==================== design 1
Design 1, the metal 3 layer:
(10 px per um)
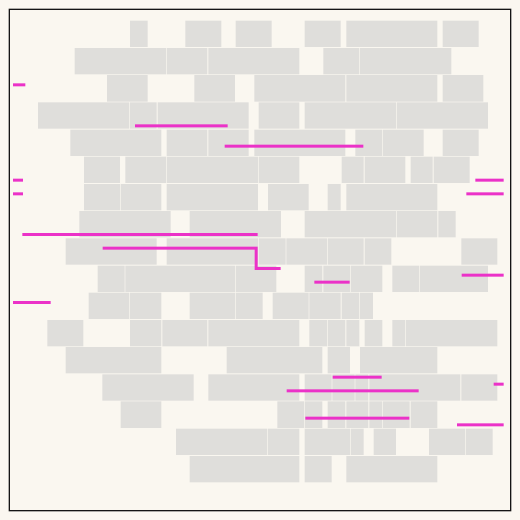

<file path="config.mk">
export PLATFORM = sky130hd
export DESIGN_NAME = uart_rx_sequencer_flat
export DESIGN_NICKNAME = d
export VERILOG_FILES = /design/src/rtl/uart_rx_sequencer_if.sv /design/src/rtl/uart_rx_sequencer.sv /design/src/flat_wrapper.sv
export SDC_FILE = /design/constraint.sdc
export NUM_CORES = 1
export LEC_CHECK = 0
export CAP_MARGIN = 15
export CORE_UTILIZATION = 54
export DETAILED_ROUTE_END_ITERATION = 12
export PLACE_DENSITY = 0.85
export SLEW_MARGIN = 20
export SYNTH_ARGS = -nofsm -noshare
export SYNTH_HDL_FRONTEND = slang
export SYNTH_SLANG_ARGS = --single-unit
export TNS_END_PERCENT = 1
</file>
<file path="constraint.sdc">
create_clock -name clock -period 2.3 [get_ports clock]
set_clock_uncertainty 0.1 [all_clocks]
set_input_delay 0.46 -clock clock [delete_from_list [all_inputs] [get_ports clock]]
set_output_delay 0.46 -clock clock [all_outputs]
set_load 0.01 [all_outputs]
</file>
<file path="src/rtl/uart_rx_sequencer_if.sv">
// Serial receive bus between the RX front end and the byte consumer.
// The sequencer takes the slave side; the tick source / line driver takes the master side.
interface uart_rx_sequencer_if #(
    parameter int DATA_BITS = 8
);
    logic                 tick;
    logic                 rx;
    logic [DATA_BITS-1:0] data;
    logic                 rx_done;
    logic                 frame_error;

    modport master (
        output tick,
        output rx,
        input  data,
        input  rx_done,
        input  frame_error
    );

    modport slave (
        input  tick,
        input  rx,
        output data,
        output rx_done,
        output frame_error
    );
endinterface

</file>
<file path="src/rtl/uart_rx_sequencer.sv">
// UART receive sequencer: oversampled start/data/stop sampling driven by a shared
// baud tick, producing a registered byte plus one-cycle done / framing-error strobes.
module uart_rx_sequencer #(
    parameter int DATA_BITS = 8,
    parameter int SB_TICKS  = 16,
    parameter int DIVISION  = 16
) (
    input  logic                  clock,
    input  logic                  reset,
    uart_rx_sequencer_if.slave    bus
);
    localparam int S_W = ($clog2(DIVISION) > 4) ? $clog2(DIVISION) : 4;
    localparam int N_W = (DATA_BITS > 1) ? $clog2(DATA_BITS) : 1;

    localparam logic [1:0] IDLE  = 2'd0;
    localparam logic [1:0] START = 2'd1;
    localparam logic [1:0] DATA  = 2'd2;
    localparam logic [1:0] STOP  = 2'd3;

    localparam logic [S_W-1:0] S_ZERO = {S_W{1'b0}};
    localparam logic [S_W-1:0] S_ONE  = S_W'(1);
    localparam logic [S_W-1:0] S_MID  = S_W'(DIVISION / 2 - 1);
    localparam logic [S_W-1:0] S_BIT  = S_W'(DIVISION - 1);
    localparam logic [S_W-1:0] S_STOP = S_W'(SB_TICKS - 1);
    localparam logic [N_W-1:0] N_ZERO = {N_W{1'b0}};
    localparam logic [N_W-1:0] N_ONE  = N_W'(1);
    localparam logic [N_W-1:0] N_LAST = N_W'(DATA_BITS - 1);

    logic [1:0]           sync_r;
    logic                 rx_s;
    logic                 tick_s;
    logic [1:0]           state_r, state_s;
    logic [S_W-1:0]       s_r, s_s;
    logic [N_W-1:0]       n_r, n_s;
    logic [DATA_BITS-1:0] shift_r, shift_s;
    logic [DATA_BITS-1:0] data_r, data_s;
    logic                 rx_done_r, rx_done_s;
    logic                 frame_error_r, frame_error_s;

    assign rx_s   = sync_r[1];
    assign tick_s = bus.tick;

    // Two-flop synchroniser for the asynchronous serial line; idles high.
    always_ff @(posedge clock or negedge reset) begin
        if (!reset) begin
            sync_r <= 2'b11;
        end else begin
            sync_r <= {sync_r[0], bus.rx};
        end
    end

    // Next-state logic: every counter moves only on a tick, except the IDLE start detect.
    always_comb begin
        state_s       = state_r;
        s_s           = s_r;
        n_s           = n_r;
        shift_s       = shift_r;
        data_s        = data_r;
        rx_done_s     = 1'b0;
        frame_error_s = 1'b0;
        case (state_r)
            IDLE: begin
                if (!rx_s) begin
                    state_s = START;
                    s_s     = S_ZERO;
                end else begin
                    state_s = IDLE;
                end
            end
            START: begin
                if (tick_s) begin
                    if (s_r == S_MID) begin
                        s_s = S_ZERO;
                        // A line that is high again at mid-start was a glitch.
                        if (!rx_s) begin
                            state_s = DATA;
                            n_s     = N_ZERO;
                        end else begin
                            state_s = IDLE;
                        end
                    end else begin
                        s_s = s_r + S_ONE;
                    end
                end else begin
                    s_s = s_r;
                end
            end
            DATA: begin
                if (tick_s) begin
                    if (s_r == S_BIT) begin
                        s_s     = S_ZERO;
                        shift_s = {rx_s, shift_r[DATA_BITS-1:1]};
                        if (n_r == N_LAST) begin
                            state_s = STOP;
                        end else begin
                            n_s = n_r + N_ONE;
                        end
                    end else begin
                        s_s = s_r + S_ONE;
                    end
                end else begin
                    s_s = s_r;
                end
            end
            STOP: begin
                if (tick_s) begin
                    if (s_r == S_STOP) begin
                        state_s = IDLE;
                        s_s     = S_ZERO;
                        if (rx_s) begin
                            data_s    = shift_r;
                            rx_done_s = 1'b1;
                        end else begin
                            frame_error_s = 1'b1;
                        end
                    end else begin
                        s_s = s_r + S_ONE;
                    end
                end else begin
                    s_s = s_r;
                end
            end
            default: begin
                state_s = IDLE;
                s_s     = S_ZERO;
                n_s     = N_ZERO;
            end
        endcase
    end

    // State, counters, shift register and registered outputs.
    always_ff @(posedge clock or negedge reset) begin
        if (!reset) begin
            state_r       <= IDLE;
            s_r           <= S_ZERO;
            n_r           <= N_ZERO;
            shift_r       <= {DATA_BITS{1'b0}};
            data_r        <= {DATA_BITS{1'b0}};
            rx_done_r     <= 1'b0;
            frame_error_r <= 1'b0;
        end else begin
            state_r       <= state_s;
            s_r           <= s_s;
            n_r           <= n_s;
            shift_r       <= shift_s;
            data_r        <= data_s;
            rx_done_r     <= rx_done_s;
            frame_error_r <= frame_error_s;
        end
    end

    assign bus.data        = data_r;
    assign bus.rx_done     = rx_done_r;
    assign bus.frame_error = frame_error_r;
endmodule
</file>
<file path="src/flat_wrapper.sv">
// flat-port wrapper written by rule: the top's interface ports become plain ports
module uart_rx_sequencer_flat 
#(
    parameter int DATA_BITS = 8,
    parameter int SB_TICKS  = 16,
    parameter int DIVISION  = 16
)
  (clock, reset, bus_tick, bus_rx, bus_data, bus_rx_done, bus_frame_error);
  uart_rx_sequencer_if #(.DATA_BITS(DATA_BITS)) bus_i ();
  input  logic clock;
  input  logic reset;
  input wire logic [$bits(bus_i.tick)-1:0] bus_tick;
  input wire logic [$bits(bus_i.rx)-1:0] bus_rx;
  output wire logic [$bits(bus_i.data)-1:0] bus_data;
  output wire logic [$bits(bus_i.rx_done)-1:0] bus_rx_done;
  output wire logic [$bits(bus_i.frame_error)-1:0] bus_frame_error;
  assign bus_i.tick = bus_tick;
  assign bus_i.rx = bus_rx;
  assign bus_data = bus_i.data;
  assign bus_rx_done = bus_i.rx_done;
  assign bus_frame_error = bus_i.frame_error;
  uart_rx_sequencer #(.DATA_BITS(DATA_BITS), .SB_TICKS(SB_TICKS), .DIVISION(DIVISION)) u_core (.clock(clock), .reset(reset), .bus(bus_i));
endmodule
</file>
==================== design 2
[src/rtl/codec_sample_serializer.sv]
// Sample FIFO plus MSB-first serial codec link with generated bclk/lrclk and per-frame request pulse.
// Optional macro SERIALIZER_VOLUME_EN adds a 3-bit vol input that arithmetic-shifts each frame's sample.
module codec_sample_serializer #(
   parameter int unsigned CLK_DIV    = 4,
   parameter int unsigned FIFO_DEPTH = 4,
   localparam int unsigned AW        = $clog2(FIFO_DEPTH),
   localparam int unsigned LW        = AW + 1,
   localparam int unsigned DIVW      = $clog2(CLK_DIV)
) (
   input  logic          clk,
   input  logic          reset,
   input  logic          play,
   input  logic [15:0]   sample_in,
   input  logic          sample_valid,
`ifdef SERIALIZER_VOLUME_EN
   input  logic [2:0]    vol,
`endif
   output logic          new_frame,
   output logic          bclk,
   output logic          lrclk,
   output logic          sdata,
   output logic [LW-1:0] fifo_level,
   output logic          underrun,
   output logic          overflow
);

   logic [DIVW-1:0] div_q, div_d;
   logic            bclk_q, bclk_d;
   logic [4:0]      bitcnt_q, bitcnt_d;
   logic            lrclk_q, lrclk_d;
   logic [15:0]     shift_q, shift_d;
   logic [15:0]     cur_q, cur_d;
   logic            new_frame_q, new_frame_d;
   logic            underrun_q, underrun_d;
   logic            overflow_q, overflow_d;
   logic [AW-1:0]   rd_q, rd_d;
   logic [AW-1:0]   wr_q, wr_d;
   logic [LW-1:0]   level_q, level_d;
   logic [15:0]     mem_q [FIFO_DEPTH];

   logic            div_wrap, fall_evt, frame_start, right_start;
   logic            fifo_empty, fifo_full, pop_req, pop_ok, push_ok;
   logic [15:0]     head, scaled, loaded;

   assign div_wrap    = (div_q == DIVW'(CLK_DIV - 1));
   assign fall_evt    = div_wrap & bclk_q;
   assign frame_start = fall_evt & (bitcnt_q == 5'd31);
   assign right_start = fall_evt & (bitcnt_q == 5'd15);

   assign fifo_empty  = (level_q == '0);
   assign fifo_full   = (level_q == LW'(FIFO_DEPTH));
   assign pop_req     = frame_start & play;
   assign pop_ok      = pop_req & ~fifo_empty;
   // A pop on a full FIFO frees a slot in the same cycle, so a coincident push is kept.
   assign push_ok     = sample_valid & (~fifo_full | pop_ok);

   assign head = mem_q[rd_q];
`ifdef SERIALIZER_VOLUME_EN
   assign scaled = 16'($signed(head) >>> vol);
`else
   assign scaled = head;
`endif
   assign loaded = pop_ok ? scaled : 16'h0000;

   always_comb begin
      div_d       = div_wrap ? '0 : div_q + 1'b1;
      bclk_d      = bclk_q ^ div_wrap;
      bitcnt_d    = bitcnt_q;
      lrclk_d     = lrclk_q;
      shift_d     = shift_q;
      cur_d       = cur_q;
      rd_d        = rd_q;
      wr_d        = wr_q;
      level_d     = level_q;
      new_frame_d = pop_req;
      underrun_d  = pop_req & fifo_empty;
      overflow_d  = sample_valid & ~push_ok;

      if (fall_evt) begin
         bitcnt_d = bitcnt_q + 5'd1;
         lrclk_d  = bitcnt_d[4];
         if (frame_start) begin
            shift_d = loaded;
            cur_d   = loaded;
         end else if (right_start) begin
            shift_d = cur_q;
         end else begin
            shift_d = {shift_q[14:0], 1'b0};
         end
      end

      if (pop_ok)  rd_d = rd_q + 1'b1;
      if (push_ok) wr_d = wr_q + 1'b1;
      case ({push_ok, pop_ok})
         2'b10:   level_d = level_q + LW'(1);
         2'b01:   level_d = level_q - LW'(1);
         default: level_d = level_q;
      endcase
   end

   always_ff @(posedge clk or negedge reset) begin
      if (!reset) begin
         div_q       <= '0;
         bclk_q      <= 1'b0;
         bitcnt_q    <= 5'd31;
         lrclk_q     <= 1'b0;
         shift_q     <= '0;
         cur_q       <= '0;
         new_frame_q <= 1'b0;
         underrun_q  <= 1'b0;
         overflow_q  <= 1'b0;
         rd_q        <= '0;
         wr_q        <= '0;
         level_q     <= '0;
      end else begin
         div_q       <= div_d;
         bclk_q      <= bclk_d;
         bitcnt_q    <= bitcnt_d;
         lrclk_q     <= lrclk_d;
         shift_q     <= shift_d;
         cur_q       <= cur_d;
         new_frame_q <= new_frame_d;
         underrun_q  <= underrun_d;
         overflow_q  <= overflow_d;
         rd_q        <= rd_d;
         wr_q        <= wr_d;
         level_q     <= level_d;
      end
   end

   // Storage needs no reset: entries are only read while the occupancy says they are valid.
   always_ff @(posedge clk) begin
      if (push_ok) mem_q[wr_q] <= sample_in;
   end

   assign new_frame  = new_frame_q;
   assign bclk       = bclk_q;
   assign lrclk      = lrclk_q;
   assign sdata      = shift_q[15];
   assign fifo_level = level_q;
   assign underrun   = underrun_q;
   assign overflow   = overflow_q;

endmodule

[config.mk]
export PLATFORM = sky130hd
export DESIGN_NAME = codec_sample_serializer
export DESIGN_NICKNAME = d
export VERILOG_FILES = /design/src/rtl/codec_sample_serializer.sv
export SDC_FILE = /design/constraint.sdc
export NUM_CORES = 1
export LEC_CHECK = 0
export ABC_AREA = 1
export ABC_CLOCK_PERIOD_IN_PS = 7200
export CORE_MARGIN = 5
export CORE_UTILIZATION = 63
export DETAILED_ROUTE_END_ITERATION = 8
export GPL_TIMING_DRIVEN = 1
export PLACE_DENSITY = 0.84
export SLEW_MARGIN = 5
export SYNTH_ARGS = -nofsm -noshare
export SYNTH_HDL_FRONTEND = slang
export SYNTH_SLANG_ARGS = --single-unit
[constraint.sdc]
create_clock -name clk -period 7.2 [get_ports clk]
set_input_delay 0.72 -clock clk [delete_from_list [all_inputs] [get_ports clk]]
set_output_delay 0.72 -clock clk [all_outputs]
set_load 0.005 [all_outputs]
==================== design 3
`src/rtl/gnss_search_scheduler.sv`:
```
// Search scheduler: picks the next eligible SV round-robin, launches it on the lowest free
// tracking channel, and on a strong enough correlation hands the SV over to that channel.
module gnss_search_scheduler #(
  parameter int          NCH     = 4,
  parameter logic [23:0] TIMEOUT = 24'd2000000
) (
  input  logic               clk,
  input  logic               rst,
  input  logic               enable,
  input  logic [31:0]        sv_mask,
  input  logic [31:0]        threshold,
  input  logic [NCH-1:0]     chan_release,
  input  logic               search_busy,
  input  logic               search_done,
  input  logic [31:0]        search_corr,
  output logic               search_start,
  output logic [4:0]         search_sv,
  output logic [5:0]         search_channel,
  output logic [NCH-1:0]     chan_start,
  output logic [NCH-1:0]     chan_busy,
  output logic [5*NCH-1:0]   chan_sv,
  output logic               timeout_err
);

  typedef enum logic [2:0] {IDLE, PICK, LAUNCH, WAIT_BUSY, WAIT_DONE, DECIDE} state_t;

  state_t      state, state_nxt;
  logic [4:0]  ptr;
  logic [4:0]  cur_sv;
  logic [2:0]  cur_ch;
  logic [31:0] corr;
  logic [23:0] cnt;

  logic [31:0] held;
  logic [31:0] elig;
  logic        pick_found;
  logic [4:0]  pick_sv;
  logic [4:0]  scan_idx;
  logic        free_found;
  logic [2:0]  free_ch;
  logic        waiting;
  logic        done_seen;
  logic        timed_out;
  logic        acq_ok;

  // Round-robin scan from ptr; descending offsets so the nearest eligible SV wins.
  always_comb begin
    held       = '0;
    pick_found = 1'b0;
    pick_sv    = '0;
    scan_idx   = '0;
    free_found = 1'b0;
    free_ch    = '0;
    for (int k = 0; k < NCH; k++)
      if (chan_busy[k]) held[chan_sv[5*k +: 5]] = 1'b1;
    elig = sv_mask & ~held;
    for (int i = 31; i >= 0; i--) begin
      scan_idx = ptr + 5'(i);
      if (elig[scan_idx]) begin
        pick_found = 1'b1;
        pick_sv    = scan_idx;
      end
    end
    for (int k = NCH - 1; k >= 0; k--)
      if (!chan_busy[k]) begin
        free_found = 1'b1;
        free_ch    = 3'(k);
      end
  end

  assign waiting   = (state == WAIT_BUSY) || (state == WAIT_DONE);
  assign done_seen = waiting && search_done;
  assign timed_out = waiting && !search_done && (cnt + 24'd1 == TIMEOUT);
  assign acq_ok    = (state == DECIDE) && (corr >= threshold);

  assign search_start = (state == LAUNCH);

  always_comb begin
    chan_start = '0;
    for (int k = 0; k < NCH; k++)
      chan_start[k] = acq_ok && (cur_ch == 3'(k));
  end

  always_comb begin
    state_nxt = state;
    case (state)
      IDLE:      if (enable && !search_busy && free_found) state_nxt = PICK;
      PICK:      state_nxt = pick_found ? LAUNCH : IDLE;
      LAUNCH:    state_nxt = WAIT_BUSY;
      WAIT_BUSY: begin
        if (done_seen)        state_nxt = DECIDE;
        else if (timed_out)   state_nxt = IDLE;
        else if (search_busy) state_nxt = WAIT_DONE;
      end
      WAIT_DONE: begin
        if (done_seen)      state_nxt = DECIDE;
        else if (timed_out) state_nxt = IDLE;
      end
      DECIDE:    state_nxt = IDLE;
      default:   state_nxt = IDLE;
    endcase
  end

  always_ff @(posedge clk) begin
    if (rst) begin
      state          <= IDLE;
      ptr            <= '0;
      cnt            <= '0;
      chan_busy      <= '0;
      chan_sv        <= '0;
      search_sv      <= '0;
      search_channel <= '0;
      timeout_err    <= 1'b0;
    end else begin
      state <= state_nxt;
      if (state == PICK && pick_found) begin
        search_sv      <= pick_sv;
        search_channel <= {3'b000, free_ch};
      end
      if (state == LAUNCH)
        cnt <= '0;
      else if (waiting)
        cnt <= cnt + 24'd1;
      if (timed_out) begin
        timeout_err <= 1'b1;
        ptr         <= cur_sv + 5'd1;
      end
      if (state == DECIDE)
        ptr <= cur_sv + 5'd1;
      // A new assignment overrides a release of the same channel in the same cycle.
      chan_busy <= (chan_busy & ~chan_release) | chan_start;
      for (int k = 0; k < NCH; k++)
        if (chan_start[k]) chan_sv[5*k +: 5] <= cur_sv;
    end
  end

  always_ff @(posedge clk) begin
    if (state == PICK && pick_found) begin
      cur_sv <= pick_sv;
      cur_ch <= free_ch;
    end
    if (done_seen)
      corr <= search_corr;
  end

endmodule

```
`config.mk`:
```
export PLATFORM = sky130hd
export DESIGN_NAME = gnss_search_scheduler
export DESIGN_NICKNAME = d
export VERILOG_FILES = /design/src/rtl/gnss_search_scheduler.sv
export SDC_FILE = /design/constraint.sdc
export NUM_CORES = 1
export LEC_CHECK = 0
export CORE_MARGIN = 3
export CORE_UTILIZATION = 30
export DETAILED_ROUTE_END_ITERATION = 7
export PLACE_DENSITY = 0.48
export RECOVER_POWER = 100
export SLEW_MARGIN = 40
export SYNTH_ARGS = -nofsm -noshare
export SYNTH_HDL_FRONTEND = slang
export SYNTH_SLANG_ARGS = --single-unit
```
`constraint.sdc`:
```
create_clock -name clk -period 11.5 [get_ports clk]
set_input_delay 1.15 -clock clk [delete_from_list [all_inputs] [get_ports clk]]
set_output_delay 1.15 -clock clk [all_outputs]
set_load 0.05 [all_outputs]
```

==> gallery <==
Clock routing.
Plate I
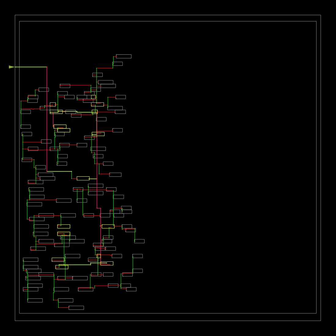
Plate II
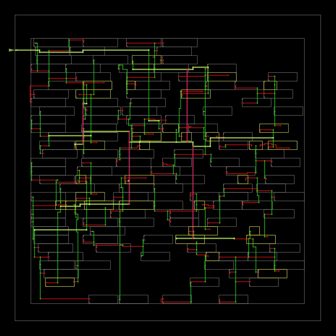
Plate III
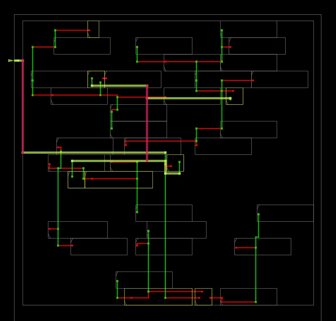
The one with the most clock buffers is Plate II.
Plate I -> design 3
Plate III -> design 1
Plate II -> design 2

Design 1, signal wires on met1:
(6 px per um) Supply wires on this layer in gray.
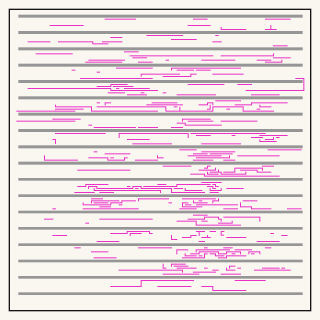
longest straight run = 13.8 um
main direction = horizontal
share of all routed wire = 45%
wire length on this layer = 947 um
nets with wire on the layer = 105

## Picture notes: 'the metal 3 layer' of design 1
wire length on this layer = 117 um
longest straight run = 23.2 um
via count: 805
M3 GR Usage: 9.26%
Routed Wire Length: 2090 um

==> flow_metrics.tcl, design 1 <==
# yosys + openroad results
set metrics [dict create \
    place_ws_ns 0.222 \
    wl_met3_um 116 \
    antenna_found_initial 0 \
    first_pass_iters 4 \
    p_total_mw 1.40 \
    aoi_share_pct 9.36 \
    nFillCells 138 \
    clockBufferDepth 2 \
    detail_route.vias_per_cell 5.83 \
    async_flop_share_pct 100 \
    post-place-cells 130 \
    synthTopCellsByArea "dfrtp_1, mux2_2, dfstp_2" \
    drv_slew 0 \
    critPathMaxStageDelay_ns 0.48 \
    edf_count 0 \
    rows 17 \
    path_class "reg -> reg" \
    p_clk_share_pct 36.8 \
    dr.first_iter.drc_count 28 \
    rr_worst_depth 4 \
    grt_max_degree 30 \
    ff_count 29 \
    ys.flops 29 \
    worst_ep_required_time_ns 2.41 \
    numCtsBuffers 5 \
    drcViolationCount 0 \
    wl_per_cell_um 15.1 \
    finalClockPeriodUsage_pct 83.6 \
    critical_path_depth 4 \
    arrival_ns 2.03 \
    cts-root-buf "clkbuf_4" \
    status "completed" \
    hold-worst-slack_ns 0.258 \
    hp-start "u_core.sync_r[0]" \
    use_met2_pct 28.7 \
    crit_start "u_core.s_r[0]" \
    ctsResizeCount 0 \
    ys_cells 90 \
    ios 14 \
    top_cell_area_share_pct 54.3 \
]
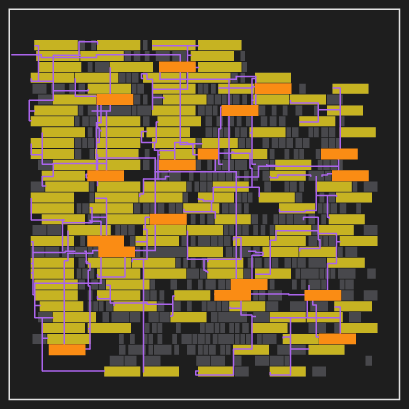
Design 2: routed clock nets over the placement
(4 px per um)
purple -> clock wires  # length 1410 um
yellow -> flip-flops  # count 115
orange -> clock-net drivers  # count 17
flops lie = spread over the die

Design 2, signal wires on met1:
(3 px per um) Supply wires on this layer in gray.
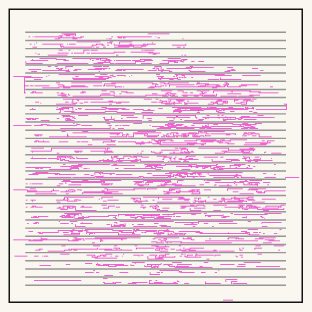
main direction = horizontal
wire length on this layer = 3930 um
nets with wire on the layer = 468
share of all routed wire = 42%
Routed Wire Length: 9450 um
GR Util met1: 26.2%
via count: 3270

==> flow_metrics.tcl, design 2 <==
# yosys + openroad results
set metrics [dict create \
    die_area_sq_um 9450 \
    cp_num_buf_inv 0 \
    start_kind "flop" \
    post_synth_mux_area_share_pct 0 \
    antenna_found_initial 0 \
    syn_area_sq_um 4790 \
    yosys_area_sq_um 4790 \
    grt_max_degree 52 \
    ios 29 \
    nClkBuffers 17 \
    skew_ns 0.00667 \
    crit_start "div_q[0]" \
    io_buffers 28 \
    top_layer "met4" \
    path_max_fanout 30 \
    rr_worst_depth 6 \
    fin_ws_ns 4.31 \
    fp_nets 468 \
    dp_hpwl_um 5620 \
    critPathMaxStageDelay_ns 0.79 \
    numCtsBuffers 17 \
    post-place-cells 550 \
    clk_pin_slew_ns 0.06 \
    detail-route-antenna-nets 0 \
    sh_comb_area_pct 23.2 \
    maxCapViolCount 0 \
    top_cell_area_share_pct 40.1 \
    seq_area_share_pct 56.1 \
    grt_pass1_wl_um 15600 \
    hold-worst-slack_ns 0.408 \
    end_kind "flop" \
    power.density_nw_per_um2 326 \
    pg_clk_mw 0.848 \
    netSwitchingFraction_pct 26.2 \
    place_area_sq_um 5110 \
    leakagePower_nw 2.40 \
    comb_power_mw 0.189 \
    htreeDepth 4 \
    nMultiInputCombCells 265 \
    grt-ovfl-total 0 \
    cts_hold_buf 0 \
    floorplan.core_util_pct 65.3 \
    tns_ns 0 \
    cts-root-buf "clkbuf_8" \
    area_growth_pct 19.2 \
    nFillCells 430 \
    utilization_pct 77.9 \
    reg_top3 "mem_q (64), cur_q (16), shift_q (16)" \
    synth_cell_types 31 \
    tightest_slew_ns 1.12 \
    drcViolationCount 0 \
    combinationalPowerShare_pct 10.2 \
    status "completed" \
    clk_latency_ns 0.53 \
    power.group.top "the clock network" \
    die_h_um 97.2 \
    stdcell_count 582 \
    clkCellAreaFrac_pct 10.5 \
    arrival_ns 3.34 \
    adder_share_pct 2.77 \
    critPathTopFamily "adder cells" \
    grtUsageMet3_pct 7.97 \
    dieWidth_um 97.2 \
    endpoint "shift_q[8]" \
    max_freq_ghz 0.347 \
    core_sq_um 7330 \
    p_total_mw 1.86 \
    tap_cells 99 \
    biggestCellCategory "sequential cells" \
]
Design 3, routed clock nets over the placement:
(1.5 px per um)
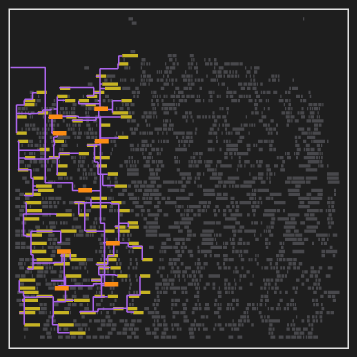
orange -> clock-net drivers  # count 9
purple -> clock wires  # length 1470 um
yellow -> flip-flops  # count 103
routed clock nets = 10

==> flow_metrics.tcl, design 3 <==
# yosys + openroad results
set metrics [dict create \
    use_met1_pct 35.7 \
    grtUsageTotal_pct 27.2 \
    setup_viol 0 \
    dp_hpwl_um 54600 \
    ff_count 103 \
    gp_congestion 1.03 \
    seqCellArea_sq_um 2460 \
    die_area_sq_um 50600 \
    grt_max_degree 61 \
    log.warning_count 36 \
    crit_path_frequent_cell "nor4_1" \
    status "finished, violations left" \
    period_minus_slack_ns 8.54 \
    peakVddDrop_v 0.0000642 \
    maxCapViolCount 3 \
    first_pass_iters 6 \
    power.group.top "registers" \
    violations "max-capacitance violations, max-slew violations" \
    drive_above_1_share_pct 13.0 \
    end_kind "flop" \
    drcViolationCount 0 \
    seq_cell_power_mw 0.395 \
    adder_share_pct 4.09 \
    leakagePower_nw 6.13 \
    grt_pass1_wl_um 104000 \
    floorplan.core_util_pct 30.6 \
    largest_reg_flops 32 \
    htreeDepth 3 \
    start_kind "flop" \
    timing.rr.start "ptr[0]" \
    sh_comb_area_pct 67.3 \
    io_buffers 141 \
    place_ws_ns 5.12 \
    postCtsSetupBuffers 0 \
    netSwitchingFraction_pct 34.3 \
    rr_worst_depth 17 \
    p_clk_share_pct 31.0 \
    yosys.cell_count.top_type "nor2_1" \
    yosysTopAreaCell "mux4_2" \
    critPathMaxStageDelay_ns 2.18 \
    post_synth_mux_area_share_pct 20.2 \
    detail-route-antenna-nets 0 \
    hold_end "timeout_err" \
    rrSetupSlack_ns 2.96 \
    detail_route.vias_per_cell 6.63 \
    cp_num_buf_inv 5 \
    top_cell_area_share_pct 13.6 \
    timing.slew.headroom_pct -101 \
    rows 79 \
    post-place-cells 2456 \
    drv_slew 138 \
    path_cells "buf_4 > inv_1 > ha_4 > clkbuf_1 > clkinv_1 > buf_4 > nor4_1 > a211oi_1 > nor4_1 > mux4_2 > a31oi_1 > a221oi_1 > o221ai_1 > a2111oi_0 > nor4_1 > o221ai_1 > a21oi_1" \
    area_growth_pct 18.3 \
    wl_met1_um 28100 \
    critical_path_depth 17 \
    wl_per_cell_um 28.6 \
    wl_met2_um 31500 \
    cts-root-buf "clkbuf_16" \
    tns_ns 0 \
    netlist_logic_family_top "simple AND/OR/NAND/NOR gates" \
    tightest_slew_ns 3.02 \
    drt_wl_total_um 70700 \
    core_sq_um 47000 \
]

==================== design 4
Design 4, clock routing:
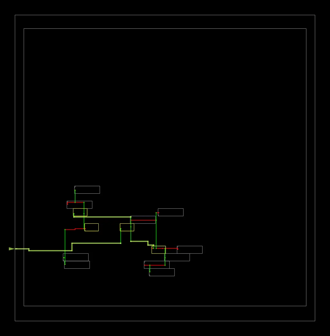

<file path="config.mk">
export PLATFORM = sky130hd
export DESIGN_NAME = mem_arbiter_flat
export DESIGN_NICKNAME = d
export VERILOG_FILES = /design/src/rtl/mem_arbiter_if.sv /design/src/rtl/mem_arbiter.sv /design/src/flat_wrapper.sv
export SDC_FILE = /design/constraint.sdc
export NUM_CORES = 1
export LEC_CHECK = 0
export CAP_MARGIN = 30
export CORE_AREA = 3 3 106 108
export DETAILED_ROUTE_END_ITERATION = 8
export DIE_AREA = 0 0 109 111
export PLACE_DENSITY = 0.6
export REMOVE_ABC_BUFFERS = 1
export SYNTH_ARGS = -nofsm -noshare
export SYNTH_HDL_FRONTEND = slang
export SYNTH_SLANG_ARGS = --single-unit
</file>
<file path="constraint.sdc">
create_clock -name clk_i -period 2.2 [get_ports clk_i]
set_input_delay 0.22 -clock clk_i [delete_from_list [all_inputs] [get_ports clk_i]]
set_output_delay 0.22 -clock clk_i [all_outputs]
set_load 0.02 [all_outputs]
</file>
<file path="src/rtl/mem_arbiter_if.sv">
// Bus bundle between the fetch/data requesters, the arbiter and the memory.
// The slave modport is the arbiter's view; master is the requester/memory side.
interface mem_arbiter_if #(
    parameter int ADDR_WIDTH = 32,
    parameter int DATA_WIDTH = 32
);
    logic                  inst_req_i;
    logic [ADDR_WIDTH-1:0] inst_addr_i;
    logic                  inst_gnt_o;
    logic                  inst_rvalid_o;
    logic [DATA_WIDTH-1:0] inst_rdata_o;

    logic                  data_req_i;
    logic                  data_we_i;
    logic [3:0]            data_be_i;
    logic [ADDR_WIDTH-1:0] data_addr_i;
    logic [DATA_WIDTH-1:0] data_wdata_i;
    logic                  data_gnt_o;
    logic                  data_rvalid_o;
    logic [DATA_WIDTH-1:0] data_rdata_o;

    logic                  mem_ce_o;
    logic                  mem_we_o;
    logic [3:0]            mem_be_o;
    logic [ADDR_WIDTH-1:0] mem_addr_o;
    logic [DATA_WIDTH-1:0] mem_wdata_o;
    logic [DATA_WIDTH-1:0] mem_rdata_i;

    logic                  stall_if_o;
    logic                  stall_mem_o;

    modport slave (
        input  inst_req_i, inst_addr_i,
        output inst_gnt_o, inst_rvalid_o, inst_rdata_o,
        input  data_req_i, data_we_i, data_be_i,
        input  data_addr_i, data_wdata_i,
        output data_gnt_o, data_rvalid_o, data_rdata_o,
        output mem_ce_o, mem_we_o, mem_be_o,
        output mem_addr_o, mem_wdata_o,
        input  mem_rdata_i,
        output stall_if_o, stall_mem_o
    );

    modport master (
        output inst_req_i, inst_addr_i,
        input  inst_gnt_o, inst_rvalid_o, inst_rdata_o,
        output data_req_i, data_we_i, data_be_i,
        output data_addr_i, data_wdata_i,
        input  data_gnt_o, data_rvalid_o, data_rdata_o,
        input  mem_ce_o, mem_we_o, mem_be_o,
        input  mem_addr_o, mem_wdata_o,
        output mem_rdata_i,
        input  stall_if_o, stall_mem_o
    );
endinterface

</file>
<file path="src/rtl/mem_arbiter.sv">
// Fetch/data arbiter for a single-ported fixed-latency memory.
// Data has priority; a saturating starve counter forces fetch progress.
module mem_arbiter #(
    parameter int ADDR_WIDTH   = 32,
    parameter int DATA_WIDTH   = 32,
    parameter int WAIT_CYCLES  = 2,
    parameter int STARVE_LIMIT = 4
) (
    input  logic         clk_i,
    input  logic         rst_i,
    mem_arbiter_if.slave bus
);
    typedef enum logic { IDLE, BUSY } state_t;
    typedef enum logic { OWN_INST, OWN_DATA } owner_t;

    localparam logic [2:0] WAIT_C  = 3'(WAIT_CYCLES);
    localparam logic [3:0] LIMIT_C = 4'(STARVE_LIMIT);

    state_t     r_state;
    owner_t     r_owner;
    logic       r_is_write;
    logic [2:0] r_cnt;
    logic [3:0] r_starve;

    logic w_resp;
    logic w_window;
    logic w_inst_win;
    logic w_gnt_i;
    logic w_gnt_d;
    logic w_rv_i;
    logic w_rv_d;

    assign w_resp     = (r_state == BUSY) && (r_cnt == WAIT_C);
    // Combinational grants must stay low while reset is held.
    assign w_window   = rst_i && ((r_state == IDLE) || w_resp);
    assign w_inst_win = bus.inst_req_i &&
                        (!bus.data_req_i || (r_starve == LIMIT_C));
    assign w_gnt_i    = w_window && w_inst_win;
    assign w_gnt_d    = w_window && bus.data_req_i && !w_inst_win;
    assign w_rv_i     = w_resp && (r_owner == OWN_INST);
    assign w_rv_d     = w_resp && (r_owner == OWN_DATA);

    always_comb begin
        bus.inst_gnt_o    = w_gnt_i;
        bus.data_gnt_o    = w_gnt_d;
        bus.inst_rvalid_o = w_rv_i;
        bus.data_rvalid_o = w_rv_d;
        bus.inst_rdata_o  = '0;
        bus.data_rdata_o  = '0;
        if (w_rv_i && !r_is_write)
            bus.inst_rdata_o = bus.mem_rdata_i;
        if (w_rv_d && !r_is_write)
            bus.data_rdata_o = bus.mem_rdata_i;

        bus.mem_ce_o    = w_gnt_i || w_gnt_d;
        bus.mem_we_o    = w_gnt_d && bus.data_we_i;
        bus.mem_be_o    = '0;
        bus.mem_addr_o  = '0;
        bus.mem_wdata_o = '0;
        if (w_gnt_d) begin
            bus.mem_be_o    = bus.data_be_i;
            bus.mem_addr_o  = bus.data_addr_i;
            bus.mem_wdata_o = bus.data_wdata_i;
        end else if (w_gnt_i) begin
            bus.mem_be_o   = 4'hF;
            bus.mem_addr_o = bus.inst_addr_i;
        end

        bus.stall_if_o  = (rst_i && bus.inst_req_i && !w_gnt_i) ||
                          ((r_state == BUSY) && (r_owner == OWN_INST) && !w_rv_i);
        bus.stall_mem_o = (rst_i && bus.data_req_i && !w_gnt_d) ||
                          ((r_state == BUSY) && (r_owner == OWN_DATA) && !w_rv_d);
    end

    always_ff @(posedge clk_i or negedge rst_i) begin
        if (!rst_i) begin
            r_state    <= IDLE;
            r_owner    <= OWN_INST;
            r_is_write <= 1'b0;
            r_cnt      <= '0;
            r_starve   <= '0;
        end else begin
            if (!bus.inst_req_i || w_gnt_i)
                r_starve <= '0;
            else if (w_gnt_d && (r_starve != 4'hF))
                r_starve <= r_starve + 4'd1;

            if (w_gnt_i || w_gnt_d) begin
                r_state    <= BUSY;
                r_cnt      <= 3'd1;
                r_owner    <= w_gnt_d ? OWN_DATA : OWN_INST;
                r_is_write <= w_gnt_d && bus.data_we_i;
            end else if (w_resp) begin
                r_state <= IDLE;
                r_cnt   <= '0;
            end else if (r_state == BUSY) begin
                r_cnt <= r_cnt + 3'd1;
            end
        end
    end
endmodule

</file>
<file path="src/flat_wrapper.sv">
// flat-port wrapper written by rule: the top's interface ports become plain ports
module mem_arbiter_flat 
#(
    parameter int ADDR_WIDTH   = 32,
    parameter int DATA_WIDTH   = 32,
    parameter int WAIT_CYCLES  = 2,
    parameter int STARVE_LIMIT = 4
)
  (clk_i, rst_i, bus_inst_req_i, bus_inst_addr_i, bus_inst_gnt_o, bus_inst_rvalid_o, bus_inst_rdata_o, bus_data_req_i, bus_data_we_i, bus_data_be_i, bus_data_addr_i, bus_data_wdata_i, bus_data_gnt_o, bus_data_rvalid_o, bus_data_rdata_o, bus_mem_ce_o, bus_mem_we_o, bus_mem_be_o, bus_mem_addr_o, bus_mem_wdata_o, bus_mem_rdata_i, bus_stall_if_o, bus_stall_mem_o);
  mem_arbiter_if #(.ADDR_WIDTH(ADDR_WIDTH), .DATA_WIDTH(DATA_WIDTH)) bus_i ();
  input  logic clk_i;
  input  logic rst_i;
  input wire logic [$bits(bus_i.inst_req_i)-1:0] bus_inst_req_i;
  input wire logic [$bits(bus_i.inst_addr_i)-1:0] bus_inst_addr_i;
  output wire logic [$bits(bus_i.inst_gnt_o)-1:0] bus_inst_gnt_o;
  output wire logic [$bits(bus_i.inst_rvalid_o)-1:0] bus_inst_rvalid_o;
  output wire logic [$bits(bus_i.inst_rdata_o)-1:0] bus_inst_rdata_o;
  input wire logic [$bits(bus_i.data_req_i)-1:0] bus_data_req_i;
  input wire logic [$bits(bus_i.data_we_i)-1:0] bus_data_we_i;
  input wire logic [$bits(bus_i.data_be_i)-1:0] bus_data_be_i;
  input wire logic [$bits(bus_i.data_addr_i)-1:0] bus_data_addr_i;
  input wire logic [$bits(bus_i.data_wdata_i)-1:0] bus_data_wdata_i;
  output wire logic [$bits(bus_i.data_gnt_o)-1:0] bus_data_gnt_o;
  output wire logic [$bits(bus_i.data_rvalid_o)-1:0] bus_data_rvalid_o;
  output wire logic [$bits(bus_i.data_rdata_o)-1:0] bus_data_rdata_o;
  output wire logic [$bits(bus_i.mem_ce_o)-1:0] bus_mem_ce_o;
  output wire logic [$bits(bus_i.mem_we_o)-1:0] bus_mem_we_o;
  output wire logic [$bits(bus_i.mem_be_o)-1:0] bus_mem_be_o;
  output wire logic [$bits(bus_i.mem_addr_o)-1:0] bus_mem_addr_o;
  output wire logic [$bits(bus_i.mem_wdata_o)-1:0] bus_mem_wdata_o;
  input wire logic [$bits(bus_i.mem_rdata_i)-1:0] bus_mem_rdata_i;
  output wire logic [$bits(bus_i.stall_if_o)-1:0] bus_stall_if_o;
  output wire logic [$bits(bus_i.stall_mem_o)-1:0] bus_stall_mem_o;
  assign bus_i.inst_req_i = bus_inst_req_i;
  assign bus_i.inst_addr_i = bus_inst_addr_i;
  assign bus_inst_gnt_o = bus_i.inst_gnt_o;
  assign bus_inst_rvalid_o = bus_i.inst_rvalid_o;
  assign bus_inst_rdata_o = bus_i.inst_rdata_o;
  assign bus_i.data_req_i = bus_data_req_i;
  assign bus_i.data_we_i = bus_data_we_i;
  assign bus_i.data_be_i = bus_data_be_i;
  assign bus_i.data_addr_i = bus_data_addr_i;
  assign bus_i.data_wdata_i = bus_data_wdata_i;
  assign bus_data_gnt_o = bus_i.data_gnt_o;
  assign bus_data_rvalid_o = bus_i.data_rvalid_o;
  assign bus_data_rdata_o = bus_i.data_rdata_o;
  assign bus_mem_ce_o = bus_i.mem_ce_o;
  assign bus_mem_we_o = bus_i.mem_we_o;
  assign bus_mem_be_o = bus_i.mem_be_o;
  assign bus_mem_addr_o = bus_i.mem_addr_o;
  assign bus_mem_wdata_o = bus_i.mem_wdata_o;
  assign bus_i.mem_rdata_i = bus_mem_rdata_i;
  assign bus_stall_if_o = bus_i.stall_if_o;
  assign bus_stall_mem_o = bus_i.stall_mem_o;
  mem_arbiter #(.ADDR_WIDTH(ADDR_WIDTH), .DATA_WIDTH(DATA_WIDTH), .WAIT_CYCLES(WAIT_CYCLES), .STARVE_LIMIT(STARVE_LIMIT)) u_core (.clk_i(clk_i), .rst_i(rst_i), .bus(bus_i));
endmodule
</file>
==================== design 5
==> config.mk <==
export PLATFORM = sky130hd
export DESIGN_NAME = boot_load_arbiter
export DESIGN_NICKNAME = d
export VERILOG_FILES = /design/src/rtl/boot_load_pkg.sv /design/src/rtl/rr_pick4.sv /design/src/rtl/boot_load_arbiter.sv
export SDC_FILE = /design/constraint.sdc
export NUM_CORES = 1
export LEC_CHECK = 0
export ABC_CLOCK_PERIOD_IN_PS = 2900
export CORE_MARGIN = 2
export CORE_UTILIZATION = 30
export DETAILED_ROUTE_END_ITERATION = 16
export PLACE_DENSITY = 0.57
export SLEW_MARGIN = 20
export SYNTH_ARGS = -nofsm -noshare
export SYNTH_HDL_FRONTEND = slang
export SYNTH_SLANG_ARGS = --single-unit
==> constraint.sdc <==
create_clock -name clk -period 2.9 [get_ports clk]
set_clock_uncertainty 0.2 [all_clocks]
set_input_delay 0.29 -clock clk [delete_from_list [all_inputs] [get_ports clk]]
set_output_delay 0.29 -clock clk [all_outputs]
set_load 0.01 [all_outputs]
==> src/rtl/boot_load_pkg.sv <==
// Shared types and port-select encoding for the boot loader and the accumulator core.
package boot_load_pkg;

    typedef enum logic [1:0] {
        IDLE = 2'd0,
        LOAD = 2'd1,
        RUN  = 2'd2
    } state_t;

    typedef logic [1:0] req_idx_t;

    localparam logic [3:0] PORT_SEL_A = 4'd0;
    localparam logic [3:0] PORT_SEL_B = 4'd2;
    localparam logic [3:0] PORT_SEL_C = 4'd4;
    localparam logic [3:0] PORT_SEL_D = 4'd6;

    function automatic logic [3:0] port_sel_of(input req_idx_t idx);
        case (idx)
            2'd0:    return PORT_SEL_A;
            2'd1:    return PORT_SEL_B;
            2'd2:    return PORT_SEL_C;
            default: return PORT_SEL_D;
        endcase
    endfunction

    function automatic req_idx_t onehot_to_idx(input logic [3:0] onehot);
        req_idx_t idx;
        idx = '0;
        for (int i = 0; i < 4; i++) begin
            if (onehot[i]) idx = req_idx_t'(i);
        end
        return idx;
    endfunction

endpackage

==> src/rtl/rr_pick4.sv <==
// Round-robin first-set-bit finder: lowest requester at or after pointer, wrapping.
module rr_pick4
    import boot_load_pkg::*;
(
    input  logic [3:0] req,
    input  req_idx_t   pointer,
    output logic [3:0] pick,
    output logic       valid
);

    req_idx_t idx;

    // Scan from the farthest candidate down so the nearest one to pointer wins.
    always_comb begin
        pick = '0;
        idx  = '0;
        for (int k = 3; k >= 0; k--) begin
            idx = pointer + req_idx_t'(k);
            if (req[idx]) pick = 4'b0001 << idx;
        end
    end

    assign valid = |req;

endmodule

==> src/rtl/boot_load_arbiter.sv <==
// Loader/run controller: round-robin burst arbitration of four loaders onto the core
// write port, and bounded execution of the core on start.
module boot_load_arbiter
    import boot_load_pkg::*;
#(
    parameter int ADDR_WIDTH    = 6,
    parameter int DATA_WIDTH    = 11,
    parameter int RUN_CNT_WIDTH = 16,
    parameter int TIMEOUT       = 8
) (
    input  logic                     clk,
    input  logic                     reset,
    input  logic [3:0]               req,
    input  logic [3:0]               req_last,
    input  logic [4*ADDR_WIDTH-1:0]  req_addr,
    input  logic [4*DATA_WIDTH-1:0]  req_data,
    output logic [3:0]               ack,
    output logic [3:0]               grant,
    input  logic                     start,
    input  logic [RUN_CNT_WIDTH-1:0] run_budget,
    input  logic                     halt,
    output logic                     cpu_reset,
    output logic                     cpu_wr,
    output logic [ADDR_WIDTH-1:0]    cpu_address,
    output logic [DATA_WIDTH-1:0]    cpu_data,
    output logic [3:0]               cpu_port_sel,
    output logic [1:0]               state,
    output logic                     err_timeout
);

    localparam int GAP_W = $clog2(TIMEOUT + 1);

    state_t                   cur_state;
    req_idx_t                 pointer;
    req_idx_t                 owner;
    logic [3:0]               pick;
    logic                     pick_valid;
    logic [GAP_W-1:0]         gap_cnt;
    logic [RUN_CNT_WIDTH-1:0] run_cnt;
    logic [ADDR_WIDTH-1:0]    addr_arr [4];
    logic [DATA_WIDTH-1:0]    data_arr [4];
    logic                     word_ack;
    logic                     last_ack;
    logic                     gap_expired;
    logic                     run_done;

    rr_pick4 u_pick (
        .req     (req),
        .pointer (pointer),
        .pick    (pick),
        .valid   (pick_valid)
    );

    always_comb begin
        for (int i = 0; i < 4; i++) begin
            addr_arr[i] = req_addr[i*ADDR_WIDTH +: ADDR_WIDTH];
            data_arr[i] = req_data[i*DATA_WIDTH +: DATA_WIDTH];
        end
    end

    assign owner       = onehot_to_idx(grant);
    assign ack         = (cur_state == LOAD) ? (grant & req) : 4'b0000;
    assign word_ack    = |ack;
    assign last_ack    = |(ack & req_last);
    assign gap_expired = (gap_cnt + GAP_W'(1)) == GAP_W'(TIMEOUT);
    // A zero counter means an unbounded run, so only halt can end it.
    assign run_done    = halt || (run_cnt == RUN_CNT_WIDTH'(1));
    assign state       = cur_state;

    // cpu_reset is set alongside every cpu_wr/state update so it always equals
    // NOT(cpu_wr OR RUN) without a combinational path to the core.
    always_ff @(posedge clk or posedge reset) begin
        if (reset) begin
            cur_state    <= IDLE;
            grant        <= '0;
            pointer      <= '0;
            gap_cnt      <= '0;
            run_cnt      <= '0;
            err_timeout  <= 1'b0;
            cpu_reset    <= 1'b1;
            cpu_wr       <= 1'b0;
            cpu_address  <= '0;
            cpu_data     <= '0;
            cpu_port_sel <= '0;
        end else begin
            case (cur_state)
                IDLE: begin
                    cpu_wr  <= 1'b0;
                    gap_cnt <= '0;
                    if (pick_valid) begin
                        grant     <= pick;
                        cur_state <= LOAD;
                        cpu_reset <= 1'b1;
                    end else if (start) begin
                        run_cnt     <= run_budget;
                        err_timeout <= 1'b0;
                        cur_state   <= RUN;
                        cpu_reset   <= 1'b0;
                    end else begin
                        cpu_reset <= 1'b1;
                    end
                end
                LOAD: begin
                    cpu_wr    <= word_ack;
                    cpu_reset <= !word_ack;
                    if (word_ack) begin
                        cpu_address  <= addr_arr[owner];
                        cpu_data     <= data_arr[owner];
                        cpu_port_sel <= port_sel_of(owner);
                        gap_cnt      <= '0;
                        if (last_ack) begin
                            grant     <= '0;
                            pointer   <= owner + req_idx_t'(1);
                            cur_state <= IDLE;
                        end
                    end else if (gap_expired) begin
                        grant       <= '0;
                        err_timeout <= 1'b1;
                        pointer     <= owner + req_idx_t'(1);
                        cur_state   <= IDLE;
                    end else begin
                        gap_cnt <= gap_cnt + GAP_W'(1);
                    end
                end
                RUN: begin
                    cpu_wr <= 1'b0;
                    if (run_cnt != '0) run_cnt <= run_cnt - RUN_CNT_WIDTH'(1);
                    if (run_done) begin
                        cur_state <= IDLE;
                        cpu_reset <= 1'b1;
                    end else begin
                        cpu_reset <= 1'b0;
                    end
                end
                default: begin
                    cur_state <= IDLE;
                    grant     <= '0;
                    cpu_wr    <= 1'b0;
                    cpu_reset <= 1'b1;
                end
            endcase
        end
    end

endmodule
Design 4, the metal 3 layer:
(4 px per um)
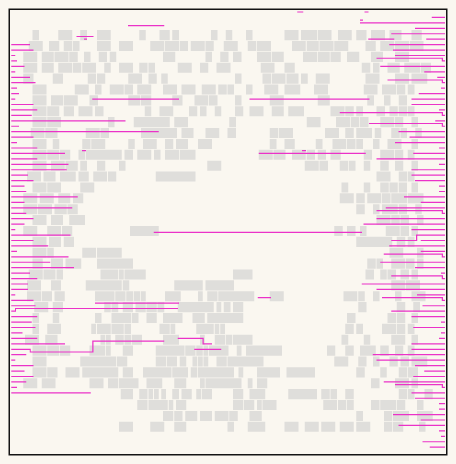
longest straight run = 51.8 um
nets with wire on the layer = 154
via count: 2787
Routed Wire Length: 11400 um

Design 4, signal wires on met1:
(2 px per um) Supply wires on this layer in gray.
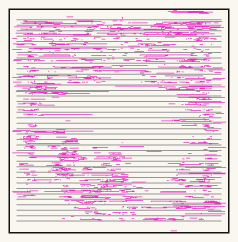
main direction = horizontal
longest straight run = 46.5 um
share of all routed wire = 33%
GR Util met1: 14.8%

About 'clock routing' of design 4:
TritonCTS Buffers: 3
final worst clock skew: 0.00100 ns
Latency at later pin: 0.24 ns

==> flow_metrics.tcl, design 4 <==
# yosys + openroad results
set metrics [dict create \
    hold_viol 0 \
    stdcell_count 665 \
    adder_share_pct 2.94 \
    tap_cells 136 \
    ys_cells 228 \
    die_area_sq_um 12100 \
    buffers 315 \
    drcViolationCount 0 \
    utilization_pct 44.6 \
    hold_path_class "in -> async" \
    drv_slew 0 \
    grt-ovfl-total 0 \
    rows 37 \
    timing.slew.headroom_pct 81.7 \
    p_total_mw 2.55 \
    detail_route.vias_per_cell 4.19 \
    simple_gate_area_share_pct 46.7 \
    start_kind "flop" \
    maxCapViolCount 0 \
    clockBufferDepth 2 \
    core_sq_um 10300 \
    nClkBuffers 4 \
    reg_top3 "u_core.r_starve (4), u_core.r_cnt (3)" \
    n_antenna_cell 0 \
    synth_cell_types 34 \
    die_h_um 111 \
    nMultiInputCombCells 193 \
    cts_tree "built" \
    path_class "reg -> out" \
    async_flop_share_pct 100 \
    cts_hold_buf 0 \
    xor_area_share_pct 0 \
    power.internal_mw 1.42 \
    detail-route-antenna-nets 0 \
    path_cells "inv_1 > ha_2 > and3b_1 > nand2b_4 > and3_4 > buf_12 > a22o_1 > buf_4" \
    critical_path_depth 8 \
    pg_clk_mw 0.232 \
    biggestCellCategory "buffers" \
    post_synth_mux_area_share_pct 0.662 \
    arrival_ns 1.93 \
    status "completed" \
    critPathMaxStageDelay_ns 0.38 \
    netSwitchingFraction_pct 44.3 \
    dieWidth_um 109 \
    synth_seq_share_pct 14.7 \
    crit_start "u_core.r_starve[0]" \
    period_minus_slack_ns 2.15 \
    path_max_fanout 13 \
    top_layer "met5" \
    rsz0062_at_grt "yes" \
    p_clk_share_pct 9.1 \
    yosysWarnings 0 \
    ys.flop_type "dfrtp_1" \
    drive_above_1_share_pct 36.7 \
    mi_logic_area_sq_um 1370 \
    syn_inst 228 \
    hold-worst-slack_ns 0.345 \
    power.density_nw_per_um2 555 \
]
Design 5, cell area per tile:
(3 px per um) 11 x 11 tiles, from white (low) to dark blue (high), 0 to 100% covered.
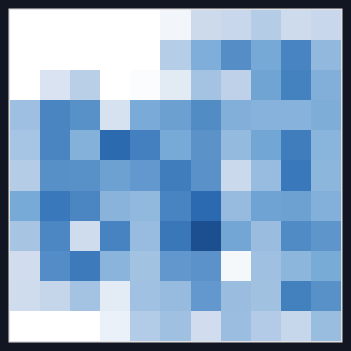
mean over tiles = 40%
densest ninth of the die = middle
tiles over 75% full = 2.5%
emptiest ninth of the die = top left

Design 5, the metal 3 layer:
(4 px per um)
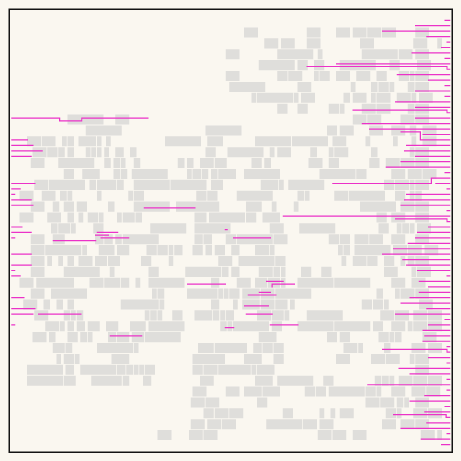
wire length on this layer = 988 um
share of all routed wire = 9.4%
main direction = horizontal
nets with wire on the layer = 113
longest straight run = 41.6 um

==> flow_metrics.tcl, design 5 <==
# yosys + openroad results
set metrics [dict create \
    status "completed" \
    drcViolationCount 0 \
    path_cells "inv_1 > ha_1 > or4b_4 > nor3_2 > a311oi_4 > buf_4 > o211ai_1 > o21ai_1" \
    place_area_sq_um 4840 \
    wl_met1_um 4580 \
    period_minus_slack_ns 2.65 \
    wl_per_cell_um 16.4 \
    xor_area_share_pct 0 \
    sh_comb_area_pct 39.9 \
    pg_clk_mw 0.679 \
    hold_viol 0 \
    detail_route.vias_per_cell 5.27 \
    yosysTopAreaCell "dfrtp_1" \
    syn_inst 374 \
    critical_path_depth 8 \
    simple_gate_area_share_pct 16.5 \
    place_ws_ns 0.239 \
    maxCapViolCount 0 \
    first_pass_iters 5 \
    tns_ns 0 \
    antenna_found_initial 0 \
    nClkBuffers 5 \
    top_usage_layer "met2" \
    hold-worst-slack_ns 0.173 \
    adder_share_pct 4.79 \
    arrival_ns 2.62 \
    switching_power_mw 1.72 \
    nMultiInputCombCells 288 \
    aoi_share_pct 28.1 \
    ios 130 \
    synthTopCellsByArea "dfrtp_1, mux2i_1, a21oi_1" \
    end_kind "flop" \
    grt_pass1_vias 3211 \
    max_freq_ghz 0.377 \
    drt_wl_total_um 10500 \
    synth_seq_share_pct 36.9 \
    power.density_nw_per_um2 861 \
    vias 3365 \
    crit_start "run_cnt[0]" \
]

==================== design 6
Design 6, cell area per tile:
(3 px per um) 13 x 13 tiles, from white (low) to dark blue (high), 0 to 100% covered.
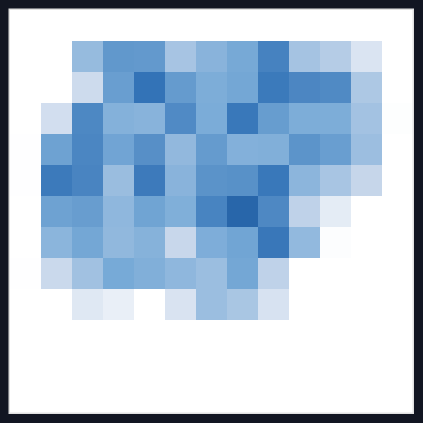

File: src/rtl/stopwatch_ctrl_if.sv
// stopwatch_ctrl_if: button inputs and counter/display outputs of the stopwatch controller
//   master: drives btn_start_n/btn_lap_n/btn_clear_n, observes the outputs
//   slave : the controller; receives the buttons, drives count, disp_value,
//           running, lap_active, tick, wrap
interface stopwatch_ctrl_if;
    logic        btn_start_n;
    logic        btn_lap_n;
    logic        btn_clear_n;
    logic [15:0] count;
    logic [15:0] disp_value;
    logic        running;
    logic        lap_active;
    logic        tick;
    logic        wrap;

    modport master (
        output btn_start_n, btn_lap_n, btn_clear_n,
        input  count, disp_value, running, lap_active, tick, wrap
    );

    modport slave (
        input  btn_start_n, btn_lap_n, btn_clear_n,
        output count, disp_value, running, lap_active, tick, wrap
    );
endinterface

File: src/rtl/stopwatch_ctrl.sv
// stopwatch_ctrl: run/pause/lap/clear controller for a 16-bit display counter
//   CLOCK  : system clock, rising edge
//   reset  : asynchronous active-low reset
//   bus    : stopwatch_ctrl_if.slave
//            btn_*_n in (active-low, asynchronous), count/disp_value out (16),
//            running/lap_active/tick/wrap out (1)
//   PRESCALE : system cycles per count tick (>= 1)
//   DEBOUNCE : stable cycles required for a button level change
//   Define STOPWATCH_CTRL_DEBOUNCE_EN to insert the debounce filter.
module stopwatch_ctrl #(
    parameter int PRESCALE = 50000,
    parameter int DEBOUNCE = 65536
) (
    input logic           CLOCK,
    input logic           reset,
    stopwatch_ctrl_if.slave bus
);
    localparam logic [1:0] IDLE  = 2'd0;
    localparam logic [1:0] RUN   = 2'd1;
    localparam logic [1:0] PAUSE = 2'd2;
    localparam logic [1:0] LAP   = 2'd3;
    localparam int PW = PRESCALE > 1 ? $clog2(PRESCALE) : 1;
    localparam logic [PW-1:0] PMAX = PW'(PRESCALE - 1);

    // button vectors: bit 0 start, bit 1 lap, bit 2 clear
    logic [2:0]    raw, s1, s2, lvl, prev, armed, ev;
    logic [1:0]    fill;
    logic [1:0]    state, nxt;
    logic [PW-1:0] pre;
    logic [15:0]   cnt, lap;
    logic          active, ev_clr, ev_start, ev_lap;

    assign raw = {bus.btn_clear_n, bus.btn_lap_n, bus.btn_start_n};

    // A button only arms once the synchronizer has carried a real released
    // level (fill marks the chain as flushed of its reset value), so a button
    // held through reset release yields no event until released and re-pressed.
    always_ff @(posedge CLOCK or negedge reset)
        if (!reset) begin
            s1    <= '1;
            s2    <= '1;
            prev  <= '1;
            armed <= '0;
            fill  <= '0;
        end else begin
            s1    <= raw;
            s2    <= s1;
            prev  <= lvl;
            armed <= armed | (s2 & {3{fill[1]}});
            fill  <= {fill[0], 1'b1};
        end

`ifdef STOPWATCH_CTRL_DEBOUNCE_EN
    localparam int DW = $clog2(DEBOUNCE + 1);
    for (genvar i = 0; i < 3; i++) begin : g_db
        logic          f;
        logic [DW-1:0] c;
        // any cycle agreeing with the filtered level restarts the run length
        always_ff @(posedge CLOCK or negedge reset)
            if (!reset) begin
                f <= 1'b1;
                c <= '0;
            end else if (s2[i] == f) begin
                c <= '0;
            end else if (c == DW'(DEBOUNCE - 1)) begin
                f <= s2[i];
                c <= '0;
            end else begin
                c <= c + 1'b1;
            end
        assign lvl[i] = f;
    end
`else
    assign lvl = s2;
`endif

    assign ev       = armed & prev & ~lvl;
    assign ev_clr   = ev[2];
    assign ev_start = ev[0] & ~ev[2];
    assign ev_lap   = ev[1] & ~ev[0] & ~ev[2];

    assign active = (state == RUN) || (state == LAP);
    assign nxt = ev_clr                      ? IDLE :
                 ev_start                    ? (active ? PAUSE : RUN) :
                 ev_lap && state == RUN      ? LAP :
                 ev_lap && state == LAP      ? RUN : state;

    assign bus.tick       = active && pre == PMAX;
    assign bus.wrap       = bus.tick && cnt == 16'hFFFF;
    assign bus.count      = cnt;
    assign bus.disp_value = state == LAP ? lap : cnt;

    // entering IDLE wins over a coincident tick: the increment is dropped
    always_ff @(posedge CLOCK or negedge reset)
        if (!reset) begin
            state          <= IDLE;
            pre            <= '0;
            cnt            <= '0;
            lap            <= '0;
            bus.running    <= 1'b0;
            bus.lap_active <= 1'b0;
        end else begin
            state          <= nxt;
            bus.running    <= nxt == RUN || nxt == LAP;
            bus.lap_active <= nxt == LAP;
            if (state == RUN && nxt == LAP)
                lap <= cnt;
            if (nxt == IDLE) begin
                pre <= '0;
                cnt <= '0;
            end else if (bus.tick) begin
                pre <= '0;
                cnt <= cnt + 16'd1;
            end else if (active) begin
                pre <= pre + 1'b1;
            end
        end
endmodule
File: src/flat_wrapper.sv
// flat-port wrapper written by rule: the top's interface ports become plain ports
module stopwatch_ctrl_flat 
#(
    parameter int PRESCALE = 50000,
    parameter int DEBOUNCE = 65536
)
  (CLOCK, reset, bus_btn_start_n, bus_btn_lap_n, bus_btn_clear_n, bus_count, bus_disp_value, bus_running, bus_lap_active, bus_tick, bus_wrap);
  stopwatch_ctrl_if bus_i ();
  input logic CLOCK;
  input logic reset;
  input wire logic [$bits(bus_i.btn_start_n)-1:0] bus_btn_start_n;
  input wire logic [$bits(bus_i.btn_lap_n)-1:0] bus_btn_lap_n;
  input wire logic [$bits(bus_i.btn_clear_n)-1:0] bus_btn_clear_n;
  output wire logic [$bits(bus_i.count)-1:0] bus_count;
  output wire logic [$bits(bus_i.disp_value)-1:0] bus_disp_value;
  output wire logic [$bits(bus_i.running)-1:0] bus_running;
  output wire logic [$bits(bus_i.lap_active)-1:0] bus_lap_active;
  output wire logic [$bits(bus_i.tick)-1:0] bus_tick;
  output wire logic [$bits(bus_i.wrap)-1:0] bus_wrap;
  assign bus_i.btn_start_n = bus_btn_start_n;
  assign bus_i.btn_lap_n = bus_btn_lap_n;
  assign bus_i.btn_clear_n = bus_btn_clear_n;
  assign bus_count = bus_i.count;
  assign bus_disp_value = bus_i.disp_value;
  assign bus_running = bus_i.running;
  assign bus_lap_active = bus_i.lap_active;
  assign bus_tick = bus_i.tick;
  assign bus_wrap = bus_i.wrap;
  stopwatch_ctrl #(.PRESCALE(PRESCALE), .DEBOUNCE(DEBOUNCE)) u_core (.CLOCK(CLOCK), .reset(reset), .bus(bus_i));
endmodule
File: config.mk
export PLATFORM = sky130hd
export DESIGN_NAME = stopwatch_ctrl_flat
export DESIGN_NICKNAME = d
export VERILOG_FILES = /design/src/rtl/stopwatch_ctrl_if.sv /design/src/rtl/stopwatch_ctrl.sv /design/src/flat_wrapper.sv
export SDC_FILE = /design/constraint.sdc
export NUM_CORES = 1
export LEC_CHECK = 0
export ABC_CLOCK_PERIOD_IN_PS = 2800
export CAP_MARGIN = 15
export CORE_MARGIN = 10
export CORE_UTILIZATION = 25
export CTS_CLUSTER_DIAMETER = 100
export DETAILED_ROUTE_END_ITERATION = 7
export GPL_ROUTABILITY_DRIVEN = 0
export PLACE_DENSITY = 0.5
export SKIP_CTS_REPAIR_TIMING = 1
export SLEW_MARGIN = 20
export SYNTH_ARGS = -nofsm -noshare
export SYNTH_HDL_FRONTEND = slang
export SYNTH_SLANG_ARGS = --single-unit
File: constraint.sdc
create_clock -name CLOCK -period 2.8 [get_ports CLOCK]
set_clock_uncertainty 0.2 [all_clocks]
set_input_delay 0.56 -clock CLOCK [delete_from_list [all_inputs] [get_ports CLOCK]]
set_output_delay 0.56 -clock CLOCK [all_outputs]
set_load 0.005 [all_outputs]
==================== design 7
--- config.mk ---
export PLATFORM = sky130hd
export DESIGN_NAME = button_conditioner
export DESIGN_NICKNAME = d
export VERILOG_FILES = /design/src/rtl/button_conditioner.sv
export SDC_FILE = /design/constraint.sdc
export NUM_CORES = 1
export LEC_CHECK = 0
export CORE_UTILIZATION = 40
export CTS_CLUSTER_SIZE = 12
export DETAILED_ROUTE_END_ITERATION = 7
export SLEW_MARGIN = 20
export SYNTH_ARGS = -nofsm -noshare
export SYNTH_HDL_FRONTEND = slang
export SYNTH_SLANG_ARGS = --single-unit
export TNS_END_PERCENT = 30
--- constraint.sdc ---
create_clock -name i_clk -period 2.3 [get_ports i_clk]
set_input_delay 0.23 -clock i_clk [delete_from_list [all_inputs] [get_ports i_clk]]
set_output_delay 0.23 -clock i_clk [all_outputs]
set_load 0.05 [all_outputs]
--- src/rtl/button_conditioner.sv ---
// Conditions the raw set/up buttons for the clock: synchronizes and debounces each button,
// produces the set level and press pulse, and turns a held up button into an auto-repeating pulse.
module button_conditioner #(
  parameter int DEBOUNCE_CYCLES = 1000,
  parameter int REPEAT_DELAY    = 500000,
  parameter int REPEAT_PERIOD   = 100000
) (
  input  logic i_clk,
  input  logic i_rst,
  input  logic i_btn_set,
  input  logic i_btn_up,
  output logic o_set,
  output logic o_up,
  output logic o_set_pulse
);

  localparam int BTN_SET = 0;
  localparam int BTN_UP  = 1;

  localparam int DB_W    = $clog2(DEBOUNCE_CYCLES + 1);
  localparam int RPT_MAX = (REPEAT_DELAY > REPEAT_PERIOD) ? REPEAT_DELAY : REPEAT_PERIOD;
  localparam int RPT_W   = $clog2(RPT_MAX + 1);

  localparam logic [DB_W-1:0]  DB_LAST    = DB_W'(DEBOUNCE_CYCLES - 1);
  localparam logic [RPT_W-1:0] RPT_DELAY  = RPT_W'(REPEAT_DELAY);
  localparam logic [RPT_W-1:0] RPT_PERIOD = RPT_W'(REPEAT_PERIOD);
  localparam logic [RPT_W-1:0] RPT_ONE    = RPT_W'(1);

  typedef enum logic [1:0] {
    IDLE,
    DELAY,
    REPEAT
  } upState_e;

  logic [1:0]      syncMeta_q;
  logic [1:0]      syncOut_q;
  logic [1:0]      stable_q;
  logic [1:0]      stable_d;
  logic [DB_W-1:0] dbCnt_q [2];
  logic [DB_W-1:0] dbCnt_d [2];

  upState_e        upState_q;
  upState_e        upState_d;
  logic [RPT_W-1:0] rptCnt_q;
  logic [RPT_W-1:0] rptCnt_d;
  logic            upPulse_q;
  logic            upPulse_d;
  logic            setPulse_q;
  logic            setPulse_d;

  logic            upRise;
  logic            upFall;

  // A level is accepted once the synchronized input has disagreed with the stable value
  // for DEBOUNCE_CYCLES consecutive cycles; any agreement restarts the count.
  always_comb begin
    stable_d = stable_q;
    for (int i = 0; i < 2; i++) begin
      dbCnt_d[i] = '0;
      if (syncOut_q[i] != stable_q[i]) begin
        if (dbCnt_q[i] == DB_LAST) begin
          stable_d[i] = syncOut_q[i];
        end else begin
          dbCnt_d[i] = dbCnt_q[i] + DB_W'(1);
        end
      end
    end
  end

  assign upRise     = stable_d[BTN_UP] & ~stable_q[BTN_UP];
  assign upFall     = ~stable_d[BTN_UP] & stable_q[BTN_UP];
  assign setPulse_d = stable_d[BTN_SET] & ~stable_q[BTN_SET];

  // Release wins over a repeat that falls due on the same cycle.
  always_comb begin
    upState_d = upState_q;
    rptCnt_d  = rptCnt_q;
    upPulse_d = 1'b0;
    case (upState_q)
      IDLE: begin
        if (upRise) begin
          upPulse_d = 1'b1;
          rptCnt_d  = RPT_ONE;
          upState_d = DELAY;
        end
      end
      DELAY: begin
        if (upFall) begin
          rptCnt_d  = '0;
          upState_d = IDLE;
        end else if (rptCnt_q == RPT_DELAY) begin
          upPulse_d = 1'b1;
          rptCnt_d  = RPT_ONE;
          upState_d = REPEAT;
        end else begin
          rptCnt_d = rptCnt_q + RPT_ONE;
        end
      end
      REPEAT: begin
        if (upFall) begin
          rptCnt_d  = '0;
          upState_d = IDLE;
        end else if (rptCnt_q == RPT_PERIOD) begin
          upPulse_d = 1'b1;
          rptCnt_d  = RPT_ONE;
        end else begin
          rptCnt_d = rptCnt_q + RPT_ONE;
        end
      end
      default: begin
        rptCnt_d  = '0;
        upState_d = IDLE;
      end
    endcase
  end

  always_ff @(posedge i_clk) begin
    if (i_rst) begin
      syncMeta_q <= '0;
      syncOut_q  <= '0;
      stable_q   <= '0;
      for (int i = 0; i < 2; i++) begin
        dbCnt_q[i] <= '0;
      end
      upState_q  <= IDLE;
      rptCnt_q   <= '0;
      upPulse_q  <= 1'b0;
      setPulse_q <= 1'b0;
    end else begin
      syncMeta_q <= {i_btn_up, i_btn_set};
      syncOut_q  <= syncMeta_q;
      stable_q   <= stable_d;
      for (int i = 0; i < 2; i++) begin
        dbCnt_q[i] <= dbCnt_d[i];
      end
      upState_q  <= upState_d;
      rptCnt_q   <= rptCnt_d;
      upPulse_q  <= upPulse_d;
      setPulse_q <= setPulse_d;
    end
  end

  assign o_set       = stable_q[BTN_SET];
  assign o_up        = upPulse_q;
  assign o_set_pulse = setPulse_q;

endmodule

==================== design 8
===== src/rtl/hubris_pkg.sv =====
// Shared constants and types for the instruction fetch path.
package hubris_pkg;

    localparam int unsigned WORD_WIDTH = 32;
    localparam logic [WORD_WIDTH-1:0] NOP_INST = 32'h0000_0013;

    // What happens to a memory response in the cycle it arrives.
    typedef enum logic [1:0] {
        RSP_NONE,
        RSP_DROP,
        RSP_KEEP,
        RSP_BYPASS
    } rsp_action_e;

endpackage


===== src/rtl/fetch_fifo.sv =====
// Synchronous FIFO with flush; DEPTH must be a power of two.
// head_data shows the oldest entry; pops on empty and pushes on full
// (without a same-cycle pop) are ignored.
module fetch_fifo #(
    parameter int unsigned WIDTH = 32,
    parameter int unsigned DEPTH = 4
) (
    input  logic                     clk,
    input  logic                     reset,
    input  logic                     flush,
    input  logic                     push,
    input  logic [WIDTH-1:0]         push_data,
    input  logic                     pop,
    output logic [WIDTH-1:0]         head_data,
    output logic [$clog2(DEPTH):0]   count
);

    localparam int unsigned PTR_W = $clog2(DEPTH);
    localparam int unsigned CNT_W = PTR_W + 1;
    localparam logic [CNT_W-1:0] FULL_CNT = CNT_W'(DEPTH);

    logic [WIDTH-1:0] store [DEPTH];
    logic [PTR_W-1:0] wr_ptr;
    logic [PTR_W-1:0] rd_ptr;
    logic [CNT_W-1:0] cnt;
    logic             do_push;
    logic             do_pop;

    // Qualify push/pop against occupancy and clear conditions.
    always_comb begin
        do_pop  = pop && (cnt != '0) && !reset && !flush;
        do_push = push && ((cnt != FULL_CNT) || do_pop) && !reset && !flush;
    end

    // Pointer and count state; flush behaves like reset.
    always_ff @(posedge clk) begin
        if (reset || flush) begin
            wr_ptr <= '0;
            rd_ptr <= '0;
            cnt    <= '0;
        end else begin
            if (do_push) wr_ptr <= wr_ptr + 1'b1;
            if (do_pop)  rd_ptr <= rd_ptr + 1'b1;
            cnt <= cnt + CNT_W'(do_push) - CNT_W'(do_pop);
        end
    end

    // Storage array, written only on an accepted push.
    always_ff @(posedge clk) begin
        if (do_push) store[wr_ptr] <= push_data;
    end

    assign head_data = store[rd_ptr];
    assign count     = cnt;

endmodule


===== src/rtl/inst_fetch_queue.sv =====
// Instruction fetch queue: issues sequential fetch requests under a credit
// limit, queues returned words with their pcs, and handles EX redirects by
// flushing the queue and dropping responses still in flight.
// Optional feature: define FETCH_QUEUE_BYPASS_EN to forward a response
// straight to the output when the queue is empty.
module inst_fetch_queue
    import hubris_pkg::*;
#(
    parameter int unsigned            ADDR_WIDTH = 32,
    parameter int unsigned            DEPTH      = 4,
    parameter logic [ADDR_WIDTH-1:0]  START_ADDR = '0
) (
    input  logic                   clk,
    input  logic                   reset,
    output logic                   mem_req_valid,
    output logic [ADDR_WIDTH-1:0]  mem_req_addr,
    input  logic                   mem_req_ready,
    input  logic                   mem_rsp_valid,
    input  logic [WORD_WIDTH-1:0]  mem_rsp_data,
    input  logic                   redirect_valid,
    input  logic [ADDR_WIDTH-1:0]  redirect_addr,
    output logic                   out_valid,
    output logic [WORD_WIDTH-1:0]  out_inst,
    output logic [ADDR_WIDTH-1:0]  out_pc,
    input  logic                   out_ready
);

    localparam int unsigned CNT_W = $clog2(DEPTH) + 1;
    localparam logic [CNT_W-1:0] DEPTH_CNT = CNT_W'(DEPTH);

    logic [ADDR_WIDTH-1:0] fetch_pc;
    logic [CNT_W-1:0]      outstanding;
    logic [CNT_W-1:0]      outstanding_next;
    logic [CNT_W-1:0]      drop_cnt;
    logic [CNT_W-1:0]      occupancy;
    logic [CNT_W:0]        in_use;

    logic                  req_fire;
    logic                  rsp_ok;
    rsp_action_e           rsp_action;
    logic                  byp_valid;

    logic [ADDR_WIDTH-1:0] rsp_pc;
    logic [CNT_W-1:0]      af_count;

    logic                  q_push;
    logic                  q_pop;
    logic                  q_valid;
    logic [CNT_W-1:0]      q_count;
    logic [WORD_WIDTH-1:0] q_head_inst;
    logic [ADDR_WIDTH-1:0] q_head_pc;

    // Address of every accepted request, consumed by each response in order.
    fetch_fifo #(
        .WIDTH (ADDR_WIDTH),
        .DEPTH (DEPTH)
    ) u_addr_fifo (
        .clk       (clk),
        .reset     (reset),
        .flush     (1'b0),
        .push      (req_fire),
        .push_data (fetch_pc),
        .pop       (rsp_ok),
        .head_data (rsp_pc),
        .count     (af_count)
    );

    // Instruction/pc queue presented to decode.
    fetch_fifo #(
        .WIDTH (WORD_WIDTH + ADDR_WIDTH),
        .DEPTH (DEPTH)
    ) u_inst_fifo (
        .clk       (clk),
        .reset     (reset),
        .flush     (redirect_valid),
        .push      (q_push),
        .push_data ({mem_rsp_data, rsp_pc}),
        .pop       (q_pop),
        .head_data ({q_head_inst, q_head_pc}),
        .count     (q_count)
    );

    assign occupancy = q_count;
    assign q_valid   = (q_count != '0);

    // Request issue under the credit rule; counts are held clear in reset.
    always_comb begin
        in_use        = {1'b0, occupancy} + {1'b0, outstanding};
        mem_req_valid = !reset && !redirect_valid
                        && (in_use < (CNT_W + 1)'(DEPTH))
                        && (af_count != DEPTH_CNT);
        mem_req_addr  = fetch_pc;
        req_fire      = mem_req_valid && mem_req_ready;
        rsp_ok        = mem_rsp_valid && !reset && (af_count != '0);
        outstanding_next = outstanding + CNT_W'(req_fire) - CNT_W'(rsp_ok);
    end

    // Classify the incoming response: drop, forward, or queue.
    always_comb begin
        rsp_action = RSP_NONE;
        byp_valid  = 1'b0;
`ifdef FETCH_QUEUE_BYPASS_EN
        byp_valid  = rsp_ok && !redirect_valid && (drop_cnt == '0) && !q_valid;
`endif
        if (rsp_ok) begin
            if (redirect_valid || (drop_cnt != '0)) begin
                rsp_action = RSP_DROP;
            end else if (byp_valid && out_ready) begin
                rsp_action = RSP_BYPASS;
            end else begin
                rsp_action = RSP_KEEP;
            end
        end
        q_push = (rsp_action == RSP_KEEP);
        q_pop  = q_valid && out_ready && !redirect_valid;
    end

    // Output selection: queue head first, then a forwarded response, else NOP.
    always_comb begin
        out_valid = 1'b0;
        out_inst  = NOP_INST;
        out_pc    = START_ADDR;
        if (!reset) begin
            out_pc = fetch_pc;
            if (q_valid) begin
                out_valid = 1'b1;
                out_inst  = q_head_inst;
                out_pc    = q_head_pc;
            end else if (byp_valid) begin
                out_valid = 1'b1;
                out_inst  = mem_rsp_data;
                out_pc    = rsp_pc;
            end
        end
    end

    // Fetch pc, in-flight count and drop count. On redirect the drop count
    // takes the post-cycle outstanding value, so a response landing in the
    // redirect cycle is already excluded from it.
    always_ff @(posedge clk) begin
        if (reset) begin
            fetch_pc    <= START_ADDR;
            outstanding <= '0;
            drop_cnt    <= '0;
        end else begin
            outstanding <= outstanding_next;
            if (redirect_valid) begin
                fetch_pc <= redirect_addr;
                drop_cnt <= outstanding_next;
            end else begin
                if (req_fire) fetch_pc <= fetch_pc + ADDR_WIDTH'(4);
                if (rsp_action == RSP_DROP) drop_cnt <= drop_cnt - 1'b1;
            end
        end
    end

endmodule


===== config.mk =====
export PLATFORM = sky130hd
export DESIGN_NAME = inst_fetch_queue
export DESIGN_NICKNAME = d
export VERILOG_FILES = /design/src/rtl/hubris_pkg.sv /design/src/rtl/fetch_fifo.sv /design/src/rtl/inst_fetch_queue.sv
export SDC_FILE = /design/constraint.sdc
export NUM_CORES = 1
export LEC_CHECK = 0
export CORE_MARGIN = 4
export CORE_UTILIZATION = 52
export CTS_BUF_LIST = sky130_fd_sc_hd__clkbuf_16
export DETAILED_ROUTE_END_ITERATION = 10
export PLACE_DENSITY = 0.81
export SLEW_MARGIN = 0
export SYNTH_ARGS = -nofsm -noshare
export SYNTH_HDL_FRONTEND = slang
export SYNTH_SLANG_ARGS = --single-unit

===== constraint.sdc =====
create_clock -name clk -period 3.3 [get_ports clk]
set_clock_uncertainty 0.2 [all_clocks]
set_input_delay 0.33 -clock clk [delete_from_list [all_inputs] [get_ports clk]]
set_output_delay 0.33 -clock clk [all_outputs]
set_load 0.02 [all_outputs]

==================== design 9
`src/rtl/fifo_pkg.sv`:
```
// Shared definitions for the FIFO control slice: datapath geometry and the
// control FSM state encoding.
package fifo_pkg;

   localparam int ADDR_W = 4;
   localparam int DEPTH  = 16;

   typedef enum logic [1:0] {
      IDLE  = 2'd0,
      WRITE = 2'd1,
      READ  = 2'd2,
      FLUSH = 2'd3
   } state_t;

endpackage

```
`src/rtl/fifo_ctrl.sv`:
```
// Control FSM for the 16-entry FIFO datapath: arbitrates push/pop onto the
// single-port RAM, drives all pointer/RAM strobes and tracks full/empty/count.
module fifo_ctrl
   import fifo_pkg::*;
#(
   parameter int ADDR_W_P = ADDR_W,
   parameter int DEPTH_P  = DEPTH
) (
   input  logic              ck,
   input  logic              reset,
   input  logic              push,
   output logic              push_ack,
   input  logic              pop,
   output logic              pop_ack,
   output logic              pop_valid,
   input  logic              flush,
   output logic              full,
   output logic              empty,
   output logic [ADDR_W_P:0] count,
   input  logic              test,
   output logic              inc_wp,
   output logic              inc_rp,
   output logic              clear_wp,
   output logic              clear_rp,
   output logic              wp_rp_sel,
   output logic              chip_sel,
   output logic              write_enable,
   output state_t            state_dbg
);

   // Handshake: push/pop are level requests held until the matching ack;
   // the RAM operation and the ack happen in the same cycle, and the request
   // may be dropped or advanced at the clock edge that ends the ack cycle.

   localparam logic [ADDR_W_P:0] ONE = {{ADDR_W_P{1'b0}}, 1'b1};

   state_t              state_q, state_d;
   logic [ADDR_W_P:0]   count_q, count_d;
   logic                wr_last_q, wr_last_d;
   logic                rr_q, rr_d;
   logic                pop_valid_q;

   assign empty     = test & ~wr_last_q;
   assign full      = test & wr_last_q;
   assign count     = count_q;
   assign pop_valid = pop_valid_q;
   assign state_dbg = state_q;

   always_ff @(posedge ck or negedge reset) begin
      if (!reset) begin
         state_q     <= IDLE;
         count_q     <= '0;
         wr_last_q   <= 1'b0;
         rr_q        <= 1'b0;
         pop_valid_q <= 1'b0;
      end else begin
         state_q     <= state_d;
         count_q     <= count_d;
         wr_last_q   <= wr_last_d;
         rr_q        <= rr_d;
         pop_valid_q <= (state_q == READ);
      end
   end

   always_comb begin
      state_d      = state_q;
      count_d      = count_q;
      wr_last_d    = wr_last_q;
      rr_d         = rr_q;
      push_ack     = 1'b0;
      pop_ack      = 1'b0;
      inc_wp       = 1'b0;
      inc_rp       = 1'b0;
      clear_wp     = 1'b0;
      clear_rp     = 1'b0;
      wp_rp_sel    = 1'b0;
      chip_sel     = 1'b0;
      write_enable = 1'b0;
      unique case (state_q)
         IDLE: begin
            // rr=1 means the last grant was a write, so a contended cycle reads
            if (flush)                                  state_d = FLUSH;
            else if (push && !full && pop && !empty)    state_d = rr_q ? READ : WRITE;
            else if (push && !full)                     state_d = WRITE;
            else if (pop && !empty)                     state_d = READ;
         end
         WRITE: begin
            chip_sel     = 1'b1;
            write_enable = 1'b1;
            wp_rp_sel    = 1'b1;
            inc_wp       = 1'b1;
            push_ack     = 1'b1;
            count_d      = count_q + ONE;
            wr_last_d    = 1'b1;
            rr_d         = 1'b1;
            state_d      = IDLE;
         end
         READ: begin
            chip_sel  = 1'b1;
            inc_rp    = 1'b1;
            pop_ack   = 1'b1;
            count_d   = count_q - ONE;
            wr_last_d = 1'b0;
            rr_d      = 1'b0;
            state_d   = IDLE;
         end
         FLUSH: begin
            clear_wp  = 1'b1;
            clear_rp  = 1'b1;
            count_d   = '0;
            wr_last_d = 1'b0;
            state_d   = IDLE;
         end
         default: state_d = IDLE;
      endcase
   end

endmodule
```
`config.mk`:
```
export PLATFORM = sky130hd
export DESIGN_NAME = fifo_ctrl
export DESIGN_NICKNAME = d
export VERILOG_FILES = /design/src/rtl/fifo_pkg.sv /design/src/rtl/fifo_ctrl.sv
export SDC_FILE = /design/constraint.sdc
export NUM_CORES = 1
export LEC_CHECK = 0
export ABC_CLOCK_PERIOD_IN_PS = 3090
export CORE_ASPECT_RATIO = 0.75
export CORE_MARGIN = 2
export CORE_UTILIZATION = 28
export CTS_CLUSTER_DIAMETER = 150
export DETAILED_ROUTE_END_ITERATION = 12
export DONT_BUFFER_PORTS = 1
export PLACE_DENSITY = 0.48
export SLEW_MARGIN = 20
export SYNTH_ARGS = -nofsm -noshare
export SYNTH_HDL_FRONTEND = slang
export SYNTH_SLANG_ARGS = --single-unit
```
`constraint.sdc`:
```
create_clock -name ck -period 3.09 [get_ports ck]
set_clock_uncertainty 0.15 [all_clocks]
set_input_delay 0.7725 -clock ck [delete_from_list [all_inputs] [get_ports ck]]
set_output_delay 0.7725 -clock ck [all_outputs]
set_load 0.01 [all_outputs]
```
Design 6, routed clock nets over the placement:
(3 px per um)
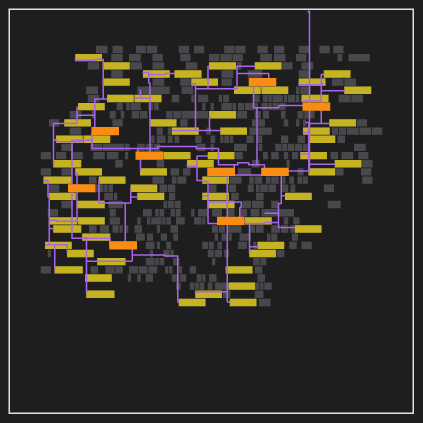
orange -> clock-net drivers  # count 9
yellow -> flip-flops  # count 65
purple -> clock wires  # length 954 um
routed clock nets = 10

About 'cell area per tile' of design 6:
tiles over 75% full = 0.60%
emptiest ninth of the die = bottom right
nearly empty tiles = 49%
densest ninth of the die = middle
mean over tiles = 24%
fullest tile = 78%
fin util: 35.7%
area of the core: 12700 sq um
fp util: 25.6%

==> flow_metrics.tcl, design 6 <==
# yosys + openroad results
set metrics [dict create \
    status "finished, violations left" \
    violations "negative setup slack" \
    timing.rr.start "u_core.pre[10]" \
    detail_route.vias_per_cell 4.80 \
    nClkBuffers 14 \
    arrival_ns 2.07 \
    fin_ws_ns -0.0345 \
    rsz0062_at_grt "yes" \
    post_synth_mux_area_share_pct 13.5 \
    layout_top_cells "dfrtp_1, buf_4, clkdlybuf4s50_1" \
    setup_viol 1 \
    finalClockPeriodUsage_pct 101 \
    simple_gate_area_share_pct 21.0 \
    fp_nets 319 \
    end_kind "output pin" \
    dp_hpwl_um 6300 \
    wl_met1_um 4250 \
    power.internal_mw 1.94 \
    dieWidth_um 134 \
    yosys_area_sq_um 3260 \
    io_buffers 40 \
    yosys.cell_count.top_type "dfrtp_1" \
    tightest_slew_ns 0.702 \
    use_met2_pct 15.2 \
    syn_area_sq_um 3260 \
    area_growth_pct 39.4 \
    comb_power_mw 0.319 \
    power.group.top "the clock network" \
    top_usage_layer "met2" \
    wl_per_cell_um 15.6 \
    slowest_stage "or4_4" \
    pwr-share-seq_pct 38.7 \
    leakagePower_nw 1.89 \
    grtUsageTotal_pct 10.0 \
]
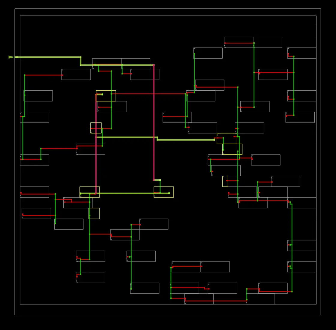
Design 7: clock routing
TritonCTS Buffers: 5
final worst clock skew: 0.00719 ns

==> flow_metrics.tcl, design 7 <==
# yosys + openroad results
set metrics [dict create \
    status "completed" \
    endpoint "rptCnt_q[0]" \
    netSwitchingFraction_pct 22.5 \
    drt_wl_total_um 4450 \
    postSynthAreaPerCell_sq_um 8.42 \
    path_class "reg -> reg" \
    wl_met1_um 2250 \
    floorplan.core_util_pct 41.6 \
    clk_pin_slew_ns 0.09 \
    power.group.top "registers" \
    hold_end "syncOut_q[1]" \
    syn_inst 274 \
    hold-worst-slack_ns 0.434 \
    ctsResizeCount 0 \
    first_pass_iters 4 \
    cp_num_buf_inv 0 \
    top_cell_area_share_pct 42.5 \
    sh_comb_area_pct 49.4 \
    place_ws_ns 0.152 \
    regToRegEndpoint "rptCnt_q[0]" \
    maxCapViolCount 0 \
    cts-root-buf "clkbuf_8" \
    dr.first_iter.drc_count 67 \
    top_layer "met4" \
    n_antenna_cell 0 \
    p_total_mw 1.39 \
    pg_clk_mw 0.508 \
    netlist_logic_family_top "simple AND/OR/NAND/NOR gates" \
    pwr-share-seq_pct 61.4 \
    fin_nets 298 \
    ys_cells 274 \
    setup_viol 0 \
    edf_count 0 \
    wl_per_cell_um 12.3 \
    path_max_fanout 6 \
    rows 27 \
    die_h_um 77.9 \
    biggestCellCategory "combinational gates" \
    hp-start "syncMeta_q[1]" \
    slowest_stage "or4_1" \
    grt_max_degree 17 \
    end_kind "flop" \
    hold_path_class "reg -> reg" \
    comb_power_mw 0.0291 \
    finalClockPeriodUsage_pct 93.6 \
    peakVddDrop_v 0.000360 \
    adder_share_pct 2.66 \
    stdcell_count 363 \
    place_area_sq_um 2490 \
    wl_met3_um 191 \
    ff_count 49 \
    xor_area_share_pct 11.0 \
    start_kind "flop" \
    rr_worst_depth 6 \
    mi_logic_area_sq_um 1280 \
    seq_cell_power_mw 0.855 \
    tightest_slew_ns 0.668 \
    aoi_share_pct 8.84 \
    reg_top3 "dbCnt_q (20), rptCnt_q (19)" \
    grtUsageTotal_pct 16.8 \
    htreeDepth 2 \
    wl_met2_um 1940 \
]
Design 9, the metal 3 layer:
(8 px per um)
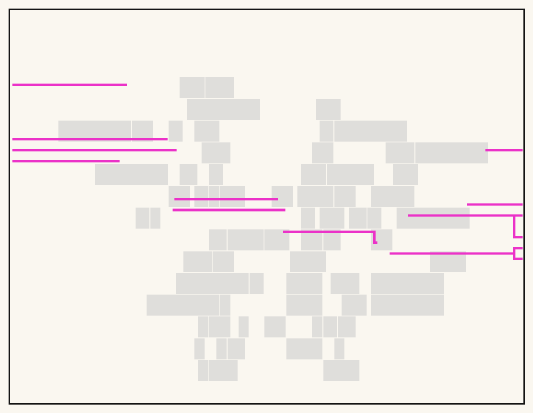
main direction = horizontal
wire length on this layer = 153 um
longest straight run = 20.2 um
share of all routed wire = 11%

==> flow_metrics.tcl, design 9 <==
# yosys + openroad results
set metrics [dict create \
    yosys.cell_count.top_type "dfrtp_1" \
    buffers 1 \
    worst_ep_required_time_ns 2.17 \
    nFillCells 297 \
    grtUsageTotal_pct 10.8 \
    postCtsSetupBuffers 0 \
    numCtsBuffers 3 \
    leakagePower_nw 0.350 \
    finalClockPeriodUsage_pct 71.8 \
    floorplan.core_util_pct 29.2 \
    top_layer "met4" \
    arrival_ns 1.30 \
    clockBufferDepth 2 \
    htreeDepth 1 \
    power.density_nw_per_um2 1220 \
    async_flop_share_pct 100 \
    ys.flop_type "dfrtp_1" \
    wl_met1_um 628 \
    vias 518 \
    status "completed" \
]
Design 8, signal wires on met1:
(1.5 px per um) Supply wires on this layer in gray.
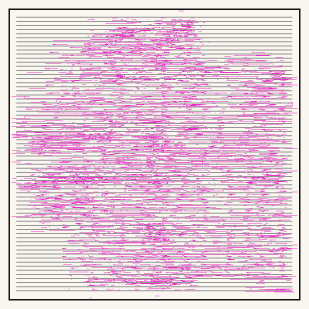
share of all routed wire = 40%
longest straight run = 52.9 um
wire length on this layer = 16500 um
main direction = horizontal
nets with wire on the layer = 1245
via count: 10.3k
Routed Wire Length: 41300 um
GR Util met1: 30.7%

==> flow_metrics.tcl, design 8 <==
# yosys + openroad results
set metrics [dict create \
    grt_pass1_wl_um 62500 \
    grt_max_degree 65 \
    pwr-share-seq_pct 52.1 \
    log.warning_count 33 \
    fin_ws_ns 0.121 \
    aoi_share_pct 3.88 \
    hold_viol 0 \
    path_cells "buf_4 > mux4_2 > or3_1 > clkdlybuf4s50_1" \
    synthTopCellsByArea "edfxtp_1, mux4_2, dfxtp_1" \
    status "completed" \
    layout_top_cells "edfxtp_1, clkdlybuf4s50_1, mux4_2" \
    wl_per_cell_um 23.9 \
    tns_ns 0 \
    synthTopCellsByCount "edfxtp_1, mux4_2, nand2_1" \
    die_h_um 193 \
    utilization_pct 64.5 \
    xor_area_share_pct 0.742 \
    power.group.top "registers" \
    maxCapViolCount 0 \
    nClkBuffers 45 \
    grtUsageMet3_pct 4.14 \
    dp_hpwl_um 24900 \
    ios 168 \
    grt-ovfl-total 0 \
    peakVddDrop_v 0.000378 \
    postCtsSetupBuffers 0 \
    power.density_nw_per_um2 570 \
    timing.rr.start "u_inst_fifo.count[2]" \
    top_usage_layer "met2" \
    path_max_fanout 13 \
    worst_ep_required_time_ns 2.77 \
    p_clk_share_pct 38.2 \
    setup_viol 0 \
    antenna_found_initial 1 \
    arrival_ns 2.65 \
]


==> gallery <==
The metal 3 layer.
shot_01.png
(2 px per um)
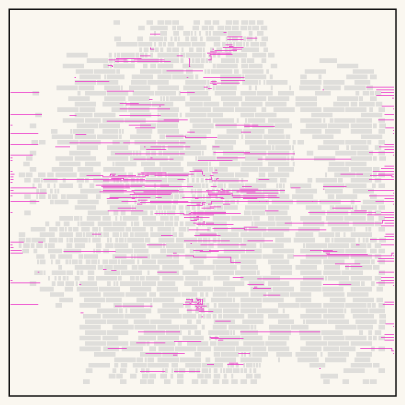
shot_02.png
(4 px per um)
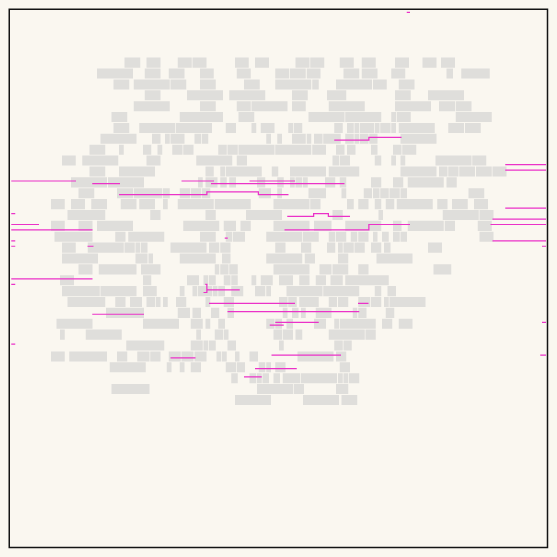
shot_03.png
(2 px per um)
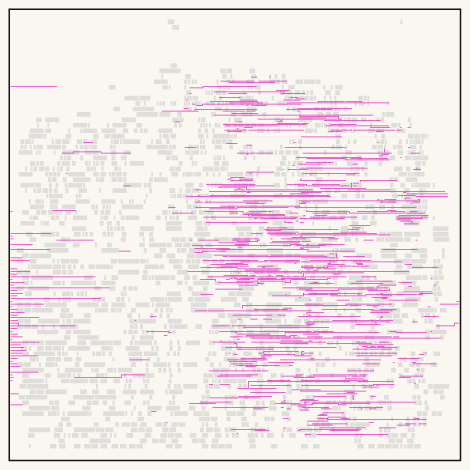
shot_04.png
(4 px per um)
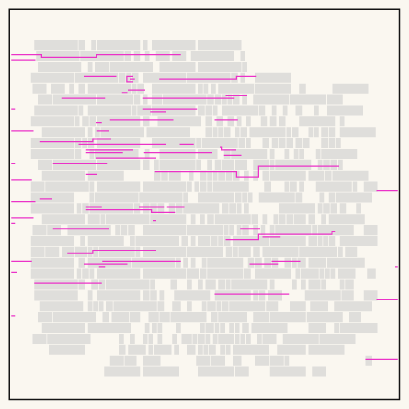
shot_05.png
(6 px per um)
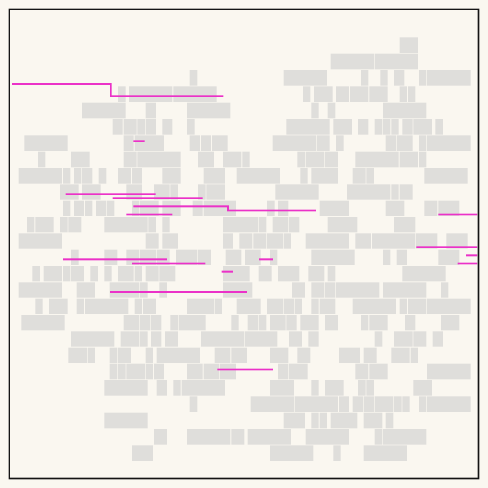
The one with the largest die is shot_03.png.
The one with the smallest die is shot_05.png.
- shot_03.png = design 3
- shot_02.png = design 6
- shot_04.png = design 2
- shot_05.png = design 7
- shot_01.png = design 8


## Gallery

Cell area per tile.
panel A
(4 px per um) 8 x 8 tiles, from white (low) to dark blue (high), 0 to 100% covered.
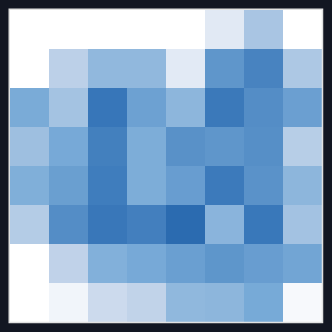
panel B
(1.5 px per um) 22 x 22 tiles, from white (low) to dark blue (high), 0 to 100% covered.
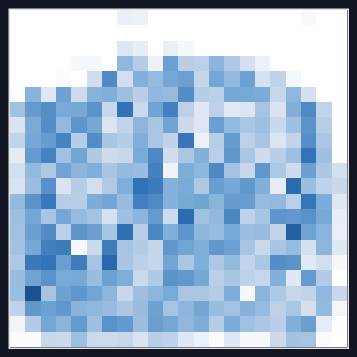
panel C
(3 px per um) 11 x 11 tiles, from white (low) to dark blue (high), 0 to 100% covered.
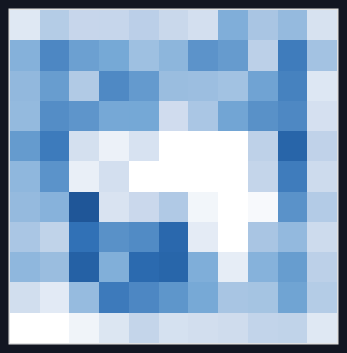
panel D
(6 px per um) 6 x 5 tiles, from white (low) to dark blue (high), 0 to 100% covered.
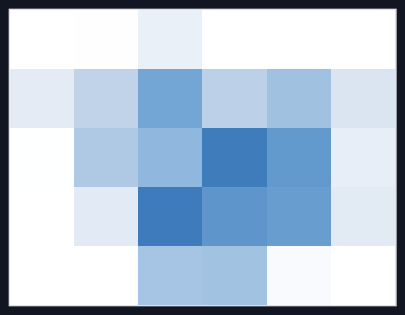
panel E
(2 px per um) 19 x 19 tiles, from white (low) to dark blue (high), 0 to 100% covered.
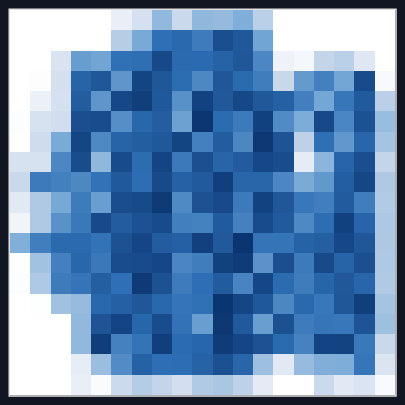
panel F
(8 px per um) 10 x 10 tiles, from white (low) to dark blue (high), 0 to 100% covered.
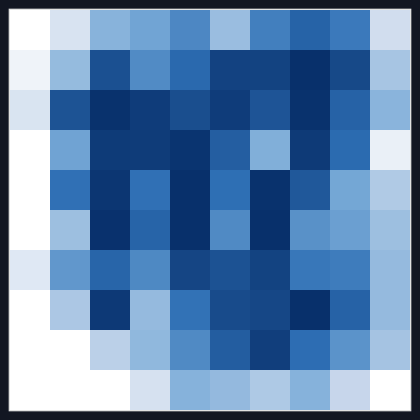
The one with the smallest die is panel F.
For design 3, see panel B.
For design 4, see panel C.
For design 7, see panel A.
For design 8, see panel E.
For design 1, see panel F.
For design 9, see panel D.

Power figures rest on the tool's default switching activity, not on a simulated workload.
